=== fwd_ctrl ===
`config.mk`:
```
export PLATFORM = sky130hd
export DESIGN_NAME = fwd_ctrl
export DESIGN_NICKNAME = d
export VERILOG_FILES = /design/src/rtl/mips_ctrl_pkg.sv /design/src/rtl/fwd_cmp.sv /design/src/rtl/fwd_ctrl.sv
export SDC_FILE = /design/constraint.sdc
export NUM_CORES = 1
export LEC_CHECK = 0
export ABC_AREA = 1
export CORE_ASPECT_RATIO = 1.5
export CORE_MARGIN = 3
export CORE_UTILIZATION = 35
export DETAILED_ROUTE_END_ITERATION = 10
export SYNTH_ARGS = -nofsm -noshare
export SYNTH_HDL_FRONTEND = slang
export SYNTH_SLANG_ARGS = --single-unit
```
`constraint.sdc`:
```
create_clock -name clk -period 1.9 [get_ports clk]
set_input_delay 0.285 -clock clk [delete_from_list [all_inputs] [get_ports clk]]
set_output_delay 0.285 -clock clk [all_outputs]
set_load 0.1 [all_outputs]
```
`src/rtl/mips_ctrl_pkg.sv`:
```
// Shared definitions for the MIPS pipeline control blocks: forwarding select
// encodings, the per-stage hazard record and the forwarding-controller FSM states.
package mips_ctrl_pkg;

  // Stage records carry register indices at a fixed width so the record type
  // can be shared; narrower indices are zero-extended on entry.
  localparam int REC_RD_W = 8;

  localparam logic [1:0] FWD_RF    = 2'b00;
  localparam logic [1:0] FWD_EXMEM = 2'b01;
  localparam logic [1:0] FWD_MEMWB = 2'b10;

  typedef struct packed {
    logic                vld;
    logic [REC_RD_W-1:0] rd;
    logic                wr;
    logic                ld;
  } stage_rec_t;

  typedef enum logic {
    RUN   = 1'b0,
    STALL = 1'b1
  } fwd_state_t;

  // A stage can supply a forwarded value only if it holds a real instruction
  // that writes a register other than r0.
  function automatic logic is_src(input stage_rec_t rec);
    return rec.vld && rec.wr && (rec.rd != '0);
  endfunction

endpackage

```
`src/rtl/fwd_cmp.sv`:
```
// Per-operand forwarding comparator: picks the youngest in-flight producer of
// the source register, EX ahead of MEM.
module fwd_cmp
  import mips_ctrl_pkg::*;
(
  input  logic [REC_RD_W-1:0] src,
  input  logic                en,
  input  stage_rec_t          ex_rec,
  input  stage_rec_t          mem_rec,
  output logic [1:0]          sel
);

  always_comb begin
    sel = FWD_RF;
    if (en) begin
      if (is_src(ex_rec) && (ex_rec.rd == src)) begin
        sel = FWD_EXMEM;
      end else if (is_src(mem_rec) && (mem_rec.rd == src)) begin
        sel = FWD_MEMWB;
      end
    end
  end

endmodule

```
`src/rtl/fwd_ctrl.sv`:
```
// Forwarding and load-use hazard controller: tracks the EX/MEM producers,
// registers the operand mux selects and inserts a one-cycle bubble on load-use.
module fwd_ctrl
  import mips_ctrl_pkg::*;
#(
  parameter int REG_W = 5,
  parameter int CNT_W = 16
) (
  input  logic             clk,
  input  logic             rst_n,
  input  logic             id_valid,
  input  logic [REG_W-1:0] id_rs,
  input  logic [REG_W-1:0] id_rt,
  input  logic             id_use_rt,
  input  logic [REG_W-1:0] id_rd,
  input  logic             id_regwrite,
  input  logic             id_memread,
  output logic [1:0]       fwd_a_sel,
  output logic [1:0]       fwd_b_sel,
  output logic             stall,
  output logic             bubble,
  output logic [CNT_W-1:0] stall_cnt
);

  stage_rec_t          ex_p1;
  stage_rec_t          mem_p2;
  fwd_state_t          state;
  logic [REC_RD_W-1:0] rs_x;
  logic [REC_RD_W-1:0] rt_x;
  logic [REC_RD_W-1:0] rd_x;
  logic [1:0]          sel_a_nxt;
  logic [1:0]          sel_b_nxt;

  assign rs_x = REC_RD_W'(id_rs);
  assign rt_x = REC_RD_W'(id_rt);
  assign rd_x = REC_RD_W'(id_rd);

  // Load in EX whose result the ID instruction needs: value not ready until after MEM.
  assign stall = id_valid && is_src(ex_p1) && ex_p1.ld &&
                 ((ex_p1.rd == rs_x) || (id_use_rt && (ex_p1.rd == rt_x)));

  assign bubble = (state == STALL);

  fwd_cmp u_cmp_a (
    .src     (rs_x),
    .en      (1'b1),
    .ex_rec  (ex_p1),
    .mem_rec (mem_p2),
    .sel     (sel_a_nxt)
  );

  fwd_cmp u_cmp_b (
    .src     (rt_x),
    .en      (id_use_rt),
    .ex_rec  (ex_p1),
    .mem_rec (mem_p2),
    .sel     (sel_b_nxt)
  );

  // ID -> EX (p1) -> MEM (p2) boundary
  always_ff @(posedge clk or negedge rst_n) begin
    if (!rst_n) begin
      ex_p1     <= '0;
      mem_p2    <= '0;
      state     <= RUN;
      fwd_a_sel <= FWD_RF;
      fwd_b_sel <= FWD_RF;
      stall_cnt <= '0;
    end else begin
      mem_p2 <= ex_p1;
      if (stall) begin
        ex_p1     <= '0;
        state     <= STALL;
        fwd_a_sel <= FWD_RF;
        fwd_b_sel <= FWD_RF;
        if (stall_cnt != '1) begin
          stall_cnt <= stall_cnt + CNT_W'(1);
        end
      end else begin
        ex_p1     <= '{vld: id_valid, rd: rd_x, wr: id_regwrite, ld: id_memread};
        state     <= RUN;
        fwd_a_sel <= id_valid ? sel_a_nxt : FWD_RF;
        fwd_b_sel <= id_valid ? sel_b_nxt : FWD_RF;
      end
    end
  end

endmodule

```
=== cart_bus_master ===
`config.mk`:
```
export PLATFORM = sky130hd
export DESIGN_NAME = cart_bus_master
export DESIGN_NICKNAME = d
export VERILOG_FILES = /design/src/rtl/cart_bus_master.sv
export SDC_FILE = /design/constraint.sdc
export NUM_CORES = 1
export LEC_CHECK = 0
export ABC_AREA = 1
export CAP_MARGIN = 10
export CORE_UTILIZATION = 34
export CTS_CLUSTER_DIAMETER = 30
export DETAILED_ROUTE_END_ITERATION = 7
export PLACE_DENSITY_LB_ADDON = 0.1
export SETUP_SLACK_MARGIN = 0.15
export SKIP_CTS_REPAIR_TIMING = 1
export SYNTH_ARGS = -nofsm -noshare
export SYNTH_HDL_FRONTEND = slang
export SYNTH_SLANG_ARGS = --single-unit
```
`constraint.sdc`:
```
create_clock -name clk -period 1.43 [get_ports clk]
set_input_delay 0.2145 -clock clk [delete_from_list [all_inputs] [get_ports clk]]
set_output_delay 0.2145 -clock clk [all_outputs]
set_load 0.01 [all_outputs]
```
`src/rtl/cart_bus_master.sv`:
```
// Host-side cartridge bus master: turns single-byte fabric requests into
// timed cartridge bus cycles (setup / strobe / hold) and runs a free-running
// PHI clock and the cartridge reset sequence.
module cart_bus_master #(
  parameter int SETUP_CYCLES  = 2,
  parameter int STROBE_CYCLES = 4,
  parameter int HOLD_CYCLES   = 1,
  parameter int RST_CYCLES    = 16,
  parameter int PHI_HALF      = 4
) (
  input  logic        clk,
  input  logic        rst,
  input  logic        req_valid,
  output logic        req_ready,
  input  logic [15:0] req_addr,
  input  logic        req_we,
  input  logic [7:0]  req_wdata,
  output logic        rsp_valid,
  output logic [7:0]  rsp_rdata,
  input  logic        cart_rst_req,
  output logic [15:0] cart_a,
  output logic [7:0]  cart_d_out,
  output logic        cart_d_oe,
  input  logic [7:0]  cart_d_in,
  output logic        cart_n_rd,
  output logic        cart_n_wr,
  output logic        cart_n_cs,
  output logic        cart_n_rst,
  output logic        cart_phi
);

  // state   | meaning
  // RESET   | cartridge n_RST held low, counting RST_CYCLES
  // IDLE    | waiting for a request or a cartridge reset request
  // SETUP   | address (and write data) driven, strobe still high
  // STROBE  | n_RD or n_WR low, n_CS low for external RAM window
  // HOLD    | strobes released, address/data still held

  localparam int MAX_A = (SETUP_CYCLES > STROBE_CYCLES) ? SETUP_CYCLES : STROBE_CYCLES;
  localparam int MAX_B = (HOLD_CYCLES > RST_CYCLES) ? HOLD_CYCLES : RST_CYCLES;
  localparam int MAX_C = (MAX_A > MAX_B) ? MAX_A : MAX_B;
  localparam int MAXP  = (MAX_C > PHI_HALF) ? MAX_C : PHI_HALF;
  localparam int CW    = $clog2(MAXP) + 1;

  typedef enum logic [2:0] {
    S_RESET,
    S_IDLE,
    S_SETUP,
    S_STROBE,
    S_HOLD
  } state_t;

  state_t        state_q;
  logic [CW-1:0] cnt_q;
  logic          we_q;
  logic [15:0]   cart_a_q;
  logic [7:0]    cart_d_out_q;
  logic          cart_d_oe_q;
  logic          cart_n_rd_q;
  logic          cart_n_wr_q;
  logic          cart_n_cs_q;
  logic          cart_n_rst_q;
  logic          rsp_valid_q;
  logic [7:0]    rsp_rdata_q;
  logic [CW-1:0] phi_cnt_q;
  logic          cart_phi_q;

  // Ready is only offered from IDLE, and a pending cartridge reset wins.
  assign req_ready = (state_q == S_IDLE) && !cart_rst_req && !rst;

  assign cart_a     = cart_a_q;
  assign cart_d_out = cart_d_out_q;
  assign cart_d_oe  = cart_d_oe_q;
  assign cart_n_rd  = cart_n_rd_q;
  assign cart_n_wr  = cart_n_wr_q;
  assign cart_n_cs  = cart_n_cs_q;
  assign cart_n_rst = cart_n_rst_q;
  assign rsp_valid  = rsp_valid_q;
  assign rsp_rdata  = rsp_rdata_q;
  assign cart_phi   = cart_phi_q;

  // Bus-cycle FSM with registered pin outputs.
  always_ff @(posedge clk) begin
    if (rst) begin
      state_q      <= S_RESET;
      cnt_q        <= CW'(RST_CYCLES);
      we_q         <= 1'b0;
      cart_a_q     <= 16'h0000;
      cart_d_out_q <= 8'h00;
      cart_d_oe_q  <= 1'b0;
      cart_n_rd_q  <= 1'b1;
      cart_n_wr_q  <= 1'b1;
      cart_n_cs_q  <= 1'b1;
      cart_n_rst_q <= 1'b0;
      rsp_valid_q  <= 1'b0;
      rsp_rdata_q  <= 8'hFF;
    end else begin
      rsp_valid_q <= 1'b0;
      case (state_q)
        S_RESET: begin
          if (cnt_q == CW'(1)) begin
            state_q      <= S_IDLE;
            cart_n_rst_q <= 1'b1;
          end else begin
            cnt_q <= cnt_q - CW'(1);
          end
        end
        S_IDLE: begin
          if (cart_rst_req) begin
            state_q      <= S_RESET;
            cnt_q        <= CW'(RST_CYCLES);
            cart_n_rst_q <= 1'b0;
          end else if (req_valid) begin
            state_q  <= S_SETUP;
            cnt_q    <= CW'(SETUP_CYCLES);
            we_q     <= req_we;
            cart_a_q <= req_addr;
            if (req_we) begin
              cart_d_out_q <= req_wdata;
              cart_d_oe_q  <= 1'b1;
            end else begin
              cart_d_oe_q  <= 1'b0;
            end
          end
        end
        S_SETUP: begin
          if (cnt_q == CW'(1)) begin
            state_q <= S_STROBE;
            cnt_q   <= CW'(STROBE_CYCLES);
            if (we_q) begin
              cart_n_wr_q <= 1'b0;
            end else begin
              cart_n_rd_q <= 1'b0;
            end
            cart_n_cs_q <= (cart_a_q[15:13] != 3'b101);
          end else begin
            cnt_q <= cnt_q - CW'(1);
          end
        end
        S_STROBE: begin
          if (cnt_q == CW'(1)) begin
            state_q     <= S_HOLD;
            cnt_q       <= CW'(HOLD_CYCLES);
            cart_n_rd_q <= 1'b1;
            cart_n_wr_q <= 1'b1;
            cart_n_cs_q <= 1'b1;
            if (!we_q) begin
              rsp_rdata_q <= cart_d_in;
            end
          end else begin
            cnt_q <= cnt_q - CW'(1);
          end
        end
        S_HOLD: begin
          if (cnt_q == CW'(1)) begin
            state_q     <= S_IDLE;
            rsp_valid_q <= 1'b1;
            cart_d_oe_q <= 1'b0;
          end else begin
            cnt_q <= cnt_q - CW'(1);
          end
        end
        default: begin
          state_q      <= S_RESET;
          cnt_q        <= CW'(RST_CYCLES);
          cart_n_rst_q <= 1'b0;
        end
      endcase
    end
  end

  // Free-running PHI: toggles every PHI_HALF clocks, stopped only by rst.
  always_ff @(posedge clk) begin
    if (rst) begin
      phi_cnt_q  <= CW'(PHI_HALF);
      cart_phi_q <= 1'b0;
    end else if (phi_cnt_q == CW'(1)) begin
      phi_cnt_q  <= CW'(PHI_HALF);
      cart_phi_q <= ~cart_phi_q;
    end else begin
      phi_cnt_q <= phi_cnt_q - CW'(1);
    end
  end

endmodule

```
Figure 1. Signal wires on met1 (cart_bus_master).
Supply wires on this layer in grey.
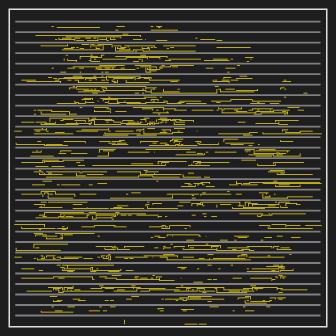
wire length on this layer: 2620 um
share of all routed wire: 46%
nets with wire on the layer: 383

==> results.json, cart_bus_master <==
{
  "status": "finished, violations left",
  "violations": "setup timing",
  "postLayoutSetupSlackWorst_ns": -0.03034,
  "critical-path-max-stage-delay_ns": 0.34,
  "worst_pin_slew_ns": 0.3118,
  "p_leak_nw": 1.994,
  "inv_count": 30,
  "finClkSkew_ns": 0.01081,
  "pre_cts_ws_ns": -0.1922,
  "start_kind": "flop",
  "comb_share": 0.3061,
  "syn_nets": 334,
  "finalNonFillerCells": 475,
  "core_um2": 6026,
  "die_width_um": 81.91,
  "n_antenna_cell": 0,
  "drt_iter0_drc": 118,
  "setup_violations": 2,
  "antenna_found_initial": 0,
  "hold_violations": 0,
  "ioPinCount": 77,
  "slew_headroom": 0.7899,
  "drc": 0,
  "synth_flops": 53
}
[cart_bus_master: where the power goes]
part / switching [mW] / internal, mW / leakage [nW] / total (mW)
Clock: 0.490 / 0.393 / 0.0512 / 0.883
Sequential: 0.102 / 1.60 / 0.432 / 1.70
Combinational: 0.489 / 0.494 / 1.51 / 0.984
Total: 1.08 / 2.49 / 1.99 / 3.57
[cart_bus_master: routing by layer]
layer | global-route usage | part of all wire | vias to the layer above
met5 | 0 | 0 | -
met1 | 0.2178 | 0.46 | 986
met3 | 0.04667 | 0.061 | 7
li1 | - | - | 1138
met2 | 0.2744 | 0.47 | 52
met4 | 0.06491 | 0.014 | 0
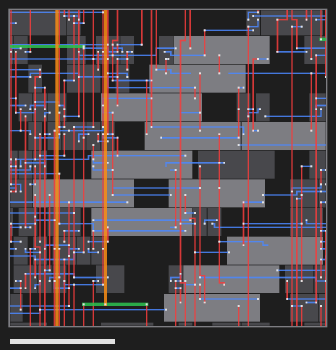
Figure 2: fwd_ctrl, layout detail.
Bar = 10 um. Region (19, 35) to (49, 65) um. Cells in grey, sequential cells in the stronger grey; small squares are vias.
legend:
  metal 2:
    colour: red
  metal 1:
    colour: blue
  metal 3:
    colour: green
  metal 4:
    colour: orange
sequential cells in the window: 12
most frequent: nand2_1 (16), nor2_1 (8), dfrtp_1 (8)
netlist names of flops here include: ex_p1 (4), mem_p2 (4), stall_cnt (4)
cells with their middle in the window: 60

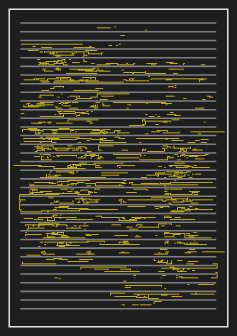
Figure 3: fwd_ctrl, signal wires on met1.
Supply wires on this layer in grey.
main direction: horizontal
share of all routed wire: 37%

==> results.json, fwd_ctrl <==
{
  "cts.clk_slew.worst_paths_ns": 0.08,
  "layout-drive-gt1-share": 0.2695,
  "p_clk_frac": 0.348,
  "seqCellArea_um2": 925.9,
  "wl_met2_um": 2891,
  "fin_nets": 355,
  "rsz0062_at_grt": "yes",
  "synthAoiAreaFrac": 0.01478,
  "powerDensity_nw_per_um2": 561.5,
  "fin_hold_ws_ns": 0.3741,
  "ys_top_logic_family": "simple AND/OR/NAND/NOR gates",
  "start_kind": "input pin",
  "rows": 33,
  "tool_warnings": 27,
  "hold_buffers": 1,
  "finalNonFillerCells": 404,
  "p_seq_frac": 0.511,
  "cts_setup_buffers": 6,
  "status": "finished clean",
  "max_freq_mhz": 543.9,
  "n_antenna_cell": 0,
  "finalClockPeriodUsage": 0.9677,
  "grt_pass1_vias": 1914,
  "syn_area_um2": 2032,
  "synth-main-ff-cell": "dfrtp_1",
  "ioPinCount": 43,
  "cp-startpoint": "id_rt[2]"
}
## fwd_ctrl: per-layer routing
layer | global-route usage | vias up
li1 | - | 973
met4 | 0.09648 | 0
met5 | 0 | -
met3 | 0.03503 | 13
met2 | 0.3195 | 49
met1 | 0.1839 | 878
## fwd_ctrl: flip-flops by register name, summed over array words and instances, names as in the netlist
signal / count
stall_cnt: 16
ex_p1: 8
mem_p2: 7
fwd_a_sel: 2
fwd_b_sel: 2
bubble: 1
## fwd_ctrl: worst max-delay path: cells and delay by family
family	cells	cell delay (ns)
xor gates and xnor gates	1	0.16
buffers and inverters	3	0.78
and+or+nand+nor	3	0.32

=== dh_matrix_gen ===
Figure 4. Signal wires on met1 (dh_matrix_gen).
Supply wires on this layer in grey.
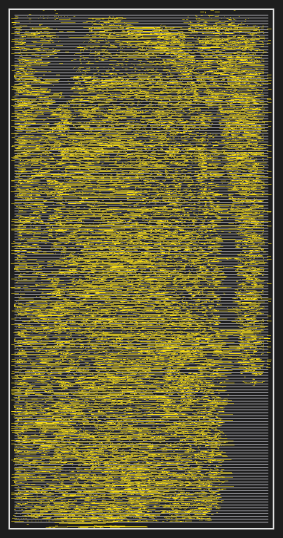

<file path="src/rtl/dh_matrix_gen_pkg.sv">
// Shared types for the inverse-kinematics datapath: fixed-point word, matrix view, FSM states.
// The element index helper gives the flat row-major position used by the packed out_mat bus.
package dh_matrix_gen_pkg;
  localparam int DH_W         = 36;
  localparam int DH_FRAC_BITS = 32;

  typedef logic signed [DH_W-1:0] fixed_t;
  typedef fixed_t mat4_t [4][4];

  localparam fixed_t FX_ONE = fixed_t'(64'd1 << DH_FRAC_BITS);

  typedef enum logic [1:0] {IDLE, ISSUE, DRAIN, OUT} dh_state_t;

  function automatic int mat_idx(input int r, input int c);
    return 4 * r + c;
  endfunction
endpackage

</file>
<file path="src/rtl/dh_matrix_gen_fx_mul.sv">
// Signed fixed-point multiply: full 2W product, arithmetic shift by FRAC_BITS, keep low W bits.
// Latency MULT_LAT cycles; no backpressure, a result emerges every cycle an operand pair entered.
// Index travels alongside the product so the caller knows where to write it back.
module fx_mul #(
  parameter int W         = 36,
  parameter int FRAC_BITS = 32,
  parameter int MULT_LAT  = 1
) (
  input  logic                clk,
  input  logic signed [W-1:0] a,
  input  logic signed [W-1:0] b,
  input  logic                valid_in,
  input  logic [2:0]          idx_in,
  output logic signed [W-1:0] p,
  output logic                valid_out,
  output logic [2:0]          idx_out
);
  logic signed [2*W-1:0] prod;
  logic signed [W-1:0]   p_q [MULT_LAT];
  logic                  v_q [MULT_LAT];
  logic [2:0]            i_q [MULT_LAT];

  assign prod = a * b;

  // >>> floors toward -inf; the width cast then wraps anything above W bits.
  always_ff @(posedge clk) begin
    p_q[0] <= W'(prod >>> FRAC_BITS);
    v_q[0] <= valid_in;
    i_q[0] <= idx_in;
    for (int s = 1; s < MULT_LAT; s++) begin
      p_q[s] <= p_q[s-1];
      v_q[s] <= v_q[s-1];
      i_q[s] <= i_q[s-1];
    end
  end

  assign p         = p_q[MULT_LAT-1];
  assign valid_out = v_q[MULT_LAT-1];
  assign idx_out   = i_q[MULT_LAT-1];
endmodule

</file>
<file path="src/rtl/dh_matrix_gen.sv">
// Builds one joint's 4x4 Denavit-Hartenberg transform; six products share a single fx_mul.
// Latency: input accept on edge k -> out_valid from edge k+7+MULT_LAT; one matrix in flight.
// Backpressure: out_valid/out_mat held until out_ready; in_ready only while idle.
module dh_matrix_gen
  import dh_matrix_gen_pkg::*;
#(
  parameter int W         = DH_W,
  parameter int FRAC_BITS = DH_FRAC_BITS,
  parameter int MULT_LAT  = 1,
  parameter int TAG_W     = 4
) (
  input  logic              clk,
  input  logic              reset_n,
  input  logic              in_valid,
  output logic              in_ready,
  input  logic [TAG_W-1:0]  in_tag,
  input  logic [W-1:0]      cos_t,
  input  logic [W-1:0]      sin_t,
  input  logic [W-1:0]      cos_a,
  input  logic [W-1:0]      sin_a,
  input  logic [W-1:0]      link_a,
  input  logic [W-1:0]      link_d,
  output logic              out_valid,
  input  logic              out_ready,
  output logic [TAG_W-1:0]  out_tag,
  output logic [16*W-1:0]   out_mat
);
  localparam logic [W-1:0] ONE = W'(1) << FRAC_BITS;
  localparam int           DCW = (MULT_LAT > 1) ? $clog2(MULT_LAT) : 1;

  dh_state_t state, state_d;
  logic [2:0]     issue_cnt;
  logic [DCW-1:0] drain_cnt;

  logic signed [W-1:0] op_ct, op_st, op_ca, op_sa, op_a;
  logic signed [W-1:0] mul_a, mul_b, mul_p;
  logic                mul_vld_in, mul_vld;
  logic [2:0]          mul_idx;
  logic [16*W-1:0]     mat_init;
  logic                accept, wb_en;

  assign accept     = in_valid && in_ready;
  assign mul_vld_in = (state == ISSUE);
  // Results still in the multiplier pipe after an abort must not land in a later matrix.
  assign wb_en      = mul_vld && (state == ISSUE || state == DRAIN);

  always_comb begin
    mul_a = '0;
    mul_b = '0;
    case (issue_cnt)
      3'd0: begin mul_a = op_ct; mul_b = op_ca; end
      3'd1: begin mul_a = op_st; mul_b = op_ca; end
      3'd2: begin mul_a = op_ct; mul_b = op_sa; end
      3'd3: begin mul_a = op_st; mul_b = op_sa; end
      3'd4: begin mul_a = op_a;  mul_b = op_ct; end
      3'd5: begin mul_a = op_a;  mul_b = op_st; end
      default: ;
    endcase
  end

  fx_mul #(.W(W), .FRAC_BITS(FRAC_BITS), .MULT_LAT(MULT_LAT)) u_mul (
    .clk      (clk),
    .a        (mul_a),
    .b        (mul_b),
    .valid_in (mul_vld_in),
    .idx_in   (issue_cnt),
    .p        (mul_p),
    .valid_out(mul_vld),
    .idx_out  (mul_idx)
  );

  // Pass-through and constant elements are fixed at accept; product slots start at zero.
  always_comb begin
    mat_init = '0;
    mat_init[mat_idx(0, 0)*W +: W] = cos_t;
    mat_init[mat_idx(1, 0)*W +: W] = sin_t;
    mat_init[mat_idx(2, 1)*W +: W] = sin_a;
    mat_init[mat_idx(2, 2)*W +: W] = cos_a;
    mat_init[mat_idx(2, 3)*W +: W] = link_d;
    mat_init[mat_idx(3, 3)*W +: W] = ONE;
  end

  always_comb begin
    state_d = state;
    case (state)
      IDLE:  if (accept) state_d = ISSUE;
      ISSUE: if (issue_cnt == 3'd5) state_d = DRAIN;
      DRAIN: if (drain_cnt == DCW'(MULT_LAT - 1)) state_d = OUT;
      OUT:   if (out_valid && out_ready) state_d = IDLE;
      default: state_d = IDLE;
    endcase
  end

  always_ff @(posedge clk) begin
    if (!reset_n) begin
      state     <= IDLE;
      in_ready  <= 1'b0;
      out_valid <= 1'b0;
      out_tag   <= '0;
      out_mat   <= '0;
      issue_cnt <= '0;
      drain_cnt <= '0;
    end else begin
      state     <= state_d;
      in_ready  <= (state_d == IDLE);
      issue_cnt <= (state == ISSUE) ? issue_cnt + 3'd1 : 3'd0;
      drain_cnt <= (state == DRAIN) ? drain_cnt + 1'b1 : '0;

      if (out_valid && out_ready)
        out_valid <= 1'b0;
      else if (state == OUT)
        out_valid <= 1'b1;

      if (accept) begin
        out_tag <= in_tag;
        out_mat <= mat_init;
      end

      if (wb_en) begin
        case (mul_idx)
          3'd0: out_mat[mat_idx(1, 1)*W +: W] <= mul_p;
          3'd1: out_mat[mat_idx(0, 1)*W +: W] <= -mul_p;
          3'd2: out_mat[mat_idx(1, 2)*W +: W] <= -mul_p;
          3'd3: out_mat[mat_idx(0, 2)*W +: W] <= mul_p;
          3'd4: out_mat[mat_idx(0, 3)*W +: W] <= mul_p;
          3'd5: out_mat[mat_idx(1, 3)*W +: W] <= mul_p;
          default: ;
        endcase
      end
    end
  end

  always_ff @(posedge clk) begin
    if (accept) begin
      op_ct <= cos_t;
      op_st <= sin_t;
      op_ca <= cos_a;
      op_sa <= sin_a;
      op_a  <= link_a;
    end
  end
endmodule

</file>
<file path="config.mk">
export PLATFORM = sky130hd
export DESIGN_NAME = dh_matrix_gen
export DESIGN_NICKNAME = d
export VERILOG_FILES = /design/src/rtl/dh_matrix_gen_pkg.sv /design/src/rtl/dh_matrix_gen_fx_mul.sv /design/src/rtl/dh_matrix_gen.sv
export SDC_FILE = /design/constraint.sdc
export NUM_CORES = 2
export LEC_CHECK = 0
export CORE_AREA = 4 4 244 485
export DETAILED_ROUTE_END_ITERATION = 7
export DIE_AREA = 0 0 248 489
export GPL_TIMING_DRIVEN = 0
export HOLD_SLACK_MARGIN = 0.12
export PLACE_DENSITY = 0.84
export REMOVE_ABC_BUFFERS = 1
export SYNTH_ARGS = -nofsm -noshare
export SYNTH_HDL_FRONTEND = slang
export SYNTH_SLANG_ARGS = --single-unit
</file>
<file path="constraint.sdc">
create_clock -name clk -period 23.3 [get_ports clk]
set_clock_uncertainty 0.1 [all_clocks]
set_input_delay 6.99 -clock clk [delete_from_list [all_inputs] [get_ports clk]]
set_output_delay 6.99 -clock clk [all_outputs]
set_load 0.02 [all_outputs]
</file>
=== mem_stage_unit ===
**src/rtl/mem_stage_unit.sv**
```systemverilog
// mem_stage_unit -- pipeline memory stage between the EX/MEM and MEM/WB latches.
//
// Purpose:
//   Issues data-cache requests and generates per-lane byte enables for
//   byte/half/word/doubleword accesses (little-endian lane map).
//   Replicates store data across lanes, and sign- or zero-extends loads.
//   A two-state request FSM (IDLE/HOLD) keeps a completed access from being
//   re-issued while the pipeline is stalled. The block also owns the MEM/WB
//   output latch, which advances on ihit and is squashed by flush.
//
// Parameters: DW (32 or 64) data width, AW address width,
//             RW register index width, SW regSel width.
//
// Ports:
//   CLK, nRST              clock, synchronous active-low reset
//   in_*                   EX/MEM entry (valid, nPC, dREN/dWEN, size, unsigned,
//                          regWr, regSel, regDst, ALUOut, rtdat, halt)
//   ihit, flush            pipeline advance enable / squash
//   dmemload, dhit         cache read data / access complete
//   dmemREN, dmemWEN       cache read/write request
//   dmemaddr, dmemstore    lane-aligned address / lane-replicated store data
//   dmembyteen             active lanes
//   mem_busy               request outstanding, upstream must stall
//   out_*                  MEM/WB latch, out_load = extended load data
//
// Optional feature: define MISALIGN_TRAP_EN to add out_misalign and suppress
// misaligned accesses. When it is left undefined, the misaligned low address
// bits are truncated by the lane map.
module mem_stage_unit #(
  parameter int DW = 32,
  parameter int AW = 32,
  parameter int RW = 5,
  parameter int SW = 3
) (
  input  logic          CLK,
  input  logic          nRST,
  input  logic          in_valid,
  input  logic [AW-1:0] in_nPC,
  input  logic          in_dREN,
  input  logic          in_dWEN,
  input  logic [1:0]    in_size,
  input  logic          in_unsigned,
  input  logic          in_regWr,
  input  logic [SW-1:0] in_regSel,
  input  logic [RW-1:0] in_regDst,
  input  logic [DW-1:0] in_ALUOut,
  input  logic [DW-1:0] in_rtdat,
  input  logic          in_halt,
  input  logic          ihit,
  input  logic          flush,
  input  logic [DW-1:0] dmemload,
  input  logic          dhit,
  output logic          dmemREN,
  output logic          dmemWEN,
  output logic [AW-1:0] dmemaddr,
  output logic [DW-1:0] dmemstore,
  output logic [DW/8-1:0] dmembyteen,
  output logic          mem_busy,
  output logic          out_valid,
  output logic [AW-1:0] out_nPC,
  output logic          out_regWr,
  output logic [SW-1:0] out_regSel,
  output logic [RW-1:0] out_regDst,
  output logic [DW-1:0] out_ALUOut,
  output logic          out_halt,
  output logic [DW-1:0] out_load
`ifdef MISALIGN_TRAP_EN
  ,
  output logic          out_misalign
`endif
);

  localparam int NL = DW / 8;
  localparam int OW = $clog2(NL);

  typedef enum logic [0:0] {IDLE = 1'b0, HOLD = 1'b1} stateT;

  stateT         state;
  logic [DW-1:0] dataQ;
  logic [1:0]    sizeEff;
  logic [OW-1:0] off;
  logic [OW-1:0] alignOff;
  logic          memAcc;
  logic          memop;
  logic          misalign;
  logic          reqOk;
  logic [DW-1:0] shifted;
  logic [DW-1:0] mask;
  logic          signBit;
  logic [DW-1:0] extLoad;
  logic          latchEn;

  assign off      = in_ALUOut[OW-1:0];
  assign memAcc   = in_valid & (in_dREN | in_dWEN) & ~in_halt;
  assign memop    = memAcc & ~flush;
  assign reqOk    = memop & ~misalign;
  assign dmemaddr = {in_ALUOut[AW-1:OW], {OW{1'b0}}};
  assign latchEn  = ihit & ~mem_busy;

  // Effective access size: a 32-bit datapath has no doubleword, so 11 acts as word.
  always_comb begin
    if (DW == 32 && in_size == 2'b11) begin
      sizeEff = 2'b10;
    end else begin
      sizeEff = in_size;
    end
  end

  // Lane offset of the access with the low bits ignored for the access size.
  always_comb begin
    case (sizeEff)
      2'b00:   alignOff = off;
      2'b01:   alignOff = off & ~OW'(2'b01);
      2'b10:   alignOff = off & ~OW'(2'b11);
      default: alignOff = {OW{1'b0}};
    endcase
  end

  // Byte enables and store-data replication per access size.
  always_comb begin
    case (sizeEff)
      2'b00: begin
        dmembyteen = NL'(1'b1) << off;
        dmemstore  = {NL{in_rtdat[7:0]}};
      end
      2'b01: begin
        dmembyteen = NL'(2'b11) << alignOff;
        dmemstore  = {(NL/2){in_rtdat[15:0]}};
      end
      2'b10: begin
        dmembyteen = NL'(4'b1111) << alignOff;
        dmemstore  = {(NL/4){in_rtdat[31:0]}};
      end
      default: begin
        dmembyteen = {NL{1'b1}};
        dmemstore  = in_rtdat;
      end
    endcase
  end

  // Load extraction: shift the addressed lanes down, then mask and extend.
  always_comb begin
    shifted = dmemload >> {alignOff, 3'b000};
    case (sizeEff)
      2'b00: begin
        mask    = DW'(8'hFF);
        signBit = shifted[7];
      end
      2'b01: begin
        mask    = DW'(16'hFFFF);
        signBit = shifted[15];
      end
      2'b10: begin
        mask    = DW'(32'hFFFF_FFFF);
        signBit = shifted[31];
      end
      default: begin
        mask    = {DW{1'b1}};
        signBit = 1'b0;
      end
    endcase
    if (signBit & ~in_unsigned) begin
      extLoad = (shifted & mask) | ~mask;
    end else begin
      extLoad = shifted & mask;
    end
  end

`ifdef MISALIGN_TRAP_EN
  // Misalignment detection; only meaningful for a real memory access.
  always_comb begin
    case (sizeEff)
      2'b01:   misalign = memAcc & off[0];
      2'b10:   misalign = memAcc & (off[1:0] != 2'b00);
      2'b11:   misalign = memAcc & (off != {OW{1'b0}});
      default: misalign = 1'b0;
    endcase
  end
`else
  assign misalign = 1'b0;
`endif

  // Cache request and stall outputs; HOLD means the access already completed.
  always_comb begin
    case (state)
      IDLE: begin
        dmemREN  = reqOk & in_dREN;
        dmemWEN  = reqOk & in_dWEN;
        mem_busy = reqOk & ~dhit;
      end
      default: begin
        dmemREN  = 1'b0;
        dmemWEN  = 1'b0;
        mem_busy = 1'b0;
      end
    endcase
  end

  // Request FSM, held load data and the MEM/WB output latch.
  always_ff @(posedge CLK) begin
    if (!nRST || flush) begin
      state      <= IDLE;
      dataQ      <= {DW{1'b0}};
      out_valid  <= 1'b0;
      out_nPC    <= {AW{1'b0}};
      out_regWr  <= 1'b0;
      out_regSel <= {SW{1'b0}};
      out_regDst <= {RW{1'b0}};
      out_ALUOut <= {DW{1'b0}};
      out_halt   <= 1'b0;
      out_load   <= {DW{1'b0}};
`ifdef MISALIGN_TRAP_EN
      out_misalign <= 1'b0;
`endif
    end else begin
      case (state)
        IDLE: begin
          // Access finished but the pipeline is stalled: park the result.
          if (reqOk & dhit & ~ihit) begin
            dataQ <= in_dREN ? extLoad : {DW{1'b0}};
            state <= HOLD;
          end else begin
            state <= IDLE;
          end
        end
        HOLD: begin
          if (ihit) begin
            state <= IDLE;
          end else begin
            state <= HOLD;
          end
        end
        default: state <= IDLE;
      endcase

      if (latchEn) begin
        out_valid  <= in_valid;
        out_nPC    <= in_nPC;
        out_regWr  <= in_regWr & ~misalign;
        out_regSel <= in_regSel;
        out_regDst <= in_regDst;
        out_ALUOut <= in_ALUOut;
        out_halt   <= in_halt;
`ifdef MISALIGN_TRAP_EN
        out_misalign <= misalign;
`endif
        if (state == HOLD) begin
          out_load <= dataQ;
        end else if (reqOk & in_dREN) begin
          out_load <= extLoad;
        end else begin
          out_load <= {DW{1'b0}};
        end
      end
    end
  end

endmodule

```
**config.mk**
```make
export PLATFORM = sky130hd
export DESIGN_NAME = mem_stage_unit
export DESIGN_NICKNAME = d
export VERILOG_FILES = /design/src/rtl/mem_stage_unit.sv
export SDC_FILE = /design/constraint.sdc
export NUM_CORES = 1
export LEC_CHECK = 0
export ABC_AREA = 1
export CORE_MARGIN = 2
export CORE_UTILIZATION = 40
export DETAILED_ROUTE_END_ITERATION = 7
export HOLD_SLACK_MARGIN = 0.1
export PLACE_DENSITY = 0.81
export SYNTH_ARGS = -nofsm -noshare
export SYNTH_HDL_FRONTEND = slang
export SYNTH_SLANG_ARGS = --single-unit
```
**constraint.sdc**
```tcl
create_clock -name CLK -period 1.85 [get_ports CLK]
set_input_delay 0.185 -clock CLK [delete_from_list [all_inputs] [get_ports CLK]]
set_output_delay 0.185 -clock CLK [all_outputs]
set_load 0.02 [all_outputs]
```
=== spi_stash ===
[src/rtl/spi_pkg.sv]
// rtl/spi_pkg.sv - shared definitions for the SPI master and its byte stash
// Purpose: transfer-sequencer state encoding, byte width, default stash depth
//          and the ENABLE active level, shared by spi_stash and the SPI master.
// Ports:   none (package).
package spi_pkg;

    typedef enum logic [1:0] {
        IDLE   = 2'd0,
        RUN    = 2'd1,
        FINISH = 2'd2
    } spi_state_t;

    localparam int   BYTE_W        = 8;
    localparam int   DEFAULT_DEPTH = 16;

    // The master treats ENABLE as an active-low transfer request.
    localparam logic ENABLE_ACTIVE = 1'b0;

endpackage

[src/rtl/spi_stash_ram.sv]
// rtl/spi_stash_ram.sv - single-write, registered-read byte array
// Purpose: DEPTH x BYTE_W storage. The array itself is never reset; only the
//          read register is, so the read port shows 0 after reset.
// Ports:   clk, rst (async, active-high), we/waddr/wdata write port,
//          raddr read index, rdata registered read data (1-cycle latency).
module spi_stash_ram
    import spi_pkg::*;
#(
    parameter  int DEPTH = DEFAULT_DEPTH,
    localparam int AW    = $clog2(DEPTH)
) (
    input  logic              clk,
    input  logic              rst,
    input  logic              we,
    input  logic [AW-1:0]     waddr,
    input  logic [BYTE_W-1:0] wdata,
    input  logic [AW-1:0]     raddr,
    output logic [BYTE_W-1:0] rdata
);

    logic [BYTE_W-1:0] mem [DEPTH];

    always_ff @(posedge clk) begin
        if (we) begin
            mem[waddr] <= wdata;
        end
    end

    // Read-before-write: a write on cycle N reaches rdata no earlier than N+2.
    always_ff @(posedge clk or posedge rst) begin
        if (rst) begin
            rdata <= '0;
        end else begin
            rdata <= mem[raddr];
        end
    end

endmodule

[src/rtl/spi_stash.sv]
// rtl/spi_stash.sv - TX/RX byte stash and transfer sequencer for the SPI master
// Purpose: holds host-written TX bytes and presents tx[stash_ptr] on MOSI_data,
//          captures each completed MISO byte into rx[stash_ptr], and drives the
//          active-low ENABLE for LEN (clamped to DEPTH) bytes, pulsing DONE at end.
// Optional feature: SPI_STASH_PTR_CHECK_EN - compare stash_ptr against the
//          internal byte count on every BYTE_DONE; a mismatch sets sticky ERR,
//          drops the rx write and ends the transfer. Undefined: ERR tied 0.
// Ports:   CTRL_CLK, RST (async, active-high);
//          host side HOST_WR/HOST_WDATA/HOST_CLR, HOST_RADDR/HOST_RDATA;
//          control START/LEN, status BUSY/DONE/ERR;
//          master side ENABLE, stash_ptr, MOSI_data, MISO_data, BYTE_DONE.
module spi_stash
    import spi_pkg::*;
#(
    parameter  int DEPTH = DEFAULT_DEPTH,
    localparam int AW    = $clog2(DEPTH)
) (
    input  logic              CTRL_CLK,
    input  logic              RST,
    input  logic              HOST_WR,
    input  logic [BYTE_W-1:0] HOST_WDATA,
    input  logic              HOST_CLR,
    input  logic [AW-1:0]     HOST_RADDR,
    output logic [BYTE_W-1:0] HOST_RDATA,
    input  logic              START,
    input  logic [7:0]        LEN,
    output logic              BUSY,
    output logic              DONE,
    output logic              ERR,
    output logic              ENABLE,
    input  logic [7:0]        stash_ptr,
    output logic [BYTE_W-1:0] MOSI_data,
    input  logic [BYTE_W-1:0] MISO_data,
    input  logic              BYTE_DONE
);

    // len_q needs 9 bits so that DEPTH=256 fits.
    localparam logic [8:0] DEPTH_L = 9'(DEPTH);

    spi_state_t  state;
    spi_state_t  next_state;
    logic [AW-1:0] wr_ptr;
    logic [7:0]  byte_cnt;
    logic [8:0]  len_q;
    logic [8:0]  len_clamped;
    logic        busy;
    logic        byte_evt;
    logic        last_byte;
    logic        ptr_bad;
    logic        tx_we;
    logic        rx_we;

    assign busy        = (state != IDLE);
    assign byte_evt    = (state == RUN) && BYTE_DONE;
    assign last_byte   = ({1'b0, byte_cnt} == (len_q - 9'd1));
    assign len_clamped = ({1'b0, LEN} > DEPTH_L) ? DEPTH_L : {1'b0, LEN};

`ifdef SPI_STASH_PTR_CHECK_EN
    logic err_q;

    assign ptr_bad = (stash_ptr != byte_cnt);

    always_ff @(posedge CTRL_CLK or posedge RST) begin
        if (RST) begin
            err_q <= 1'b0;
        end else if (byte_evt && ptr_bad) begin
            err_q <= 1'b1;
        end
    end

    assign ERR = err_q;
`else
    // Only the low AW bits index the arrays when the pointer is trusted.
    logic unused_ptr_hi;

    assign unused_ptr_hi = ^stash_ptr;
    assign ptr_bad       = 1'b0;
    assign ERR           = 1'b0;
`endif

    // Sequencer state register.
    always_ff @(posedge CTRL_CLK or posedge RST) begin
        if (RST) begin
            state <= IDLE;
        end else begin
            state <= next_state;
        end
    end

    always_comb begin
        next_state = state;
        case (state)
            IDLE: begin
                if (START) begin
                    next_state = (LEN == 8'd0) ? FINISH : RUN;
                end
            end
            RUN: begin
                if (BYTE_DONE && (ptr_bad || last_byte)) begin
                    next_state = FINISH;
                end
            end
            FINISH:  next_state = IDLE;
            default: next_state = IDLE;
        endcase
    end

    // Transfer length and progress counter.
    always_ff @(posedge CTRL_CLK or posedge RST) begin
        if (RST) begin
            len_q    <= '0;
            byte_cnt <= '0;
        end else if ((state == IDLE) && START && (LEN != 8'd0)) begin
            len_q    <= len_clamped;
            byte_cnt <= '0;
        end else if (byte_evt) begin
            byte_cnt <= byte_cnt + 8'd1;
        end
    end

    // Host write pointer: clear wins over write; writes during a transfer are dropped.
    assign tx_we = HOST_WR && !HOST_CLR && !busy;

    always_ff @(posedge CTRL_CLK or posedge RST) begin
        if (RST) begin
            wr_ptr <= '0;
        end else if (HOST_CLR) begin
            wr_ptr <= '0;
        end else if (tx_we) begin
            wr_ptr <= wr_ptr + 1'b1;
        end
    end

    assign rx_we = byte_evt && !ptr_bad;

    spi_stash_ram #(.DEPTH(DEPTH)) u_tx_ram (
        .clk   (CTRL_CLK),
        .rst   (RST),
        .we    (tx_we),
        .waddr (wr_ptr),
        .wdata (HOST_WDATA),
        .raddr (stash_ptr[AW-1:0]),
        .rdata (MOSI_data)
    );

    spi_stash_ram #(.DEPTH(DEPTH)) u_rx_ram (
        .clk   (CTRL_CLK),
        .rst   (RST),
        .we    (rx_we),
        .waddr (stash_ptr[AW-1:0]),
        .wdata (MISO_data),
        .raddr (HOST_RADDR),
        .rdata (HOST_RDATA)
    );

    // Decoded from the state register so reset raises ENABLE immediately.
    assign ENABLE = (state == RUN) ? ENABLE_ACTIVE : ~ENABLE_ACTIVE;
    assign BUSY   = busy;
    assign DONE   = (state == FINISH);

endmodule
[config.mk]
export PLATFORM = sky130hd
export DESIGN_NAME = spi_stash
export DESIGN_NICKNAME = d
export VERILOG_FILES = /design/src/rtl/spi_pkg.sv /design/src/rtl/spi_stash_ram.sv /design/src/rtl/spi_stash.sv
export SDC_FILE = /design/constraint.sdc
export NUM_CORES = 1
export LEC_CHECK = 0
export CORE_MARGIN = 3
export CORE_UTILIZATION = 40
export CTS_CLUSTER_SIZE = 25
export DETAILED_ROUTE_END_ITERATION = 7
export GPL_ROUTABILITY_DRIVEN = 0
export PLACE_DENSITY = 0.59
export SYNTH_ARGS = -nofsm -noshare
export SYNTH_HDL_FRONTEND = slang
export SYNTH_SLANG_ARGS = --single-unit
[constraint.sdc]
create_clock -name CTRL_CLK -period 5.9 [get_ports CTRL_CLK]
set_clock_uncertainty 0.05 [all_clocks]
set_input_delay 1.18 -clock CTRL_CLK [delete_from_list [all_inputs] [get_ports CTRL_CLK]]
set_output_delay 1.18 -clock CTRL_CLK [all_outputs]
set_load 0.05 [all_outputs]
=== poly_dds_acc_flat ===
==> src/rtl/poly_dds_acc_if.sv <==
// Bus for the polyphonic DDS phase accumulator: per-channel keys and frequency
// words in, per-channel phase/active/wrap out.
interface poly_dds_acc_if #(
    parameter int CH     = 4,
    parameter int ACC_W  = 25,
    parameter int FCW_W  = 16,
    parameter int MULT_W = 3
);
    logic [CH-1:0]       key_n;
    logic [CH*FCW_W-1:0] fcw;
    logic [MULT_W-1:0]   mult_a;
    logic [MULT_W-1:0]   mult_b;
    logic                mode;
    logic                tick;
    logic [CH*ACC_W-1:0] phase;
    logic [CH-1:0]       active;
    logic [CH-1:0]       wrap;

    modport master (
        output key_n, fcw, mult_a, mult_b, mode, tick,
        input  phase, active, wrap
    );

    modport slave (
        input  key_n, fcw, mult_a, mult_b, mode, tick,
        output phase, active, wrap
    );
endinterface

==> src/rtl/poly_dds_acc.sv <==
// Polyphonic DDS phase accumulator: each channel latches fcw*multiplier on key
// press and advances its phase on every tick while the key is held.
module poly_dds_acc #(
    parameter int CH     = 4,
    parameter int ACC_W  = 25,
    parameter int FCW_W  = 16,
    parameter int MULT_W = 3
) (
    input logic           clk,
    input logic           rst_n,
    poly_dds_acc_if.slave bus
);
    localparam int STEP_W = FCW_W + MULT_W;
    localparam int EXT_W  = (STEP_W > ACC_W) ? STEP_W : ACC_W;

    logic [MULT_W-1:0] mult_sel;
    assign mult_sel = bus.mode ? bus.mult_b : bus.mult_a;

    generate
        for (genvar gi = 0; gi < CH; gi++) begin : g_ch
            logic              s1_q, s1_d;
            logic              s2_q, s2_d;
            logic              prev_q, prev_d;
            logic              press;
            logic              rel_ev;
            logic [STEP_W-1:0] step_q, step_d;
            logic [ACC_W-1:0]  phase_q, phase_d;
            logic              active_q, active_d;
            logic              wrap_q, wrap_d;
            logic [EXT_W-1:0]  step_ext;
            logic [ACC_W:0]    sum;

            // Only the low ACC_W bits of the step matter modulo 2^ACC_W.
            assign step_ext = EXT_W'(step_q);
            assign sum      = {1'b0, phase_q} + {1'b0, step_ext[ACC_W-1:0]};

            always_comb begin
                s1_d     = bus.key_n[gi];
                s2_d     = s1_q;
                prev_d   = s2_q;
                press    = prev_q & ~s2_q;
                rel_ev   = ~prev_q & s2_q;
                step_d   = step_q;
                phase_d  = phase_q;
                active_d = active_q;
                wrap_d   = 1'b0;
                if (press) begin
                    step_d   = STEP_W'(bus.fcw[gi*FCW_W +: FCW_W]) * STEP_W'(mult_sel);
                    phase_d  = '0;
                    active_d = 1'b1;
                end else if (rel_ev) begin
                    phase_d  = '0;
                    active_d = 1'b0;
                end else if (active_q && bus.tick) begin
                    phase_d = sum[ACC_W-1:0];
                    wrap_d  = sum[ACC_W];
                end
            end

            always_ff @(posedge clk or negedge rst_n) begin
                if (!rst_n) begin
                    s1_q     <= 1'b0;
                    s2_q     <= 1'b0;
                    prev_q   <= 1'b0;
                    step_q   <= '0;
                    phase_q  <= '0;
                    active_q <= 1'b0;
                    wrap_q   <= 1'b0;
                end else begin
                    s1_q     <= s1_d;
                    s2_q     <= s2_d;
                    prev_q   <= prev_d;
                    step_q   <= step_d;
                    phase_q  <= phase_d;
                    active_q <= active_d;
                    wrap_q   <= wrap_d;
                end
            end

            assign bus.phase[gi*ACC_W +: ACC_W] = phase_q;
            assign bus.active[gi]               = active_q;
            assign bus.wrap[gi]                 = wrap_q;
        end
    endgenerate
endmodule

==> src/flat_wrapper.sv <==
// flat-port wrapper written by rule: the top's interface ports become plain ports
module poly_dds_acc_flat 
#(
    parameter int CH     = 4,
    parameter int ACC_W  = 25,
    parameter int FCW_W  = 16,
    parameter int MULT_W = 3
)
  (clk, rst_n, bus_key_n, bus_fcw, bus_mult_a, bus_mult_b, bus_mode, bus_tick, bus_phase, bus_active, bus_wrap);
  poly_dds_acc_if #(.CH(CH), .ACC_W(ACC_W), .FCW_W(FCW_W), .MULT_W(MULT_W)) bus_i ();
  input logic clk;
  input logic rst_n;
  input wire logic [$bits(bus_i.key_n)-1:0] bus_key_n;
  input wire logic [$bits(bus_i.fcw)-1:0] bus_fcw;
  input wire logic [$bits(bus_i.mult_a)-1:0] bus_mult_a;
  input wire logic [$bits(bus_i.mult_b)-1:0] bus_mult_b;
  input wire logic [$bits(bus_i.mode)-1:0] bus_mode;
  input wire logic [$bits(bus_i.tick)-1:0] bus_tick;
  output wire logic [$bits(bus_i.phase)-1:0] bus_phase;
  output wire logic [$bits(bus_i.active)-1:0] bus_active;
  output wire logic [$bits(bus_i.wrap)-1:0] bus_wrap;
  assign bus_i.key_n = bus_key_n;
  assign bus_i.fcw = bus_fcw;
  assign bus_i.mult_a = bus_mult_a;
  assign bus_i.mult_b = bus_mult_b;
  assign bus_i.mode = bus_mode;
  assign bus_i.tick = bus_tick;
  assign bus_phase = bus_i.phase;
  assign bus_active = bus_i.active;
  assign bus_wrap = bus_i.wrap;
  poly_dds_acc #(.CH(CH), .ACC_W(ACC_W), .FCW_W(FCW_W), .MULT_W(MULT_W)) u_core (.clk(clk), .rst_n(rst_n), .bus(bus_i));
endmodule
==> config.mk <==
export PLATFORM = sky130hd
export DESIGN_NAME = poly_dds_acc_flat
export DESIGN_NICKNAME = d
export VERILOG_FILES = /design/src/rtl/poly_dds_acc_if.sv /design/src/rtl/poly_dds_acc.sv /design/src/flat_wrapper.sv
export SDC_FILE = /design/constraint.sdc
export NUM_CORES = 1
export LEC_CHECK = 0
export CAP_MARGIN = 0
export CORE_ASPECT_RATIO = 1.25
export CORE_UTILIZATION = 50
export CTS_BUF_LIST = sky130_fd_sc_hd__clkbuf_8 sky130_fd_sc_hd__clkbuf_16
export CTS_CLUSTER_SIZE = 10
export DETAILED_ROUTE_END_ITERATION = 16
export PLACE_DENSITY_LB_ADDON = 0.12
export SLEW_MARGIN = 20
export SYNTH_ARGS = -nofsm -noshare
export SYNTH_HDL_FRONTEND = slang
export SYNTH_SLANG_ARGS = --single-unit
==> constraint.sdc <==
create_clock -name clk -period 3.4 [get_ports clk]
set_clock_uncertainty 0.05 [all_clocks]
set_input_delay 0.68 -clock clk [delete_from_list [all_inputs] [get_ports clk]]
set_output_delay 0.68 -clock clk [all_outputs]
set_load 0.02 [all_outputs]
Figure 5. Signal wires on met1 (poly_dds_acc_flat).
Supply wires on this layer in grey.
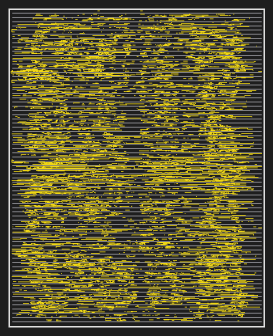
share of all routed wire: 44%
nets with wire on the layer: 2284
wire length on this layer: 17400 um
longest straight run: 50.6 um

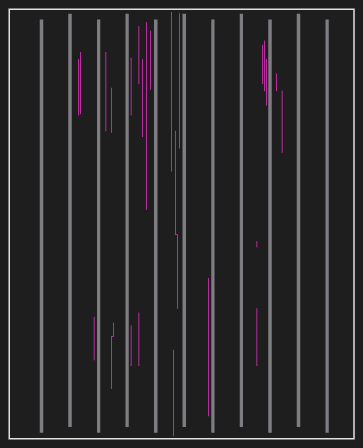
Figure 6: poly_dds_acc_flat, the metal 4 layer.
Supply wires on this layer in grey.
longest straight run: 89.1 um
main direction: vertical
nets with wire on the layer: 20

==> results.json, poly_dds_acc_flat <==
{
  "status": "finished, violations left",
  "violations": "setup timing",
  "seq_share": 0.2301,
  "worstSetupPathType": "input pin to flop",
  "finalWeightedCongestion": 0.9058,
  "overflow": 0,
  "max_freq_mhz": 280.8,
  "drc": 0,
  "wl_per_cell_um": 14.91,
  "postSynthCellCount": 1865,
  "finalNonFillerCells": 2645,
  "cts_buffers": 17,
  "rr_startpoint": "u_core.g_ch[1].phase_q[0]$_DFFE_PN0P_",
  "buffers": 397,
  "die-height_um": 203.3,
  "io_buffers": 185,
  "placed_area_um2": 20050,
  "hold_violations": 0,
  "setup_violations": 15,
  "crit_path_end_kind": "flop",
  "rsz0062_at_grt": "yes",
  "reg2regPathDepth": 11,
  "synth_top_area_share": 0.3025,
  "postLayoutSetupSlackWorst_ns": -0.1618
}
[poly_dds_acc_flat: per-layer routing]
layer / GRT usage / routed length (um)
met5: 0 / 13
met4: 0.07310 / 881
met3: 0.03579 / 1380
met2: 0.4251 / 19730
met1: 0.3078 / 17430
[poly_dds_acc_flat: flip-flops by register name, summed over array words and instances (netlist names)]
signal,count
u_core.g_ch.s1_q,4
u_core.g_ch.step_q,76
u_core.g_ch.active_q,4
u_core.g_ch.prev_d,4
u_core.g_ch.wrap_q,4
u_core.g_ch.phase_q,100
u_core.g_ch.prev_q,4
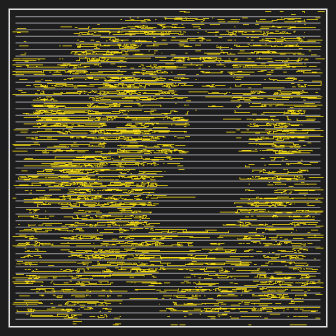
Figure 7: mem_stage_unit, signal wires on met1.
Supply wires on this layer in grey.
share of all routed wire: 38%
main direction: horizontal
longest straight run: 33.6 um

==> results.json, mem_stage_unit <==
{
  "status": "finished clean",
  "setup_violations": 0,
  "h-tree-depth": 4,
  "place_hpwl_um": 17370,
  "grt_pass1_vias": 6783,
  "combGateArea_um2": 2915,
  "start_kind": "input pin",
  "fin_hold_ws_ns": 0.3637,
  "max_freq_mhz": 604.2,
  "fin_tns_setup_ns": 0,
  "dr.pass1.iters": 6,
  "antenna_found_initial": 0
}
mem_stage_unit: final timing paths:
path	start	to	slack, ns	cells after the start
setup / recovery	in_valid	dmemWEN	0.20	7
hold / removal	in_valid	out_valid$_SDFFE_PP0P_	0.36	3
hold reg to reg	dataQ[6]$_SDFFE_PP0P_	dataQ[6]$_SDFFE_PP0P_	0.46	2
setup reg to reg	state$_SDFF_PP0_	out_load[31]$_SDFFE_PP0P_	0.40	7
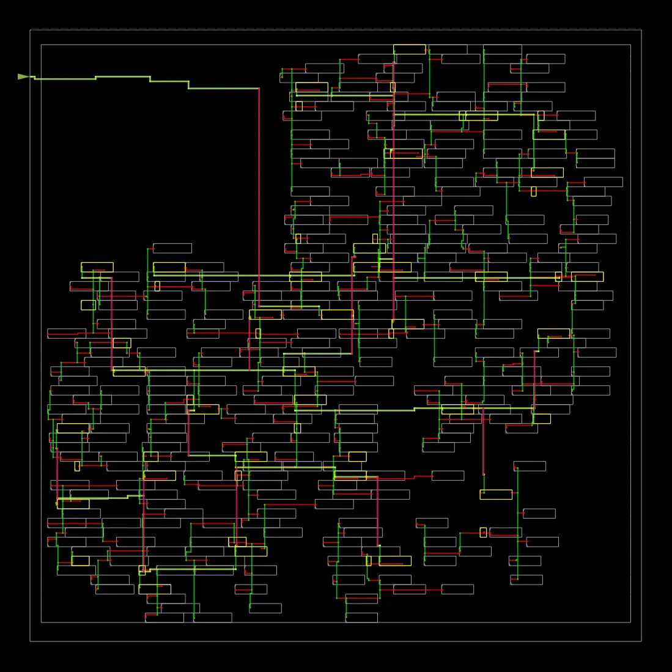
Figure 8: spi_stash, clock wiring as the flow saved it.
total CTS buffers: 31
Skew-Pair Late Insertion Delay: 0.57 ns
clk sinks: 294

==> results.json, spi_stash <==
{
  "cts_root_buffer": "clkbuf_16",
  "yosysUniqueCellTypes": 42,
  "areaGrowthSynthToFinish_pct": 16.98,
  "ys_warn_count": 0,
  "min_path_type": "flop to flop",
  "seq_share": 0.6419,
  "start_kind": "flop",
  "antenna_found_initial": 0,
  "cts.clk_slew.worst_paths_ns": 0.06,
  "status": "finished clean",
  "overflow": 0,
  "postSynthCellCount": 564,
  "cp-startpoint": "state[0]$_DFFE_PP0P_",
  "clock_buffers": 40,
  "critPathRequiredTime_ns": 4.67,
  "clkCellAreaFrac": 0.07215,
  "die_width_um": 175.6,
  "grt_use_met1": 0.2012,
  "yosys-stat-area_um2": 11500,
  "finalClockPeriodUsage": 0.5747
}
[spi_stash: layer usage]
metal  part of all wire  up-vias  wire, um
li1                   -     2427         -
met1               0.42     2875      9533
met5                  0        -         0
met4              0.017        0       383
met2               0.51      137     11700
met3              0.053       37      1212
[spi_stash: stage by stage]
stage               instances  hold WS, ns  utilization  area (um2)
finish                   1041       0.4889       0.4791       13460
CTS                      1041       0.4896       0.4791       13460
global placement          983       0.4736       0.4445       12490
detailed placement        983       0.4730       0.4445       12490
floorplan                 564       0.4489            -       11500
global route             1041       0.5191       0.4791       13460
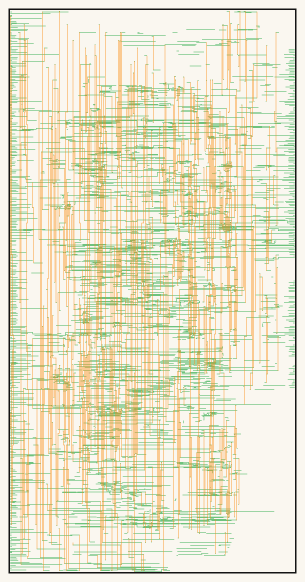
Figure 9: dh_matrix_gen, signal wires by layer.
Two of the layers only.
legend:
  metal 3:
    colour: green
    wire_length: 27.9 mm
  metal 4:
    colour: orange
    wire_length: 34.2 mm

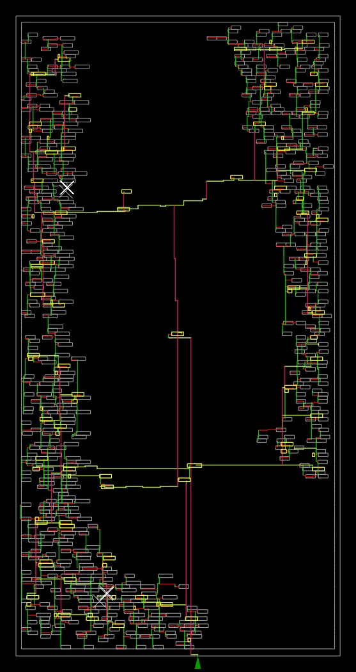
Figure 10: dh_matrix_gen, clock wiring as the flow saved it.
clk sinks: 629
Skew-Pair Late Insertion Delay: 0.67 ns
CLK BUF: 68
total CTS buffers: 55
flop count: 629

Notes on Figure 4 above:
longest straight run: 75.0 um
main direction: horizontal
share of all routed wire: 29%

==> results.json, dh_matrix_gen <==
{
  "status": "finished, violations left",
  "violations": "DRC, capacitance limit, slew limit",
  "max_cap_violations": 4,
  "synthTopCellsByArea": "fa_1 (39%), dfxtp_1 (13%), edfxtp_1 (7.9%)",
  "finalWirelength_um": 250200,
  "crit_arrival_ns": 14.32,
  "via_count": 55936,
  "yosys.area_share.simple": 0.1486,
  "areaGrowthSynthToFinish_pct": 15.32,
  "fp_util": 0.5950,
  "tap-cell-count": 1513,
  "regMostFlops": "out_mat",
  "nMultiInputCombCells": 5090,
  "slew_viol_final": 58,
  "reg2regPathDepth": 34,
  "slew_headroom": -0.07536,
  "async_flop_share": 0,
  "start_kind": "flop",
  "final_cell_mix": "nand2_1 (1378), fa_1 (1329), inv_1 (1272), nor2_1 (668), clkdlybuf4s50_1 (625)",
  "hold_end": "out_mat[357]$_SDFFE_PN0P_",
  "finalClockPeriodUsage": 0.5980,
  "worstSetupPathType": "flop to flop",
  "drc": 10
}
## dh_matrix_gen: cell usage after synthesis (all sizes together), types with 5 or more instances
library cell	instances
nand2	1386
fa	1329
inv	1273
nor2	679
dfxtp	449
clkbuf	407
a21boi	388
nand3	230
buf	224
ha	219
edfxtp	180
a21oi	82
o21ai	80
xnor2	72
and2	40
a22oi	39
a21o	37
o21a	32
nand2b	29
xor2	25
a221o	19
nor3	19
a221oi	17
or2	17
a22o	16
nand4	16
or3	14
a222oi	13
o21bai	13
nor4	9
a31oi	8
a211oi	7
and3	7
mux2	6
nor2b	6
or4	6
nor3b	5
o31ai	5

=== mult_share_arbiter ===
Figure 11. Layout detail (mult_share_arbiter).
Bar = 10 um. Region (27, 23) to (57, 53) um. Cells in grey, sequential cells in the stronger grey; small squares are vias.
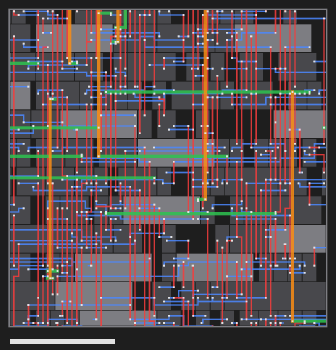

## src/rtl/mult_share_arbiter.sv

```systemverilog
// Round-robin front end that time-shares one external combinational 8x8 multiplier.
// Operands are registered, a fixed settle interval elapses, then the tagged product is returned.
module mult_share_arbiter #(
  parameter int unsigned NREQ     = 4,
  parameter int unsigned IDW      = 2,
  parameter int unsigned WAIT_CYC = 3
) (
  input  logic              clk,
  input  logic              rst,
  input  logic [NREQ-1:0]   req_valid,
  input  logic [NREQ*8-1:0] req_a,
  input  logic [NREQ*8-1:0] req_b,
  output logic [NREQ-1:0]   req_ready,
  output logic [7:0]        mul_a,
  output logic [7:0]        mul_b,
  input  logic [15:0]       mul_p,
  output logic              rsp_valid,
  input  logic              rsp_ready,
  output logic [IDW-1:0]    rsp_id,
  output logic [15:0]       rsp_p,
  output logic              busy
);

  typedef enum logic [1:0] {
    StIdle,
    StSettle,
    StResp
  } state_e;

  state_e          state_q, state_d;
  logic [IDW-1:0]  last_q, last_d;
  logic [3:0]      cnt_q, cnt_d;
  logic [7:0]      mul_a_q, mul_a_d;
  logic [7:0]      mul_b_q, mul_b_d;
  logic            rsp_valid_q, rsp_valid_d;
  logic [IDW-1:0]  rsp_id_q, rsp_id_d;
  logic [15:0]     rsp_p_q, rsp_p_d;

  logic            gnt_found;
  logic [IDW-1:0]  gnt_idx;
  logic [IDW-1:0]  cand;
  logic [NREQ-1:0] gnt_onehot;
  logic            xfer;

  // Search starts one past the last served requester; IDW-bit addition wraps modulo NREQ.
  always_comb begin
    gnt_found  = 1'b0;
    gnt_idx    = '0;
    cand       = '0;
    gnt_onehot = '0;
    for (int unsigned k = 1; k <= NREQ; k++) begin
      cand = last_q + IDW'(k);
      if (!gnt_found && req_valid[cand]) begin
        gnt_found = 1'b1;
        gnt_idx   = cand;
      end
    end
    if (gnt_found) begin
      gnt_onehot[gnt_idx] = 1'b1;
    end
  end

  always_comb begin
    req_ready = '0;
    if (state_q == StIdle && !rst) begin
      req_ready = gnt_onehot;
    end
  end

  assign xfer = |(req_valid & req_ready);

  always_comb begin
    state_d     = state_q;
    last_d      = last_q;
    cnt_d       = cnt_q;
    mul_a_d     = mul_a_q;
    mul_b_d     = mul_b_q;
    rsp_valid_d = rsp_valid_q;
    rsp_id_d    = rsp_id_q;
    rsp_p_d     = rsp_p_q;
    unique case (state_q)
      StIdle: begin
        if (xfer) begin
          mul_a_d  = req_a[8*gnt_idx +: 8];
          mul_b_d  = req_b[8*gnt_idx +: 8];
          rsp_id_d = gnt_idx;
          last_d   = gnt_idx;
          cnt_d    = 4'(WAIT_CYC);
          state_d  = StSettle;
        end
      end
      StSettle: begin
        cnt_d = cnt_q - 4'd1;
        if (cnt_q == 4'd1) begin
          rsp_p_d     = mul_p;
          rsp_valid_d = 1'b1;
          state_d     = StResp;
        end
      end
      StResp: begin
        // No bypass to a new grant: the IDLE cycle after acceptance is intentional.
        if (rsp_valid_q && rsp_ready) begin
          rsp_valid_d = 1'b0;
          state_d     = StIdle;
        end
      end
      default: begin
        state_d = StIdle;
      end
    endcase
  end

  always_ff @(posedge clk) begin
    if (rst) begin
      state_q     <= StIdle;
      last_q      <= IDW'(NREQ - 1);
      cnt_q       <= '0;
      mul_a_q     <= '0;
      mul_b_q     <= '0;
      rsp_valid_q <= 1'b0;
      rsp_id_q    <= '0;
      rsp_p_q     <= '0;
    end else begin
      state_q     <= state_d;
      last_q      <= last_d;
      cnt_q       <= cnt_d;
      mul_a_q     <= mul_a_d;
      mul_b_q     <= mul_b_d;
      rsp_valid_q <= rsp_valid_d;
      rsp_id_q    <= rsp_id_d;
      rsp_p_q     <= rsp_p_d;
    end
  end

  assign mul_a     = mul_a_q;
  assign mul_b     = mul_b_q;
  assign rsp_valid = rsp_valid_q;
  assign rsp_id    = rsp_id_q;
  assign rsp_p     = rsp_p_q;
  assign busy      = (state_q != StIdle);

endmodule

```

## config.mk

```make
export PLATFORM = sky130hd
export DESIGN_NAME = mult_share_arbiter
export DESIGN_NICKNAME = d
export VERILOG_FILES = /design/src/rtl/mult_share_arbiter.sv
export SDC_FILE = /design/constraint.sdc
export NUM_CORES = 1
export LEC_CHECK = 0
export ABC_AREA = 1
export CAP_MARGIN = 20
export CORE_ASPECT_RATIO = 0.9
export CORE_UTILIZATION = 45
export CTS_CLUSTER_SIZE = 25
export DETAILED_ROUTE_END_ITERATION = 8
export PLACE_DENSITY = 0.93
export SETUP_SLACK_MARGIN = 0.5
export SLEW_MARGIN = 20
export SYNTH_ARGS = -nofsm -noshare
export SYNTH_HDL_FRONTEND = slang
export SYNTH_SLANG_ARGS = --single-unit
```

## constraint.sdc

```tcl
create_clock -name clk -period 3.72 [get_ports clk]
set_input_delay 0.93 -clock clk [delete_from_list [all_inputs] [get_ports clk]]
set_output_delay 0.93 -clock clk [all_outputs]
set_load 0.02 [all_outputs]
```

=== i2c_cmd_sequencer ===
$ cat src/rtl/i2c_pkg.sv
// Shared types for the I2C command sequencer: queued command, returned response,
// and the sequencer FSM states.
package i2c_pkg;

  typedef struct packed {
    logic       rw;
    logic [6:0] addr;
    logic [7:0] wdata;
  } i2c_cmd_t;

  typedef struct packed {
    logic [7:0] rdata;
    logic       nack;
    logic       timeout;
  } i2c_rsp_t;

  typedef enum logic [1:0] {
    S_IDLE,
    S_ISSUE,
    S_WAIT,
    S_GAP
  } seq_state_t;

  localparam i2c_rsp_t RSP_TIMEOUT = '{rdata: 8'h00, nack: 1'b0, timeout: 1'b1};

  // Read data is only meaningful for an acknowledged read; everything else returns zero.
  function automatic i2c_rsp_t done_rsp(input logic rw, input logic ack_error,
                                        input logic [7:0] data_out);
    i2c_rsp_t r;
    r.rdata   = (rw && !ack_error) ? data_out : 8'h00;
    r.nack    = ack_error;
    r.timeout = 1'b0;
    return r;
  endfunction

endpackage

$ cat src/rtl/i2c_cmd_fifo.sv
// Synchronous command FIFO; the head entry is visible combinationally so a pop
// can load it into the master-facing registers on the same edge.
module i2c_cmd_fifo
  import i2c_pkg::*;
#(
  parameter int DEPTH = 4
) (
  input  logic                   clk_400,
  input  logic                   rst_n,
  input  logic                   push,
  input  i2c_cmd_t               push_data,
  input  logic                   pop,
  output i2c_cmd_t               head,
  output logic                   full,
  output logic                   empty,
  output logic [$clog2(DEPTH):0] level
);

  localparam int AW = $clog2(DEPTH);

  i2c_cmd_t      mem [DEPTH];
  logic [AW-1:0] wr_ptr;
  logic [AW-1:0] rd_ptr;
  logic          do_push;
  logic          do_pop;

  assign full    = (level == (AW+1)'(DEPTH));
  assign empty   = (level == '0);
  assign do_push = push && !full;
  assign do_pop  = pop && !empty;
  assign head    = mem[rd_ptr];

  // DEPTH is a power of two, so the pointers wrap by plain overflow.
  always_ff @(posedge clk_400) begin
    if (!rst_n) begin
      wr_ptr <= '0;
      rd_ptr <= '0;
      level  <= '0;
    end else begin
      if (do_push) wr_ptr <= wr_ptr + AW'(1);
      if (do_pop)  rd_ptr <= rd_ptr + AW'(1);
      case ({do_push, do_pop})
        2'b10:   level <= level + (AW+1)'(1);
        2'b01:   level <= level - (AW+1)'(1);
        default: level <= level;
      endcase
    end
  end

  always_ff @(posedge clk_400) begin
    if (do_push) mem[wr_ptr] <= push_data;
  end

endmodule

$ cat src/rtl/i2c_cmd_sequencer.sv
// Command front-end for the single-byte I2C master: queues commands, issues them
// one at a time over start_txn/busy/done and returns one response per command.
module i2c_cmd_sequencer
  import i2c_pkg::*;
#(
  parameter int DEPTH          = 4,
  parameter int TIMEOUT_CYCLES = 256
) (
  input  logic                   clk_400,
  input  logic                   rst_n,
  input  logic                   cmd_valid,
  output logic                   cmd_ready,
  input  logic                   cmd_rw,
  input  logic [6:0]             cmd_addr,
  input  logic [7:0]             cmd_wdata,
  output logic                   rsp_valid,
  input  logic                   rsp_ready,
  output logic [7:0]             rsp_rdata,
  output logic                   rsp_nack,
  output logic                   rsp_timeout,
  output logic                   m_start_txn,
  output logic                   m_rw,
  output logic [6:0]             m_sub_addr,
  output logic [7:0]             m_data_in,
  input  logic [7:0]             m_data_out,
  input  logic                   m_busy,
  input  logic                   m_done,
  input  logic                   m_ack_error,
  output logic [$clog2(DEPTH):0] fifo_level,
  output logic                   idle
);

  localparam int TW = $clog2(TIMEOUT_CYCLES);

  seq_state_t state;
  seq_state_t state_nxt;
  i2c_cmd_t   head;
  i2c_rsp_t   rsp_nxt;
  logic       fifo_full;
  logic       fifo_empty;
  logic       pop;
  logic       start_clr;
  logic       rsp_load;
  logic       timed_out;
  logic [TW-1:0] timer;

  i2c_cmd_fifo #(.DEPTH(DEPTH)) u_fifo (
    .clk_400   (clk_400),
    .rst_n     (rst_n),
    .push      (cmd_valid),
    .push_data ('{rw: cmd_rw, addr: cmd_addr, wdata: cmd_wdata}),
    .pop       (pop),
    .head      (head),
    .full      (fifo_full),
    .empty     (fifo_empty),
    .level     (fifo_level)
  );

  assign cmd_ready = !fifo_full;
  assign idle      = (state == S_IDLE) && fifo_empty;
  assign timed_out = (timer == TW'(TIMEOUT_CYCLES - 1));

  always_ff @(posedge clk_400) begin
    if (!rst_n) state <= S_IDLE;
    else        state <= state_nxt;
  end

  // A completed transaction wins over a timeout expiring in the same cycle.
  always_comb begin
    state_nxt = state;
    pop       = 1'b0;
    start_clr = 1'b0;
    rsp_load  = 1'b0;
    rsp_nxt   = '0;
    case (state)
      S_IDLE: begin
        if (!fifo_empty && !rsp_valid) begin
          pop       = 1'b1;
          state_nxt = S_ISSUE;
        end
      end
      S_ISSUE: begin
        if (timed_out) begin
          start_clr = 1'b1;
          rsp_load  = 1'b1;
          rsp_nxt   = RSP_TIMEOUT;
          state_nxt = S_GAP;
        end else if (m_busy) begin
          start_clr = 1'b1;
          state_nxt = S_WAIT;
        end
      end
      S_WAIT: begin
        if (m_done) begin
          rsp_load  = 1'b1;
          rsp_nxt   = done_rsp(m_rw, m_ack_error, m_data_out);
          state_nxt = S_GAP;
        end else if (timed_out) begin
          start_clr = 1'b1;
          rsp_load  = 1'b1;
          rsp_nxt   = RSP_TIMEOUT;
          state_nxt = S_GAP;
        end
      end
      S_GAP: begin
        if (!m_busy && !m_done) state_nxt = S_IDLE;
      end
      default: state_nxt = S_IDLE;
    endcase
  end

  // Master-facing fields only move on a pop, so they stay put for the whole transaction.
  always_ff @(posedge clk_400) begin
    if (!rst_n) begin
      m_start_txn <= 1'b0;
      m_rw        <= 1'b0;
      m_sub_addr  <= '0;
      m_data_in   <= '0;
      timer       <= '0;
      rsp_valid   <= 1'b0;
      rsp_rdata   <= '0;
      rsp_nack    <= 1'b0;
      rsp_timeout <= 1'b0;
    end else begin
      if (pop) begin
        m_rw        <= head.rw;
        m_sub_addr  <= head.addr;
        m_data_in   <= head.wdata;
        m_start_txn <= 1'b1;
        timer       <= '0;
      end else begin
        if (start_clr) m_start_txn <= 1'b0;
        if (state == S_ISSUE || state == S_WAIT) timer <= timer + TW'(1);
      end
      if (rsp_load) begin
        rsp_valid   <= 1'b1;
        rsp_rdata   <= rsp_nxt.rdata;
        rsp_nack    <= rsp_nxt.nack;
        rsp_timeout <= rsp_nxt.timeout;
      end else if (rsp_valid && rsp_ready) begin
        rsp_valid <= 1'b0;
      end
    end
  end

endmodule

$ cat config.mk
export PLATFORM = sky130hd
export DESIGN_NAME = i2c_cmd_sequencer
export DESIGN_NICKNAME = d
export VERILOG_FILES = /design/src/rtl/i2c_pkg.sv /design/src/rtl/i2c_cmd_fifo.sv /design/src/rtl/i2c_cmd_sequencer.sv
export SDC_FILE = /design/constraint.sdc
export NUM_CORES = 1
export LEC_CHECK = 0
export CORE_MARGIN = 2
export CORE_UTILIZATION = 45
export CTS_CLUSTER_DIAMETER = 120
export DETAILED_ROUTE_END_ITERATION = 10
export PLACE_DENSITY = 0.75
export REMOVE_ABC_BUFFERS = 1
export SETUP_SLACK_MARGIN = 0.5
export SLEW_MARGIN = 20
export SYNTH_ARGS = -nofsm -noshare
export SYNTH_HDL_FRONTEND = slang
export SYNTH_SLANG_ARGS = --single-unit
$ cat constraint.sdc
create_clock -name clk_400 -period 2.5 [get_ports clk_400]
set_clock_uncertainty 0.05 [all_clocks]
set_input_delay 0.75 -clock clk_400 [delete_from_list [all_inputs] [get_ports clk_400]]
set_output_delay 0.75 -clock clk_400 [all_outputs]
set_load 0.02 [all_outputs]
=== crc32_d8 ===
File: config.mk
export PLATFORM = sky130hd
export DESIGN_NAME = crc32_d8
export DESIGN_NICKNAME = d
export VERILOG_FILES = /design/src/rtl/crc32_pkg.sv /design/src/rtl/crc32_d8.sv
export SDC_FILE = /design/constraint.sdc
export NUM_CORES = 1
export LEC_CHECK = 0
export CAP_MARGIN = 5
export CORE_ASPECT_RATIO = 1.5
export CORE_MARGIN = 10
export CORE_UTILIZATION = 38
export DETAILED_ROUTE_END_ITERATION = 7
export PLACE_DENSITY = 0.87
export SLEW_MARGIN = 20
export SYNTH_ARGS = -nofsm -noshare
export SYNTH_HDL_FRONTEND = slang
export SYNTH_SLANG_ARGS = --single-unit
File: constraint.sdc
create_clock -name vclk -period 4
set_clock_uncertainty 0.15 [all_clocks]
set_input_delay 0.6 -clock vclk [all_inputs]
set_output_delay 0.6 -clock vclk [all_outputs]
set_load 0.01 [all_outputs]
File: src/rtl/crc32_pkg.sv
// crc32_pkg: CRC-32 constants and rx checker state type shared by rx/tx MAC stages
package crc32_pkg;
  localparam logic [31:0] CRC32_POLY_REFL = 32'hEDB88320;
  localparam logic [31:0] CRC32_INIT      = 32'hFFFFFFFF;
  localparam logic [31:0] CRC32_RESIDUE   = 32'hDEBB20E3;
  localparam logic [7:0]  PREAMBLE_BYTE   = 8'h55;
  localparam logic [7:0]  SFD_BYTE        = 8'hD5;
  typedef enum logic [1:0] {IDLE, PREAMBLE, DATA, DROP} crc_chk_state_t;
endpackage

File: src/rtl/crc32_d8.sv
// crc32_d8: combinational reflected CRC-32 update by one byte, LSB first
module crc32_d8
  import crc32_pkg::*;
(
  input  logic [31:0] crc,
  input  logic [7:0]  data,
  output logic [31:0] crc_next
);
  always_comb begin
    crc_next = crc ^ {24'h0, data};
    for (int i = 0; i < 8; i++)
      crc_next = crc_next[0] ? (crc_next >> 1) ^ CRC32_POLY_REFL : crc_next >> 1;
  end
endmodule

=== spi_reg_ctrl ===
===== src/rtl/spi_reg_ctrl.sv =====
// spi_reg_ctrl: command controller behind an SPI slave.
// Decodes the received byte stream into register-bus reads/writes and
// sequences the slave's tx byte. The slave only loads tx at frame start, so
// read data and STATUS bytes surface in the first byte of the following frame.
//
// state   | meaning
// --------+-----------------------------------------------------------------
// IDLE    | no frame being parsed; waiting for a frame start
// CMD     | frame open, waiting for the command byte
// WDATA   | write command taken; each byte is written, address auto-increments
// RD_REQ  | read strobe on the bus, arming the timeout counter
// RD_WAIT | waiting for reg_rvalid or timeout; address held
// DRAIN   | read answered, remaining bytes of the frame are discarded
module spi_reg_ctrl #(
    parameter int ADDR_W     = 7,
    parameter int RD_TIMEOUT = 255
) (
    input  logic              clk,
    input  logic              rst,
    input  logic              frame_active,
    input  logic [7:0]        rx_data,
    input  logic              rx_valid,
    output logic [7:0]        tx_data,
    output logic              tx_valid,
    output logic [ADDR_W-1:0] reg_addr,
    output logic [7:0]        reg_wdata,
    output logic              reg_we,
    output logic              reg_re,
    input  logic [7:0]        reg_rdata,
    input  logic              reg_rvalid,
    output logic [1:0]        err_flags
);

    localparam int CW = $clog2(RD_TIMEOUT + 1);

    typedef enum logic [2:0] {IDLE, CMD, WDATA, RD_REQ, RD_WAIT, DRAIN} state_t;

    state_t            state, state_d;
    logic              fa_r1, fa_r2;
    logic [ADDR_W-1:0] addr_d;
    logic [7:0]        wdata_d, tx_data_d;
    logic              we_d, re_d, tx_valid_d;
    logic              rd_late, rd_late_d, rd_to, rd_to_d, wr_seen, wr_seen_d;
    logic              end_pend, end_pend_d, new_frm, new_frm_d;
    logic [CW-1:0]     cnt, cnt_d;
    logic              frm_start, frm_end, byte_ok, rd_done;
    logic              status_ld, set_late, set_to, set_wr;
    logic [7:0]        status;

    assign frm_start = fa_r1 & ~fa_r2;
    assign frm_end   = ~fa_r1 & fa_r2;
    assign byte_ok   = rx_valid & fa_r2;
    assign status    = {4'hA, 1'b0, rd_late, rd_to, wr_seen};
    assign err_flags = {rd_late, rd_to};

    // State and output registers. The frame_active history resets to "in a
    // frame" so a reset inside a frame cannot fake a new frame start; the
    // remainder of that frame is then dropped in IDLE.
    always_ff @(posedge clk) begin
        if (rst) begin
            state     <= IDLE;
            fa_r1     <= 1'b1;
            fa_r2     <= 1'b1;
            reg_addr  <= '0;
            reg_wdata <= '0;
            reg_we    <= 1'b0;
            reg_re    <= 1'b0;
            tx_data   <= '0;
            tx_valid  <= 1'b0;
            rd_late   <= 1'b0;
            rd_to     <= 1'b0;
            wr_seen   <= 1'b0;
            end_pend  <= 1'b0;
            new_frm   <= 1'b0;
            cnt       <= '0;
        end else begin
            state     <= state_d;
            fa_r1     <= frame_active;
            fa_r2     <= fa_r1;
            reg_addr  <= addr_d;
            reg_wdata <= wdata_d;
            reg_we    <= we_d;
            reg_re    <= re_d;
            tx_data   <= tx_data_d;
            tx_valid  <= tx_valid_d;
            rd_late   <= rd_late_d;
            rd_to     <= rd_to_d;
            wr_seen   <= wr_seen_d;
            end_pend  <= end_pend_d;
            new_frm   <= new_frm_d;
            cnt       <= cnt_d;
        end
    end

    // Next-state, bus strobes, tx sequencing and sticky flag handling.
    always_comb begin
        state_d    = state;
        addr_d     = reg_addr;
        wdata_d    = reg_wdata;
        we_d       = 1'b0;
        re_d       = 1'b0;
        tx_data_d  = tx_data;
        tx_valid_d = 1'b0;
        rd_late_d  = rd_late;
        rd_to_d    = rd_to;
        wr_seen_d  = wr_seen;
        end_pend_d = end_pend;
        new_frm_d  = new_frm;
        cnt_d      = cnt;
        status_ld  = 1'b0;
        set_late   = 1'b0;
        set_to     = 1'b0;
        set_wr     = 1'b0;
        rd_done    = 1'b0;

        // address advances in the cycle the write strobe is on the bus
        if (reg_we) addr_d = reg_addr + 1'b1;

        case (state)
            IDLE: begin
                if (frm_start) begin
                    state_d    = CMD;
                    end_pend_d = 1'b0;
                end
            end
            CMD: begin
                if (byte_ok) begin
                    addr_d = rx_data[ADDR_W-1:0];
                    if (rx_data[7]) begin
                        re_d      = 1'b1;
                        new_frm_d = 1'b0;
                        state_d   = RD_REQ;
                    end else begin
                        end_pend_d = frm_end;
                        state_d    = WDATA;
                    end
                end else if (frm_end) begin
                    status_ld = 1'b1;
                    state_d   = IDLE;
                end
            end
            WDATA: begin
                if (byte_ok) begin
                    wdata_d = rx_data;
                    we_d    = 1'b1;
                    set_wr  = 1'b1;
                    if (frm_end) end_pend_d = 1'b1;
                end else if (frm_end || end_pend) begin
                    status_ld  = 1'b1;
                    end_pend_d = 1'b0;
                    state_d    = IDLE;
                end
            end
            RD_REQ: begin
                cnt_d   = CW'(RD_TIMEOUT);
                state_d = RD_WAIT;
                if (frm_start) begin
                    set_late  = 1'b1;
                    new_frm_d = 1'b1;
                end
            end
            RD_WAIT: begin
                if (frm_start) begin
                    set_late  = 1'b1;
                    new_frm_d = 1'b1;
                end
                if (reg_rvalid) begin
                    tx_data_d  = reg_rdata;
                    tx_valid_d = 1'b1;
                    rd_done    = 1'b1;
                end else if (cnt <= CW'(1)) begin
                    tx_data_d  = 8'hEE;
                    tx_valid_d = 1'b1;
                    set_to     = 1'b1;
                    rd_done    = 1'b1;
                end else begin
                    cnt_d = cnt - 1'b1;
                end
                // a frame that opened during the read is parsed from its next byte
                if (rd_done) begin
                    new_frm_d  = 1'b0;
                    end_pend_d = 1'b0;
                    if (new_frm || frm_start) state_d = fa_r1 ? CMD : IDLE;
                    else                      state_d = fa_r1 ? DRAIN : IDLE;
                end
            end
            DRAIN: begin
                if (frm_end) state_d = IDLE;
            end
            default: state_d = IDLE;
        endcase

        if (status_ld) begin
            tx_data_d  = status;
            tx_valid_d = 1'b1;
            rd_late_d  = 1'b0;
            rd_to_d    = 1'b0;
            wr_seen_d  = 1'b0;
        end
        if (set_late) rd_late_d = 1'b1;
        if (set_to)   rd_to_d   = 1'b1;
        if (set_wr)   wr_seen_d = 1'b1;
    end

endmodule

===== config.mk =====
export PLATFORM = sky130hd
export DESIGN_NAME = spi_reg_ctrl
export DESIGN_NICKNAME = d
export VERILOG_FILES = /design/src/rtl/spi_reg_ctrl.sv
export SDC_FILE = /design/constraint.sdc
export NUM_CORES = 1
export LEC_CHECK = 0
export CAP_MARGIN = 10
export CORE_ASPECT_RATIO = 0.7
export CORE_MARGIN = 2
export CORE_UTILIZATION = 55
export CTS_BUF_LIST = sky130_fd_sc_hd__clkbuf_4
export DETAILED_ROUTE_END_ITERATION = 10
export PLACE_DENSITY = 0.88
export SLEW_MARGIN = 20
export SYNTH_ARGS = -nofsm -noshare
export SYNTH_HDL_FRONTEND = slang
export SYNTH_SLANG_ARGS = --single-unit

===== constraint.sdc =====
create_clock -name clk -period 3.86 [get_ports clk]
set_input_delay 0.772 -clock clk [delete_from_list [all_inputs] [get_ports clk]]
set_output_delay 0.772 -clock clk [all_outputs]
set_load 0.01 [all_outputs]

Figure 12. The metal 4 layer (mult_share_arbiter).
Supply wires on this layer in grey.
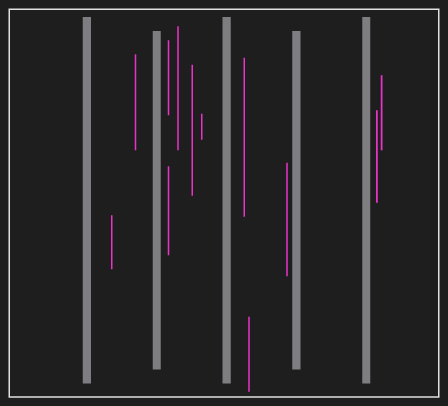
main direction: vertical
longest straight run: 30.6 um

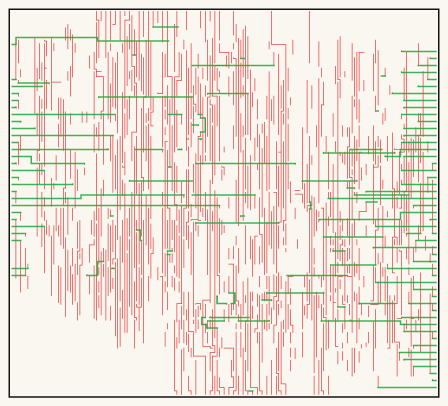
Figure 13: mult_share_arbiter, signal wires by layer.
Two of the layers only.
legend:
  metal 3:
    colour: green
    wire_length: 819 um
  metal 2:
    colour: red
    wire_length: 4690 um

Notes on Figure 11 above:
legend:
  metal 1:
    colour: blue
  metal 3:
    colour: green
  metal 4:
    colour: orange
  metal 2:
    colour: red
sequential cells in the window: 11
netlist names of flops here include: mul_b (4), mul_a (2), rsp_id (2)
most frequent: nand2_1 (20), nor2_1 (14), inv_1 (12)
cells with their middle in the window: 99

==> results.json, mult_share_arbiter <==
{
  "status": "finished clean",
  "hold_violations": 0,
  "fin_hold_ws_ns": 0.4810,
  "fp_util": 0.4688,
  "internal_power_mw": 1.735,
  "clock_buffers": 6,
  "grtUsageTotal": 0.2809,
  "pwr-share-comb": 0.670,
  "tool_warnings": 29,
  "slew_headroom": 0.6438,
  "overflow": 0,
  "antenna_found_initial": 0,
  "design_area_um2": 4283,
  "p_clk_frac": 0.130,
  "top_layer": "met4",
  "pg_clk_mw": 0.438,
  "utilization": 0.7523,
  "h-tree-depth": 2,
  "tap-cell-count": 70,
  "finalWirelength_um": 9273,
  "top_usage_layer": "met2",
  "crit_arrival_ns": 2.32
}
-- mult_share_arbiter: worst max-delay path, cell delays in order --
cell,delay (ns)
buf_2,0.11
inv_1,0.06
nand2_2,0.07
nand3_2,0.09
nand2_4,0.08
nor2_4,0.21
nand4_4,0.13
nand3_4,0.13
inv_1,0.10
nor3_2,0.20
buf_2,0.20
-- mult_share_arbiter: state kept, by name (all words and copies together), names as in the netlist --
register and cells:
cnt_q 4, last_q 2, mul_a 8, mul_b 8
rsp_id 2, rsp_p 16, rsp_valid 1, state_q 2
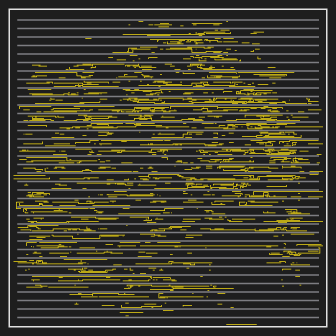
Figure 14: i2c_cmd_sequencer, signal wires on met1.
Supply wires on this layer in grey.
share of all routed wire: 44%
nets with wire on the layer: 398
longest straight run: 44.2 um
main direction: horizontal

==> results.json, i2c_cmd_sequencer <==
{
  "status": "finished clean",
  "finalWirelength_um": 8598,
  "ys_top_logic_family": "simple AND/OR/NAND/NOR gates",
  "layout-drive-gt1-share": 0.2347,
  "worstSetupPathType": "flop to output port",
  "h-tree-depth": 3,
  "rows": 35,
  "crit_arrival_ns": 1.54,
  "core_um2": 9196,
  "viasPerCell": 5.340,
  "path_depth": 5,
  "io_buffers": 63,
  "largest_register_ffs": 64,
  "rr_startpoint": "u_fifo.level[2]$_SDFFE_PN0P_",
  "die_area_um2": 10220,
  "dr.pass1.iters": 4,
  "path_cells": "inv_2 -> ha_4 -> or4b_4 -> inv_2 -> buf_6",
  "use_met2": 0.2950,
  "min_path_type": "flop to flop",
  "wl_met2_um": 4391,
  "ir_drop_mv": 0.5053,
  "design_area_um2": 5474
}
[i2c_cmd_sequencer: area by class of cell]
cell class	count	area [um2]
clock buffer	9	123.9
fill	758	3722
sequential	109	2831
clock inverter	7	50.05
tap	111	138.9
timing repair buffer	95	877.1
inverter	11	46.29
multi-input combinational	178	1406
[i2c_cmd_sequencer: worst register-to-register path, stage by stage, from the launching register on]
cell and delay, ns:
dfxtp_2 0.36, or3b_4 0.38, and2_4 0.16, inv_4 0.06
ha_4 0.13, inv_2 0.03, fa_2 0.35, xor2_2 0.19
or3_4 0.39, a21oi_2 0.14
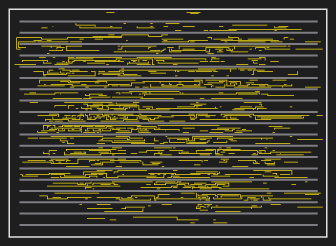
Figure 15: spi_reg_ctrl, signal wires on met1.
Supply wires on this layer in grey.
wire length on this layer: 2330 um
nets with wire on the layer: 277
longest straight run: 25.8 um
share of all routed wire: 48%
main direction: horizontal

==> results.json, spi_reg_ctrl <==
{
  "cts_tree": "done",
  "top_cell": "dfxtp_1",
  "top_layer": "met4",
  "flop-count": 44,
  "ioPinCount": 49,
  "synthTopCellsByArea": "dfxtp_1 (44%), a21oi_1 (6.0%), nand2_1 (6.0%)",
  "status": "finished clean",
  "cts_root_buffer": "clkbuf_4",
  "core_um2": 3513,
  "tap-cell-count": 50,
  "cp_max_fo": 8,
  "hold_path_depth": 2,
  "path_cells": "clkdlybuf4s50_1 -> nor4b_4 -> o2111ai_1 -> or3_2 -> xor2_1 -> a21oi_1",
  "met3_length_um": 309,
  "finClkSkew_ns": 0.009147,
  "combGateArea_um2": 1032,
  "reg2reg_slack_ns": 1.69,
  "viasPerCell": 5.616,
  "tool_warnings": 27
}
spi_reg_ctrl: logic make-up after synthesis:
kind of cell | share of synthesized area
AND/OR/NAND/NOR | 0.2541
AND-OR/OR-AND | 0.1903
flip-flops | 0.4405
buffers and inverters | 0.04318
XOR/XNOR | 0.04818
adder cells (fa/ha/maj) | 0.01878
multiplexers | 0.005006
spi_reg_ctrl: report_power, final:
group          internal [mW]  total, mW  switching, mW
sequential             0.465      0.479         0.0145
combinational         0.0501     0.0944         0.0444
clock                  0.135      0.294          0.159
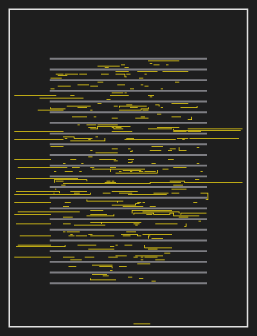
Figure 16: crc32_d8, signal wires on met1.
Supply wires on this layer in grey.
wire length on this layer: 910 um
nets with wire on the layer: 158
share of all routed wire: 30%
main direction: horizontal

==> results.json, crc32_d8 <==
{
  "status": "finished clean",
  "cp_slowest_cell": "clkdlybuf4s50_1",
  "slew_headroom": 0.5967,
  "grt_use_met1": 0.1120,
  "grtUsageTotal": 0.1239,
  "grt_pass1_vias": 950,
  "die_area_um2": 4847,
  "grt_start_max_net_pins": 9,
  "comb_share": 0.5428,
  "grt_util_met3": 0.04094,
  "setup_violations": 0,
  "hold_path_depth": 3,
  "postSynthCellCount": 67,
  "dominant-cell-class": "logic gates",
  "cts_resized": 0,
  "ir_drop_mv": 0.2744,
  "final_cell_mix": "clkdlybuf4s50_1 (72), xnor2_1 (30), xnor3_1 (10), xor2_1 (9), xnor2_2 (6)",
  "finalNonFillerCells": 165,
  "wl_per_cell_um": 18.44
}
-- crc32_d8: critical path: cells and delay by family --
| kind | cells | cell delay [ns] |
|---|---|---|
| xor gates and xnor gates | 3 | 1.31 |
| buffers and inverters | 2 | 0.94 |
-- crc32_d8: metal layers --
metal  routed length (um)  share of wire  vias to the layer above
li1                     -              -                      365
met1                  910           0.30                      355
met2                 1840           0.60                       39
met3                  293          0.096                        0
met4                    0              0                        0
met5                    0              0                        -

=== spi_master_flat ===
Figure 17. Signal wires on met1 (spi_master_flat).
Supply wires on this layer in grey.
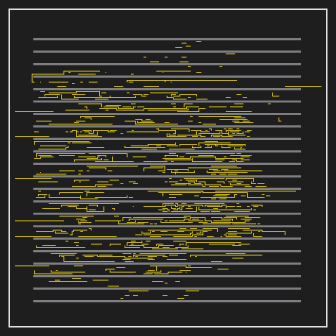

===== src/rtl/spi_pkg.sv =====
// Shared types and constants for the SPI master: command encodings, FSM states, frame payload.
package spi_pkg;

    localparam int unsigned FRAME_BITS = 10;
    localparam int unsigned RD_BITS    = 8;
    localparam int unsigned CNT_W      = 4;

    localparam logic [1:0] CMD_WR_ADDR = 2'b00;
    localparam logic [1:0] CMD_WR_DATA = 2'b01;
    localparam logic [1:0] CMD_RD_ADDR = 2'b10;
    localparam logic [1:0] CMD_RD_DATA = 2'b11;

    typedef enum logic [2:0] {
        ST_IDLE,
        ST_LEAD,
        ST_SHIFT,
        ST_HOLD,
        ST_RD_WAIT_S,
        ST_RECV,
        ST_GAP
    } spi_state_e;

    typedef struct packed {
        logic [1:0]         cmd;
        logic [RD_BITS-1:0] payload;
    } spi_frame_t;

endpackage


===== src/rtl/spi_master_if.sv =====
// Command port and SPI pins of the SPI master, bundled with master/slave views.
interface spi_master_if;
    import spi_pkg::*;

    logic               start;
    spi_frame_t         cmd_word;
    logic               busy;
    logic               done;
    logic [RD_BITS-1:0] rd_data;
    logic               rd_valid;
    logic               seq_err;
    logic               SS_n;
    logic               MOSI;
    logic               MISO;

    modport master (
        input  start, cmd_word, MISO,
        output busy, done, rd_data, rd_valid, seq_err, SS_n, MOSI
    );

    modport slave (
        output start, cmd_word, MISO,
        input  busy, done, rd_data, rd_valid, seq_err, SS_n, MOSI
    );

endinterface


===== src/rtl/spi_mst_shreg.sv =====
// Load/shift register shared by the TX frame and the RX byte: MSB out, serial in at the LSB.
module spi_mst_shreg
    import spi_pkg::*;
(
    input  logic                  clk,
    input  logic                  rst,
    input  logic                  load,
    input  logic [FRAME_BITS-1:0] load_val,
    input  logic                  shift,
    input  logic                  sin,
    output logic                  msb,
    output logic [RD_BITS-1:0]    shift_lo_c
);

    logic [FRAME_BITS-1:0] sh_q;
    logic [FRAME_BITS-1:0] sh_d;

    always_comb begin
        sh_d = sh_q;
        if (load) begin
            sh_d = load_val;
        end else if (shift) begin
            sh_d = {sh_q[FRAME_BITS-2:0], sin};
        end
    end

    always_ff @(posedge clk) begin
        if (rst) begin
            sh_q <= '0;
        end else begin
            sh_q <= sh_d;
        end
    end

    assign msb = sh_q[FRAME_BITS-1];
    // Low byte as it will look after the current shift; lets the final RX bit land in rd_data directly.
    assign shift_lo_c = {sh_q[RD_BITS-2:0], sin};

endmodule


===== src/rtl/spi_master.sv =====
// SPI master issuing one 10-bit frame per request on the slave's own clock (no SCLK).
// Optional RD_ADDR-before-RD_DATA ordering check: define SPI_MST_SEQ_CHK_EN.
module spi_master
    import spi_pkg::*;
#(
    parameter int unsigned RD_WAIT  = 2,
    parameter int unsigned IDLE_GAP = 1
) (
    input  logic         clk,
    input  logic         rst,
    spi_master_if.master bus
);

    spi_state_e         state_q, state_d;
    logic [CNT_W-1:0]   cnt_q, cnt_d;
    logic [1:0]         cmd_q, cmd_d;
    logic               ss_n_q, ss_n_d;
    logic               mosi_q, mosi_d;
    logic               busy_q, busy_d;
    logic               done_q, done_d;
    logic               rd_valid_q, rd_valid_d;
    logic               seq_err_q, seq_err_d;
    logic [RD_BITS-1:0] rd_data_q, rd_data_d;

    logic               sh_load_c;
    logic               sh_shift_c;
    logic               sh_sin_c;
    logic               sh_msb;
    logic [RD_BITS-1:0] sh_lo_c;
    logic               reject_c;

    spi_mst_shreg u_shreg (
        .clk        (clk),
        .rst        (rst),
        .load       (sh_load_c),
        .load_val   (bus.cmd_word),
        .shift      (sh_shift_c),
        .sin        (sh_sin_c),
        .msb        (sh_msb),
        .shift_lo_c (sh_lo_c)
    );

    // Next state, counter and registered-output values.
    always_comb begin
        state_d    = state_q;
        cnt_d      = cnt_q;
        cmd_d      = cmd_q;
        rd_data_d  = rd_data_q;
        mosi_d     = 1'b0;
        seq_err_d  = 1'b0;
        sh_load_c  = 1'b0;
        sh_shift_c = 1'b0;
        sh_sin_c   = 1'b0;

        unique case (state_q)
            ST_IDLE: begin
                if (bus.start) begin
                    if (reject_c) begin
                        seq_err_d = 1'b1;
                    end else begin
                        state_d   = ST_LEAD;
                        cmd_d     = bus.cmd_word.cmd;
                        sh_load_c = 1'b1;
                    end
                end
            end
            ST_LEAD: begin
                state_d = ST_SHIFT;
                cnt_d   = CNT_W'(FRAME_BITS);
                mosi_d  = sh_msb;
            end
            // The first SHIFT cycle repeats bit 9 as the direction bit, so shifting lags MOSI by one cycle.
            ST_SHIFT: begin
                if (cnt_q != '0) begin
                    mosi_d     = sh_msb;
                    sh_shift_c = 1'b1;
                    cnt_d      = cnt_q - CNT_W'(1);
                end else begin
                    state_d = ST_HOLD;
                end
            end
            ST_HOLD: begin
                if (cmd_q == CMD_RD_DATA) begin
                    state_d = ST_RD_WAIT_S;
                    cnt_d   = CNT_W'(RD_WAIT - 1);
                end else begin
                    state_d = ST_GAP;
                    cnt_d   = CNT_W'(IDLE_GAP - 1);
                end
            end
            ST_RD_WAIT_S: begin
                if (cnt_q == '0) begin
                    state_d = ST_RECV;
                    cnt_d   = CNT_W'(RD_BITS - 1);
                end else begin
                    cnt_d = cnt_q - CNT_W'(1);
                end
            end
            ST_RECV: begin
                sh_shift_c = 1'b1;
                sh_sin_c   = bus.MISO;
                if (cnt_q == '0) begin
                    state_d   = ST_GAP;
                    cnt_d     = CNT_W'(IDLE_GAP - 1);
                    rd_data_d = sh_lo_c;
                end else begin
                    cnt_d = cnt_q - CNT_W'(1);
                end
            end
            ST_GAP: begin
                if (cnt_q == '0) begin
                    state_d = ST_IDLE;
                end else begin
                    cnt_d = cnt_q - CNT_W'(1);
                end
            end
            default: begin
                state_d = ST_IDLE;
            end
        endcase

        ss_n_d     = (state_d == ST_IDLE) || (state_d == ST_GAP);
        busy_d     = (state_d != ST_IDLE);
        done_d     = (state_d == ST_GAP) && (state_q != ST_GAP);
        rd_valid_d = done_d && (cmd_q == CMD_RD_DATA);
    end

`ifdef SPI_MST_SEQ_CHK_EN
    logic addr_armed_q, addr_armed_d;

    // Armed by a completed RD_ADDR, consumed by a completed RD_DATA.
    always_comb begin
        addr_armed_d = addr_armed_q;
        if (done_d && (cmd_q == CMD_RD_ADDR)) begin
            addr_armed_d = 1'b1;
        end else if (done_d && (cmd_q == CMD_RD_DATA)) begin
            addr_armed_d = 1'b0;
        end
    end

    always_ff @(posedge clk) begin
        if (rst) begin
            addr_armed_q <= 1'b0;
        end else begin
            addr_armed_q <= addr_armed_d;
        end
    end

    assign reject_c = (bus.cmd_word.cmd == CMD_RD_DATA) && !addr_armed_q;
`else
    assign reject_c = 1'b0;
`endif

    always_ff @(posedge clk) begin
        if (rst) begin
            state_q    <= ST_IDLE;
            cnt_q      <= '0;
            cmd_q      <= CMD_WR_ADDR;
            ss_n_q     <= 1'b1;
            mosi_q     <= 1'b0;
            busy_q     <= 1'b0;
            done_q     <= 1'b0;
            rd_valid_q <= 1'b0;
            seq_err_q  <= 1'b0;
            rd_data_q  <= '0;
        end else begin
            state_q    <= state_d;
            cnt_q      <= cnt_d;
            cmd_q      <= cmd_d;
            ss_n_q     <= ss_n_d;
            mosi_q     <= mosi_d;
            busy_q     <= busy_d;
            done_q     <= done_d;
            rd_valid_q <= rd_valid_d;
            seq_err_q  <= seq_err_d;
            rd_data_q  <= rd_data_d;
        end
    end

    assign bus.SS_n     = ss_n_q;
    assign bus.MOSI     = mosi_q;
    assign bus.busy     = busy_q;
    assign bus.done     = done_q;
    assign bus.rd_valid = rd_valid_q;
    assign bus.seq_err  = seq_err_q;
    assign bus.rd_data  = rd_data_q;

endmodule

===== src/flat_wrapper.sv =====
// flat-port wrapper written by rule: the top's interface ports become plain ports
module spi_master_flat import spi_pkg::*;
#(
    parameter int unsigned RD_WAIT  = 2,
    parameter int unsigned IDLE_GAP = 1
)
  (clk, rst, bus_start, bus_cmd_word, bus_MISO, bus_busy, bus_done, bus_rd_data, bus_rd_valid, bus_seq_err, bus_SS_n, bus_MOSI);
  spi_master_if bus_i ();
  input  logic clk;
  input  logic rst;
  input wire logic [$bits(bus_i.start)-1:0] bus_start;
  input wire logic [$bits(bus_i.cmd_word)-1:0] bus_cmd_word;
  input wire logic [$bits(bus_i.MISO)-1:0] bus_MISO;
  output wire logic [$bits(bus_i.busy)-1:0] bus_busy;
  output wire logic [$bits(bus_i.done)-1:0] bus_done;
  output wire logic [$bits(bus_i.rd_data)-1:0] bus_rd_data;
  output wire logic [$bits(bus_i.rd_valid)-1:0] bus_rd_valid;
  output wire logic [$bits(bus_i.seq_err)-1:0] bus_seq_err;
  output wire logic [$bits(bus_i.SS_n)-1:0] bus_SS_n;
  output wire logic [$bits(bus_i.MOSI)-1:0] bus_MOSI;
  assign bus_i.start = bus_start;
  assign bus_i.cmd_word = bus_cmd_word;
  assign bus_i.MISO = bus_MISO;
  assign bus_busy = bus_i.busy;
  assign bus_done = bus_i.done;
  assign bus_rd_data = bus_i.rd_data;
  assign bus_rd_valid = bus_i.rd_valid;
  assign bus_seq_err = bus_i.seq_err;
  assign bus_SS_n = bus_i.SS_n;
  assign bus_MOSI = bus_i.MOSI;
  spi_master #(.RD_WAIT(RD_WAIT), .IDLE_GAP(IDLE_GAP)) u_core (.clk(clk), .rst(rst), .bus(bus_i));
endmodule

===== config.mk =====
export PLATFORM = sky130hd
export DESIGN_NAME = spi_master_flat
export DESIGN_NICKNAME = d
export VERILOG_FILES = /design/src/rtl/spi_pkg.sv /design/src/rtl/spi_master_if.sv /design/src/rtl/spi_mst_shreg.sv /design/src/rtl/spi_master.sv /design/src/flat_wrapper.sv
export SDC_FILE = /design/constraint.sdc
export NUM_CORES = 1
export LEC_CHECK = 0
export CORE_MARGIN = 5
export CORE_UTILIZATION = 47
export DETAILED_ROUTE_END_ITERATION = 8
export PLACE_DENSITY = 0.85
export SLEW_MARGIN = 20
export SYNTH_ARGS = -nofsm -noshare
export SYNTH_HDL_FRONTEND = slang
export SYNTH_SLANG_ARGS = --single-unit

===== constraint.sdc =====
create_clock -name clk -period 2 [get_ports clk]
set_input_delay 0.4 -clock clk [delete_from_list [all_inputs] [get_ports clk]]
set_output_delay 0.4 -clock clk [all_outputs]
set_load 0.01 [all_outputs]

=== board_display_unit_flat ===
[config.mk]
export PLATFORM = sky130hd
export DESIGN_NAME = board_display_unit_flat
export DESIGN_NICKNAME = d
export VERILOG_FILES = /design/src/rtl/board_display_if.sv /design/src/rtl/board_display_unit.sv /design/src/flat_wrapper.sv
export SDC_FILE = /design/constraint.sdc
export NUM_CORES = 1
export LEC_CHECK = 0
export ABC_AREA = 0
export CELL_PAD_IN_SITES_DETAIL_PLACEMENT = 0
export CELL_PAD_IN_SITES_GLOBAL_PLACEMENT = 1
export CORE_ASPECT_RATIO = 1.2
export CORE_MARGIN = 2
export CORE_UTILIZATION = 47
export DETAILED_ROUTE_END_ITERATION = 8
export PLACE_DENSITY_LB_ADDON = 0.12
export SKIP_LAST_GASP = 1
export SYNTH_ARGS = -nofsm -noshare
export SYNTH_HDL_FRONTEND = slang
export SYNTH_SLANG_ARGS = --single-unit
[constraint.sdc]
create_clock -name clock -period 3.7 [get_ports clock]
set_input_delay 0.555 -clock clock [delete_from_list [all_inputs] [get_ports clock]]
set_output_delay 0.555 -clock clock [all_outputs]
set_load 0.05 [all_outputs]
[src/rtl/board_display_if.sv]
// Signal bundle between the VGA/game logic and the board display back-end.
// The master side presents pixel coordinates, board state and score digits;
// the slave side (the display unit) returns pixel colour, the 7-segment drive
// and the two slow timebases.
interface board_display_if;
  logic [9:0]  x;
  logic [8:0]  y;
  logic [17:0] memory;
  logic        is_end;
  logic [15:0] digits;
  logic [3:0]  render_r;
  logic [3:0]  render_g;
  logic [3:0]  render_b;
  logic [6:0]  seg;
  logic [3:0]  an;
  logic        blink;
  logic        sec_clk;

  modport master (
    output x, y, memory, is_end, digits,
    input  render_r, render_g, render_b, seg, an, blink, sec_clk
  );

  modport slave (
    input  x, y, memory, is_end, digits,
    output render_r, render_g, render_b, seg, an, blink, sec_clk
  );
endinterface

[src/rtl/board_display_unit.sv]
// Display back-end for pyramid tic-tac-toe: three clock dividers (digit scan,
// cursor blink, 1 Hz timebase), a 4-digit common-anode 7-segment multiplexer
// and a registered per-pixel renderer for the 9-cell pyramid board.
module board_display_unit #(
  parameter int SCAN_DIV  = 208334,
  parameter int BLINK_DIV = 12500000,
  parameter int SEC_DIV   = 50000000,
  parameter int DIV_W     = 26
) (
  input  logic           clock,
  input  logic           reset,
  board_display_if.slave bus
);

  localparam logic [DIV_W-1:0] SCAN_LAST  = DIV_W'(SCAN_DIV - 1);
  localparam logic [DIV_W-1:0] BLINK_LAST = DIV_W'(BLINK_DIV - 1);
  localparam logic [DIV_W-1:0] SEC_LAST   = DIV_W'(SEC_DIV - 1);
  localparam logic [DIV_W-1:0] CNT_ONE    = DIV_W'(1);

  // Active-low gfedcba pattern for one BCD digit; codes 10-15 are blank.
  function automatic logic [6:0] seg_decode(input logic [3:0] d);
    logic [6:0] p;
    case (d)
      4'd0:    p = 7'b1000000;
      4'd1:    p = 7'b1111001;
      4'd2:    p = 7'b0100100;
      4'd3:    p = 7'b0110000;
      4'd4:    p = 7'b0011001;
      4'd5:    p = 7'b0010010;
      4'd6:    p = 7'b0000010;
      4'd7:    p = 7'b1111000;
      4'd8:    p = 7'b0000000;
      4'd9:    p = 7'b0010000;
      default: p = 7'b1111111;
    endcase
    return p;
  endfunction

  // Left edge of grid column c (five columns, 120 px pitch).
  function automatic logic [9:0] x_org(input logic [2:0] c);
    logic [9:0] o;
    case (c)
      3'd0:    o = 10'd10;
      3'd1:    o = 10'd130;
      3'd2:    o = 10'd250;
      3'd3:    o = 10'd370;
      3'd4:    o = 10'd490;
      default: o = 10'd0;
    endcase
    return o;
  endfunction

  // Top edge of grid row r (three rows, 154 px pitch).
  function automatic logic [8:0] y_org(input logic [1:0] r);
    logic [8:0] o;
    case (r)
      2'd0:    o = 9'd10;
      2'd1:    o = 9'd164;
      2'd2:    o = 9'd318;
      default: o = 9'd0;
    endcase
    return o;
  endfunction

  // Divider / scan state
  logic [DIV_W-1:0] scan_cnt_q, scan_cnt_d;
  logic [DIV_W-1:0] blink_cnt_q, blink_cnt_d;
  logic [DIV_W-1:0] sec_cnt_q, sec_cnt_d;
  logic             scan_tog_q, scan_tog_d;
  logic             blink_q, blink_d;
  logic             sec_q, sec_d;
  logic [1:0]       scan_idx_q, scan_idx_d;

  // Render state
  logic [3:0] r_q, r_d, g_q, g_d, b_q, b_d;

  // Render intermediates
  logic       col_hit_s, row_hit_s, cell_hit_s;
  logic [2:0] col_s;
  logic [1:0] row_s;
  logic [3:0] cell_s;
  logic [6:0] u_s, v_s, a_s, b_s;
  logic [9:0] dx_s;
  logic [8:0] dy_s;
  logic       outline_s, glyph_ok_s, on_x_s, on_o_s;
  logic [6:0] dab_s, ra_s, rb_s;
  logic [7:0] sum_s, dsum_s;
  logic [12:0] rad_s;
  logic [6:0] seg_s;
  logic [3:0] an_s;

  // Register update for dividers, scan index and render colour.
  always_ff @(posedge clock or posedge reset) begin
    if (reset) begin
      scan_cnt_q  <= '0;
      blink_cnt_q <= '0;
      sec_cnt_q   <= '0;
      scan_tog_q  <= 1'b1;
      blink_q     <= 1'b1;
      sec_q       <= 1'b1;
      scan_idx_q  <= 2'd0;
      r_q         <= 4'h0;
      g_q         <= 4'h0;
      b_q         <= 4'h0;
    end else begin
      scan_cnt_q  <= scan_cnt_d;
      blink_cnt_q <= blink_cnt_d;
      sec_cnt_q   <= sec_cnt_d;
      scan_tog_q  <= scan_tog_d;
      blink_q     <= blink_d;
      sec_q       <= sec_d;
      scan_idx_q  <= scan_idx_d;
      r_q         <= r_d;
      g_q         <= g_d;
      b_q         <= b_d;
    end
  end

  // Divider next-state: wrap at DIV-1 and toggle; scan index steps on the
  // low-to-high transition of the scan toggle.
  always_comb begin
    scan_cnt_d  = scan_cnt_q + CNT_ONE;
    scan_tog_d  = scan_tog_q;
    scan_idx_d  = scan_idx_q;
    blink_cnt_d = blink_cnt_q + CNT_ONE;
    blink_d     = blink_q;
    sec_cnt_d   = sec_cnt_q + CNT_ONE;
    sec_d       = sec_q;
    if (scan_cnt_q == SCAN_LAST) begin
      scan_cnt_d = '0;
      scan_tog_d = ~scan_tog_q;
      if (!scan_tog_q) scan_idx_d = scan_idx_q + 2'd1;
      else             scan_idx_d = scan_idx_q;
    end else begin
      scan_cnt_d = scan_cnt_q + CNT_ONE;
    end
    if (blink_cnt_q == BLINK_LAST) begin
      blink_cnt_d = '0;
      blink_d     = ~blink_q;
    end else begin
      blink_cnt_d = blink_cnt_q + CNT_ONE;
    end
    if (sec_cnt_q == SEC_LAST) begin
      sec_cnt_d = '0;
      sec_d     = ~sec_q;
    end else begin
      sec_cnt_d = sec_cnt_q + CNT_ONE;
    end
  end

  // Digit multiplexer: one-hot-low anode and the decoded selected nibble.
  always_comb begin
    an_s  = 4'b1110;
    seg_s = 7'b1111111;
    case (scan_idx_q)
      2'd0:    begin an_s = 4'b1110; seg_s = seg_decode(bus.digits[3:0]);   end
      2'd1:    begin an_s = 4'b1101; seg_s = seg_decode(bus.digits[7:4]);   end
      2'd2:    begin an_s = 4'b1011; seg_s = seg_decode(bus.digits[11:8]);  end
      2'd3:    begin an_s = 4'b0111; seg_s = seg_decode(bus.digits[15:12]); end
      default: begin an_s = 4'b1110; seg_s = 7'b1111111;                   end
    endcase
  end

  // Pixel renderer: locate grid slot, map to cell, then glyph/outline colour.
  // Offsets use unsigned wrap so a pixel left of / above an origin never hits.
  always_comb begin
    col_hit_s = 1'b0;
    row_hit_s = 1'b0;
    col_s     = 3'd0;
    row_s     = 2'd0;
    u_s       = 7'd0;
    v_s       = 7'd0;
    dx_s      = 10'd0;
    dy_s      = 9'd0;
    for (int c = 0; c < 5; c++) begin
      dx_s = bus.x - x_org(3'(c));
      if (dx_s <= 10'd102) begin
        col_hit_s = 1'b1;
        col_s     = 3'(c);
        u_s       = dx_s[6:0];
      end else begin
        col_hit_s = col_hit_s;
      end
    end
    for (int r = 0; r < 3; r++) begin
      dy_s = bus.y - y_org(2'(r));
      if (dy_s <= 9'd102) begin
        row_hit_s = 1'b1;
        row_s     = 2'(r);
        v_s       = dy_s[6:0];
      end else begin
        row_hit_s = row_hit_s;
      end
    end

    // Pyramid layout: one cell on top, three in the middle, five at the base.
    cell_hit_s = 1'b0;
    cell_s     = 4'd0;
    case (row_s)
      2'd0: begin
        cell_hit_s = (col_s == 3'd2);
        cell_s     = 4'd0;
      end
      2'd1: begin
        cell_hit_s = (col_s >= 3'd1) && (col_s <= 3'd3);
        cell_s     = {1'b0, col_s};
      end
      2'd2: begin
        cell_hit_s = 1'b1;
        cell_s     = 4'd4 + {1'b0, col_s};
      end
      default: begin
        cell_hit_s = 1'b0;
        cell_s     = 4'd0;
      end
    endcase
    cell_hit_s = cell_hit_s && col_hit_s && row_hit_s &&
                 (bus.x < 10'd640) && (bus.y < 9'd480);

    outline_s  = (u_s < 7'd3) || (u_s > 7'd99) || (v_s < 7'd3) || (v_s > 7'd99);
    glyph_ok_s = (u_s >= 7'd8) && (u_s <= 7'd94) && (v_s >= 7'd8) && (v_s <= 7'd94);
    a_s        = u_s - 7'd8;
    b_s        = v_s - 7'd8;

    // X: two diagonal bands of half-width 6.
    dab_s  = (a_s >= b_s) ? (a_s - b_s) : (b_s - a_s);
    sum_s  = {1'b0, a_s} + {1'b0, b_s};
    dsum_s = (sum_s >= 8'd86) ? (sum_s - 8'd86) : (8'd86 - sum_s);
    on_x_s = (dab_s <= 7'd6) || (dsum_s <= 8'd6);

    // O: ring between radius 30 and 40 around (43, 43).
    ra_s   = (a_s >= 7'd43) ? (a_s - 7'd43) : (7'd43 - a_s);
    rb_s   = (b_s >= 7'd43) ? (b_s - 7'd43) : (7'd43 - b_s);
    rad_s  = ({6'd0, ra_s} * {6'd0, ra_s}) + ({6'd0, rb_s} * {6'd0, rb_s});
    on_o_s = (rad_s >= 13'd900) && (rad_s <= 13'd1600);

    r_d = 4'h0;
    g_d = 4'h0;
    b_d = 4'h0;
    if (cell_hit_s) begin
      if (glyph_ok_s && bus.memory[9 + cell_s] && !bus.memory[cell_s] && on_x_s) begin
        r_d = 4'hF;
      end else if (glyph_ok_s && bus.memory[9 + cell_s] && bus.memory[cell_s] && on_o_s) begin
        b_d = 4'hF;
      end else if (outline_s) begin
        r_d = 4'h8;
        g_d = 4'h8;
        b_d = 4'h8;
      end else begin
        r_d = 4'h0;
      end
    end else begin
      r_d = 4'h0;
    end

    // Game over: dim the board under the result overlay.
    if (bus.is_end) begin
      r_d = (r_d != 4'h0) ? 4'h7 : 4'h0;
      g_d = (g_d != 4'h0) ? 4'h7 : 4'h0;
      b_d = (b_d != 4'h0) ? 4'h7 : 4'h0;
    end else begin
      r_d = r_d;
    end
  end

  assign bus.render_r = r_q;
  assign bus.render_g = g_q;
  assign bus.render_b = b_q;
  assign bus.seg      = seg_s;
  assign bus.an       = an_s;
  assign bus.blink    = blink_q;
  assign bus.sec_clk  = sec_q;

endmodule

[src/flat_wrapper.sv]
// flat-port wrapper written by rule: the top's interface ports become plain ports
module board_display_unit_flat 
#(
  parameter int SCAN_DIV  = 208334,
  parameter int BLINK_DIV = 12500000,
  parameter int SEC_DIV   = 50000000,
  parameter int DIV_W     = 26
)
  (clock, reset, bus_x, bus_y, bus_memory, bus_is_end, bus_digits, bus_render_r, bus_render_g, bus_render_b, bus_seg, bus_an, bus_blink, bus_sec_clk);
  board_display_if bus_i ();
  input  logic clock;
  input  logic reset;
  input wire logic [$bits(bus_i.x)-1:0] bus_x;
  input wire logic [$bits(bus_i.y)-1:0] bus_y;
  input wire logic [$bits(bus_i.memory)-1:0] bus_memory;
  input wire logic [$bits(bus_i.is_end)-1:0] bus_is_end;
  input wire logic [$bits(bus_i.digits)-1:0] bus_digits;
  output wire logic [$bits(bus_i.render_r)-1:0] bus_render_r;
  output wire logic [$bits(bus_i.render_g)-1:0] bus_render_g;
  output wire logic [$bits(bus_i.render_b)-1:0] bus_render_b;
  output wire logic [$bits(bus_i.seg)-1:0] bus_seg;
  output wire logic [$bits(bus_i.an)-1:0] bus_an;
  output wire logic [$bits(bus_i.blink)-1:0] bus_blink;
  output wire logic [$bits(bus_i.sec_clk)-1:0] bus_sec_clk;
  assign bus_i.x = bus_x;
  assign bus_i.y = bus_y;
  assign bus_i.memory = bus_memory;
  assign bus_i.is_end = bus_is_end;
  assign bus_i.digits = bus_digits;
  assign bus_render_r = bus_i.render_r;
  assign bus_render_g = bus_i.render_g;
  assign bus_render_b = bus_i.render_b;
  assign bus_seg = bus_i.seg;
  assign bus_an = bus_i.an;
  assign bus_blink = bus_i.blink;
  assign bus_sec_clk = bus_i.sec_clk;
  board_display_unit #(.SCAN_DIV(SCAN_DIV), .BLINK_DIV(BLINK_DIV), .SEC_DIV(SEC_DIV), .DIV_W(DIV_W)) u_core (.clock(clock), .reset(reset), .bus(bus_i));
endmodule

==> layout pictures side by side <==
Signal wires by layer.
Two of the layers only.
(a)
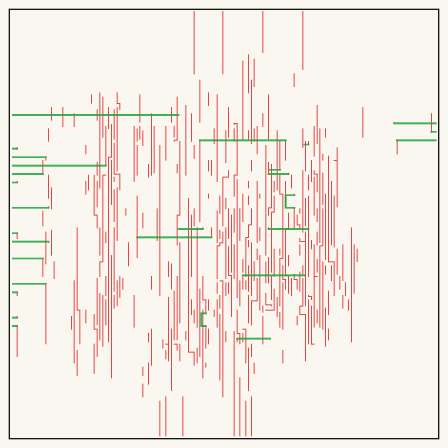
(b)
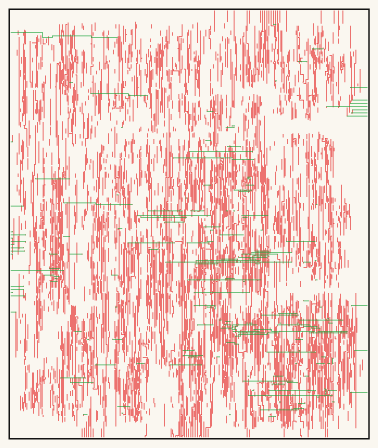
spi_master_flat is (a).
board_display_unit_flat is (b).
Of these, most wire: (b)

Figure 18. I/O nets highlighted (spi_master_flat).
Bar = 20 um.
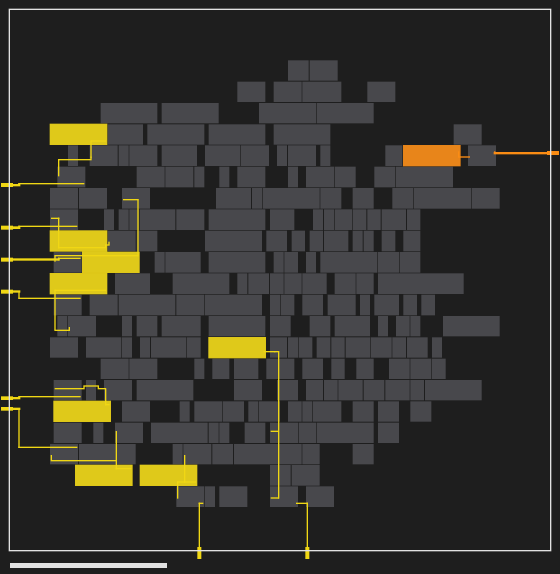
legend:
  bus_SS_n:
    colour: orange
    bits: 1
    direction: output
    edge: right
    end_cells: 1
    wire: 8.90 um
  bus_rd_data:
    colour: yellow
    bits: 8
    direction: output
    edge: 6 left, 2 bottom
    end_cells: 8
    wire: 182 um

About Figure 17:
share of all routed wire: 47%
wire length on this layer: 1630 um
longest straight run: 23.9 um

==> results.json, spi_master_flat <==
{
  "hold_buffers": 0,
  "crit_arrival_ns": 2.10,
  "areaGrowthSynthToFinish_pct": 26.07,
  "reg2reg_slack_ns": 0.12,
  "die_width_um": 68.92,
  "synth_seq_share": 0.3926,
  "min_path_type": "flop to flop",
  "layout-drive-gt1-share": 0.1722,
  "top_usage_layer": "met2",
  "crit_path_end_kind": "flop",
  "critPathRequiredTime_ns": 2.22,
  "hold_end": "u_core.bus.MOSI$_SDFF_PP0_",
  "ys_top_logic_family": "AND-OR/OR-AND gates",
  "adder_share": 0.007669,
  "wl_met2_um": 1621,
  "h-tree-depth": 2,
  "path_cells": "inv_1 -> ha_1 -> or3b_1 -> a311o_1 -> buf_12 -> nor2_1 -> a211oi_2",
  "status": "finished clean",
  "worstSetupPathType": "flop to flop",
  "cp_max_fo": 18
}
-- spi_master_flat: area by class of cell --
class / instances / area [um2]
Fill cell: 285 / 1280
Multi-Input combinational cell: 123 / 859.6
Sequential cell: 32 / 640.6
Timing Repair Buffer: 41 / 385.4
Clock buffer: 7 / 65.06
Tap cell: 46 / 57.56
Clock inverter: 1 / 30.03
Inverter: 5 / 18.77
-- spi_master_flat: through the flow --
step                utilization  cells
floorplan                     -    176
global placement         0.5879    247
detailed placement       0.5879    247
CTS                      0.6164    255
global route             0.6164    255
finish                   0.6164    255
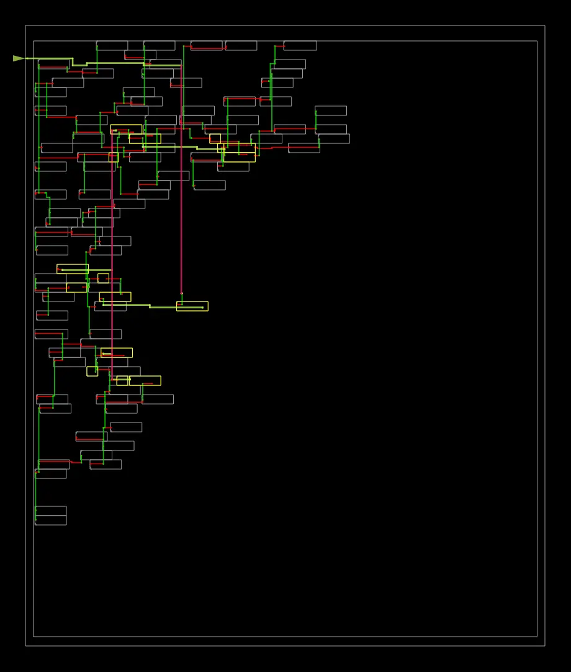
Figure 19: board_display_unit_flat, clock wiring as the flow saved it.
skew final: 0.01131 ns
Skew-Pair Late Insertion Delay: 0.34 ns
total CTS buffers: 9
flop count: 89

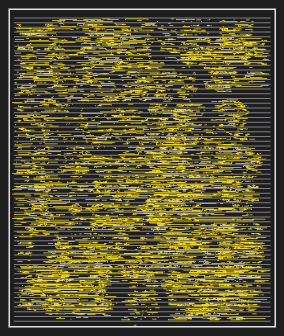
Figure 20: board_display_unit_flat, signal wires on met1.
Supply wires on this layer in grey.
longest straight run: 40.0 um
main direction: horizontal
nets with wire on the layer: 2006

==> results.json, board_display_unit_flat <==
{
  "status": "finished, violations left",
  "violations": "setup timing",
  "setup_violations": 6,
  "synth.largest_area_cell": "dfrtp_1",
  "seqCellArea_um2": 2231,
  "async_flop_share": 1.000,
  "place_inst": 2197,
  "top_cell": "nor2_1",
  "grt_pass1_wl_um": 60120,
  "cts.clk_slew.worst_paths_ns": 0.07,
  "postLayoutSetupSlackWorst_ns": -5.607,
  "grt_start_max_net_pins": 51,
  "largest_registers": "u_core.blink_cnt_q (26), u_core.scan_cnt_q (26), u_core.sec_cnt_q (26)",
  "via_count": 12515
}
-- board_display_unit_flat: worst max-delay path: cells and delay by family --
kind / cells / cell delay, ns
adder cells (fa/ha/maj): 9 / 3.61
AND-OR/OR-AND: 15 / 2.34
AND/OR/NAND/NOR: 5 / 0.89
multiplexers: 1 / 0.25
buffers and inverters: 15 / 1.29
XOR/XNOR: 3 / 0.59
-- board_display_unit_flat: cells by family after synthesis --
logic type      after synthesis  synth area share
compound gates              328            0.1903
xor+xnor                    128           0.09346
fa+ha+maj                   184            0.2186
buf+inv                     222           0.07314
flops                        89            0.1811
mux                          28           0.02570
simple gates                541            0.2177


==> screenshots <==
I/O nets highlighted.
Bar = 20 um.
shot_01.png
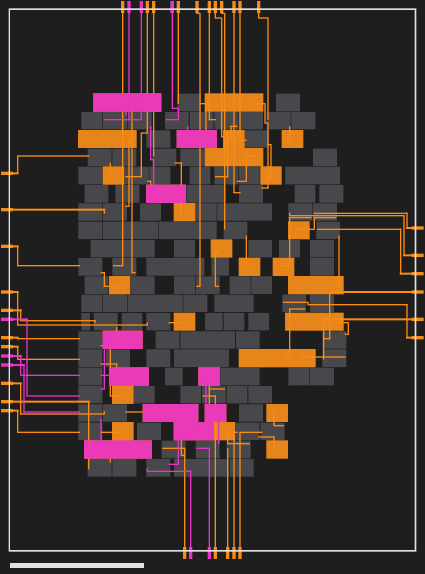
shot_02.png
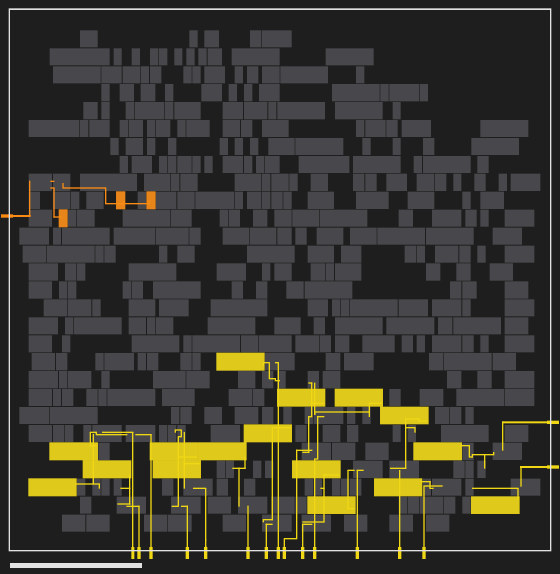
shot_03.png
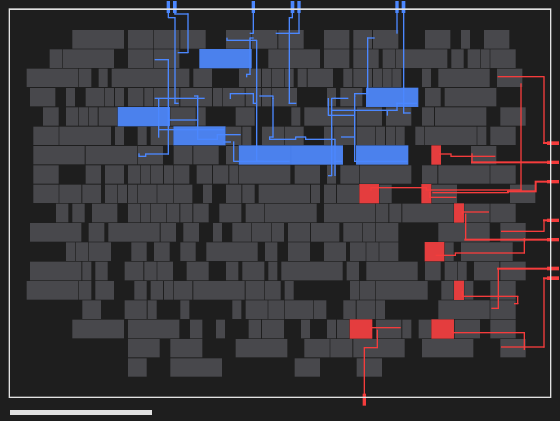
shot_04.png
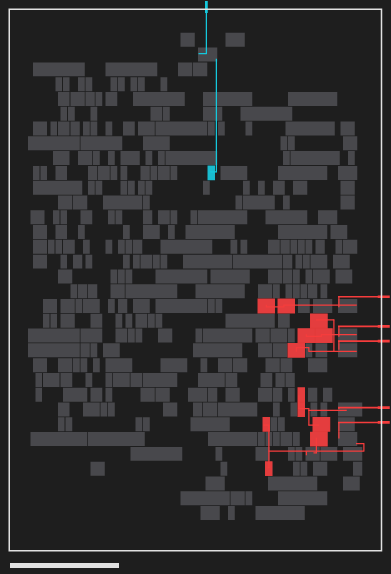
shot_05.png
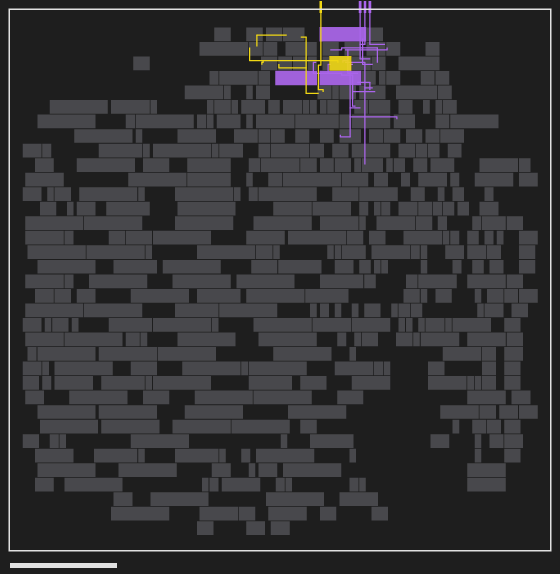
- fwd_ctrl = shot_04.png
- i2c_cmd_sequencer = shot_05.png
- cart_bus_master = shot_02.png
- spi_reg_ctrl = shot_03.png
- crc32_d8 = shot_01.png


==> screenshots <==
Signal wires by layer.
Two of the layers only.
picture 1
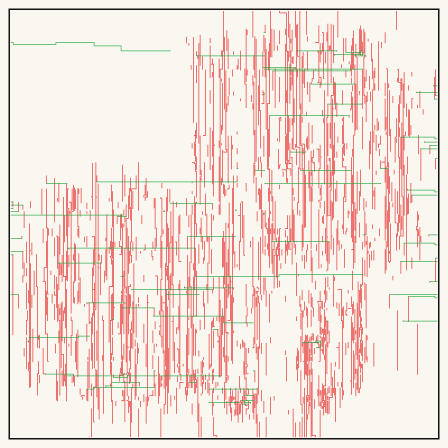
picture 2
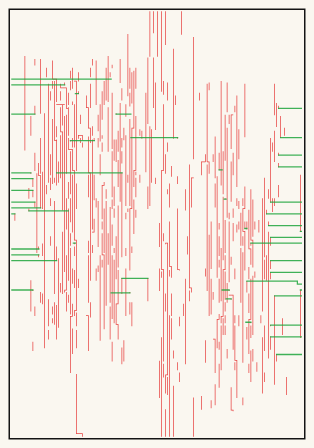
picture 3
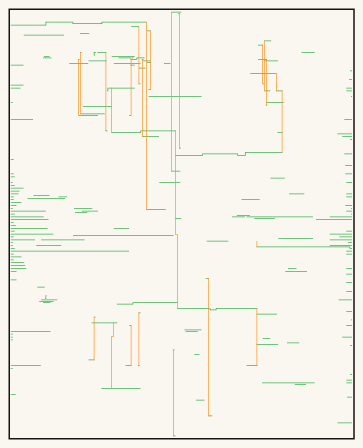
picture 4
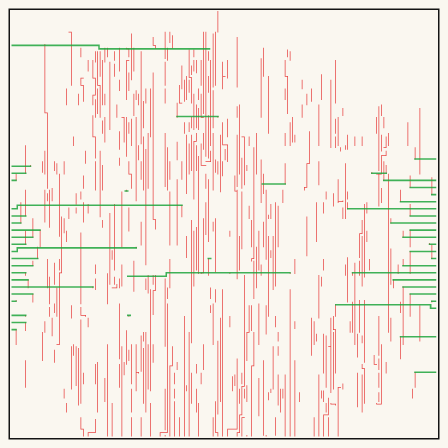
picture 5
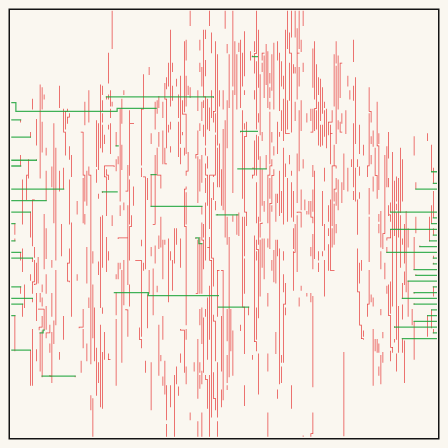
picture 6
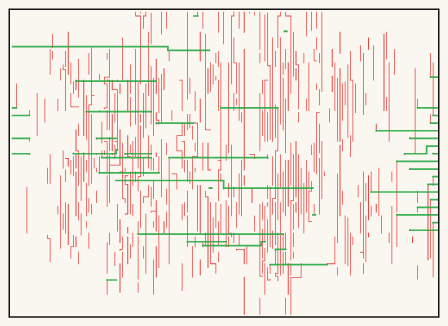
picture 3: poly_dds_acc_flat
picture 1: spi_stash
picture 4: cart_bus_master
picture 2: fwd_ctrl
picture 5: i2c_cmd_sequencer
picture 6: spi_reg_ctrl
The one with the most wire is picture 3.

Key to picture 6:
legend:
  metal 3:
    colour: green
    wire_length: 310 um
  metal 2:
    colour: red
    wire_length: 2150 um

Power and IR drop assume default switching activity.
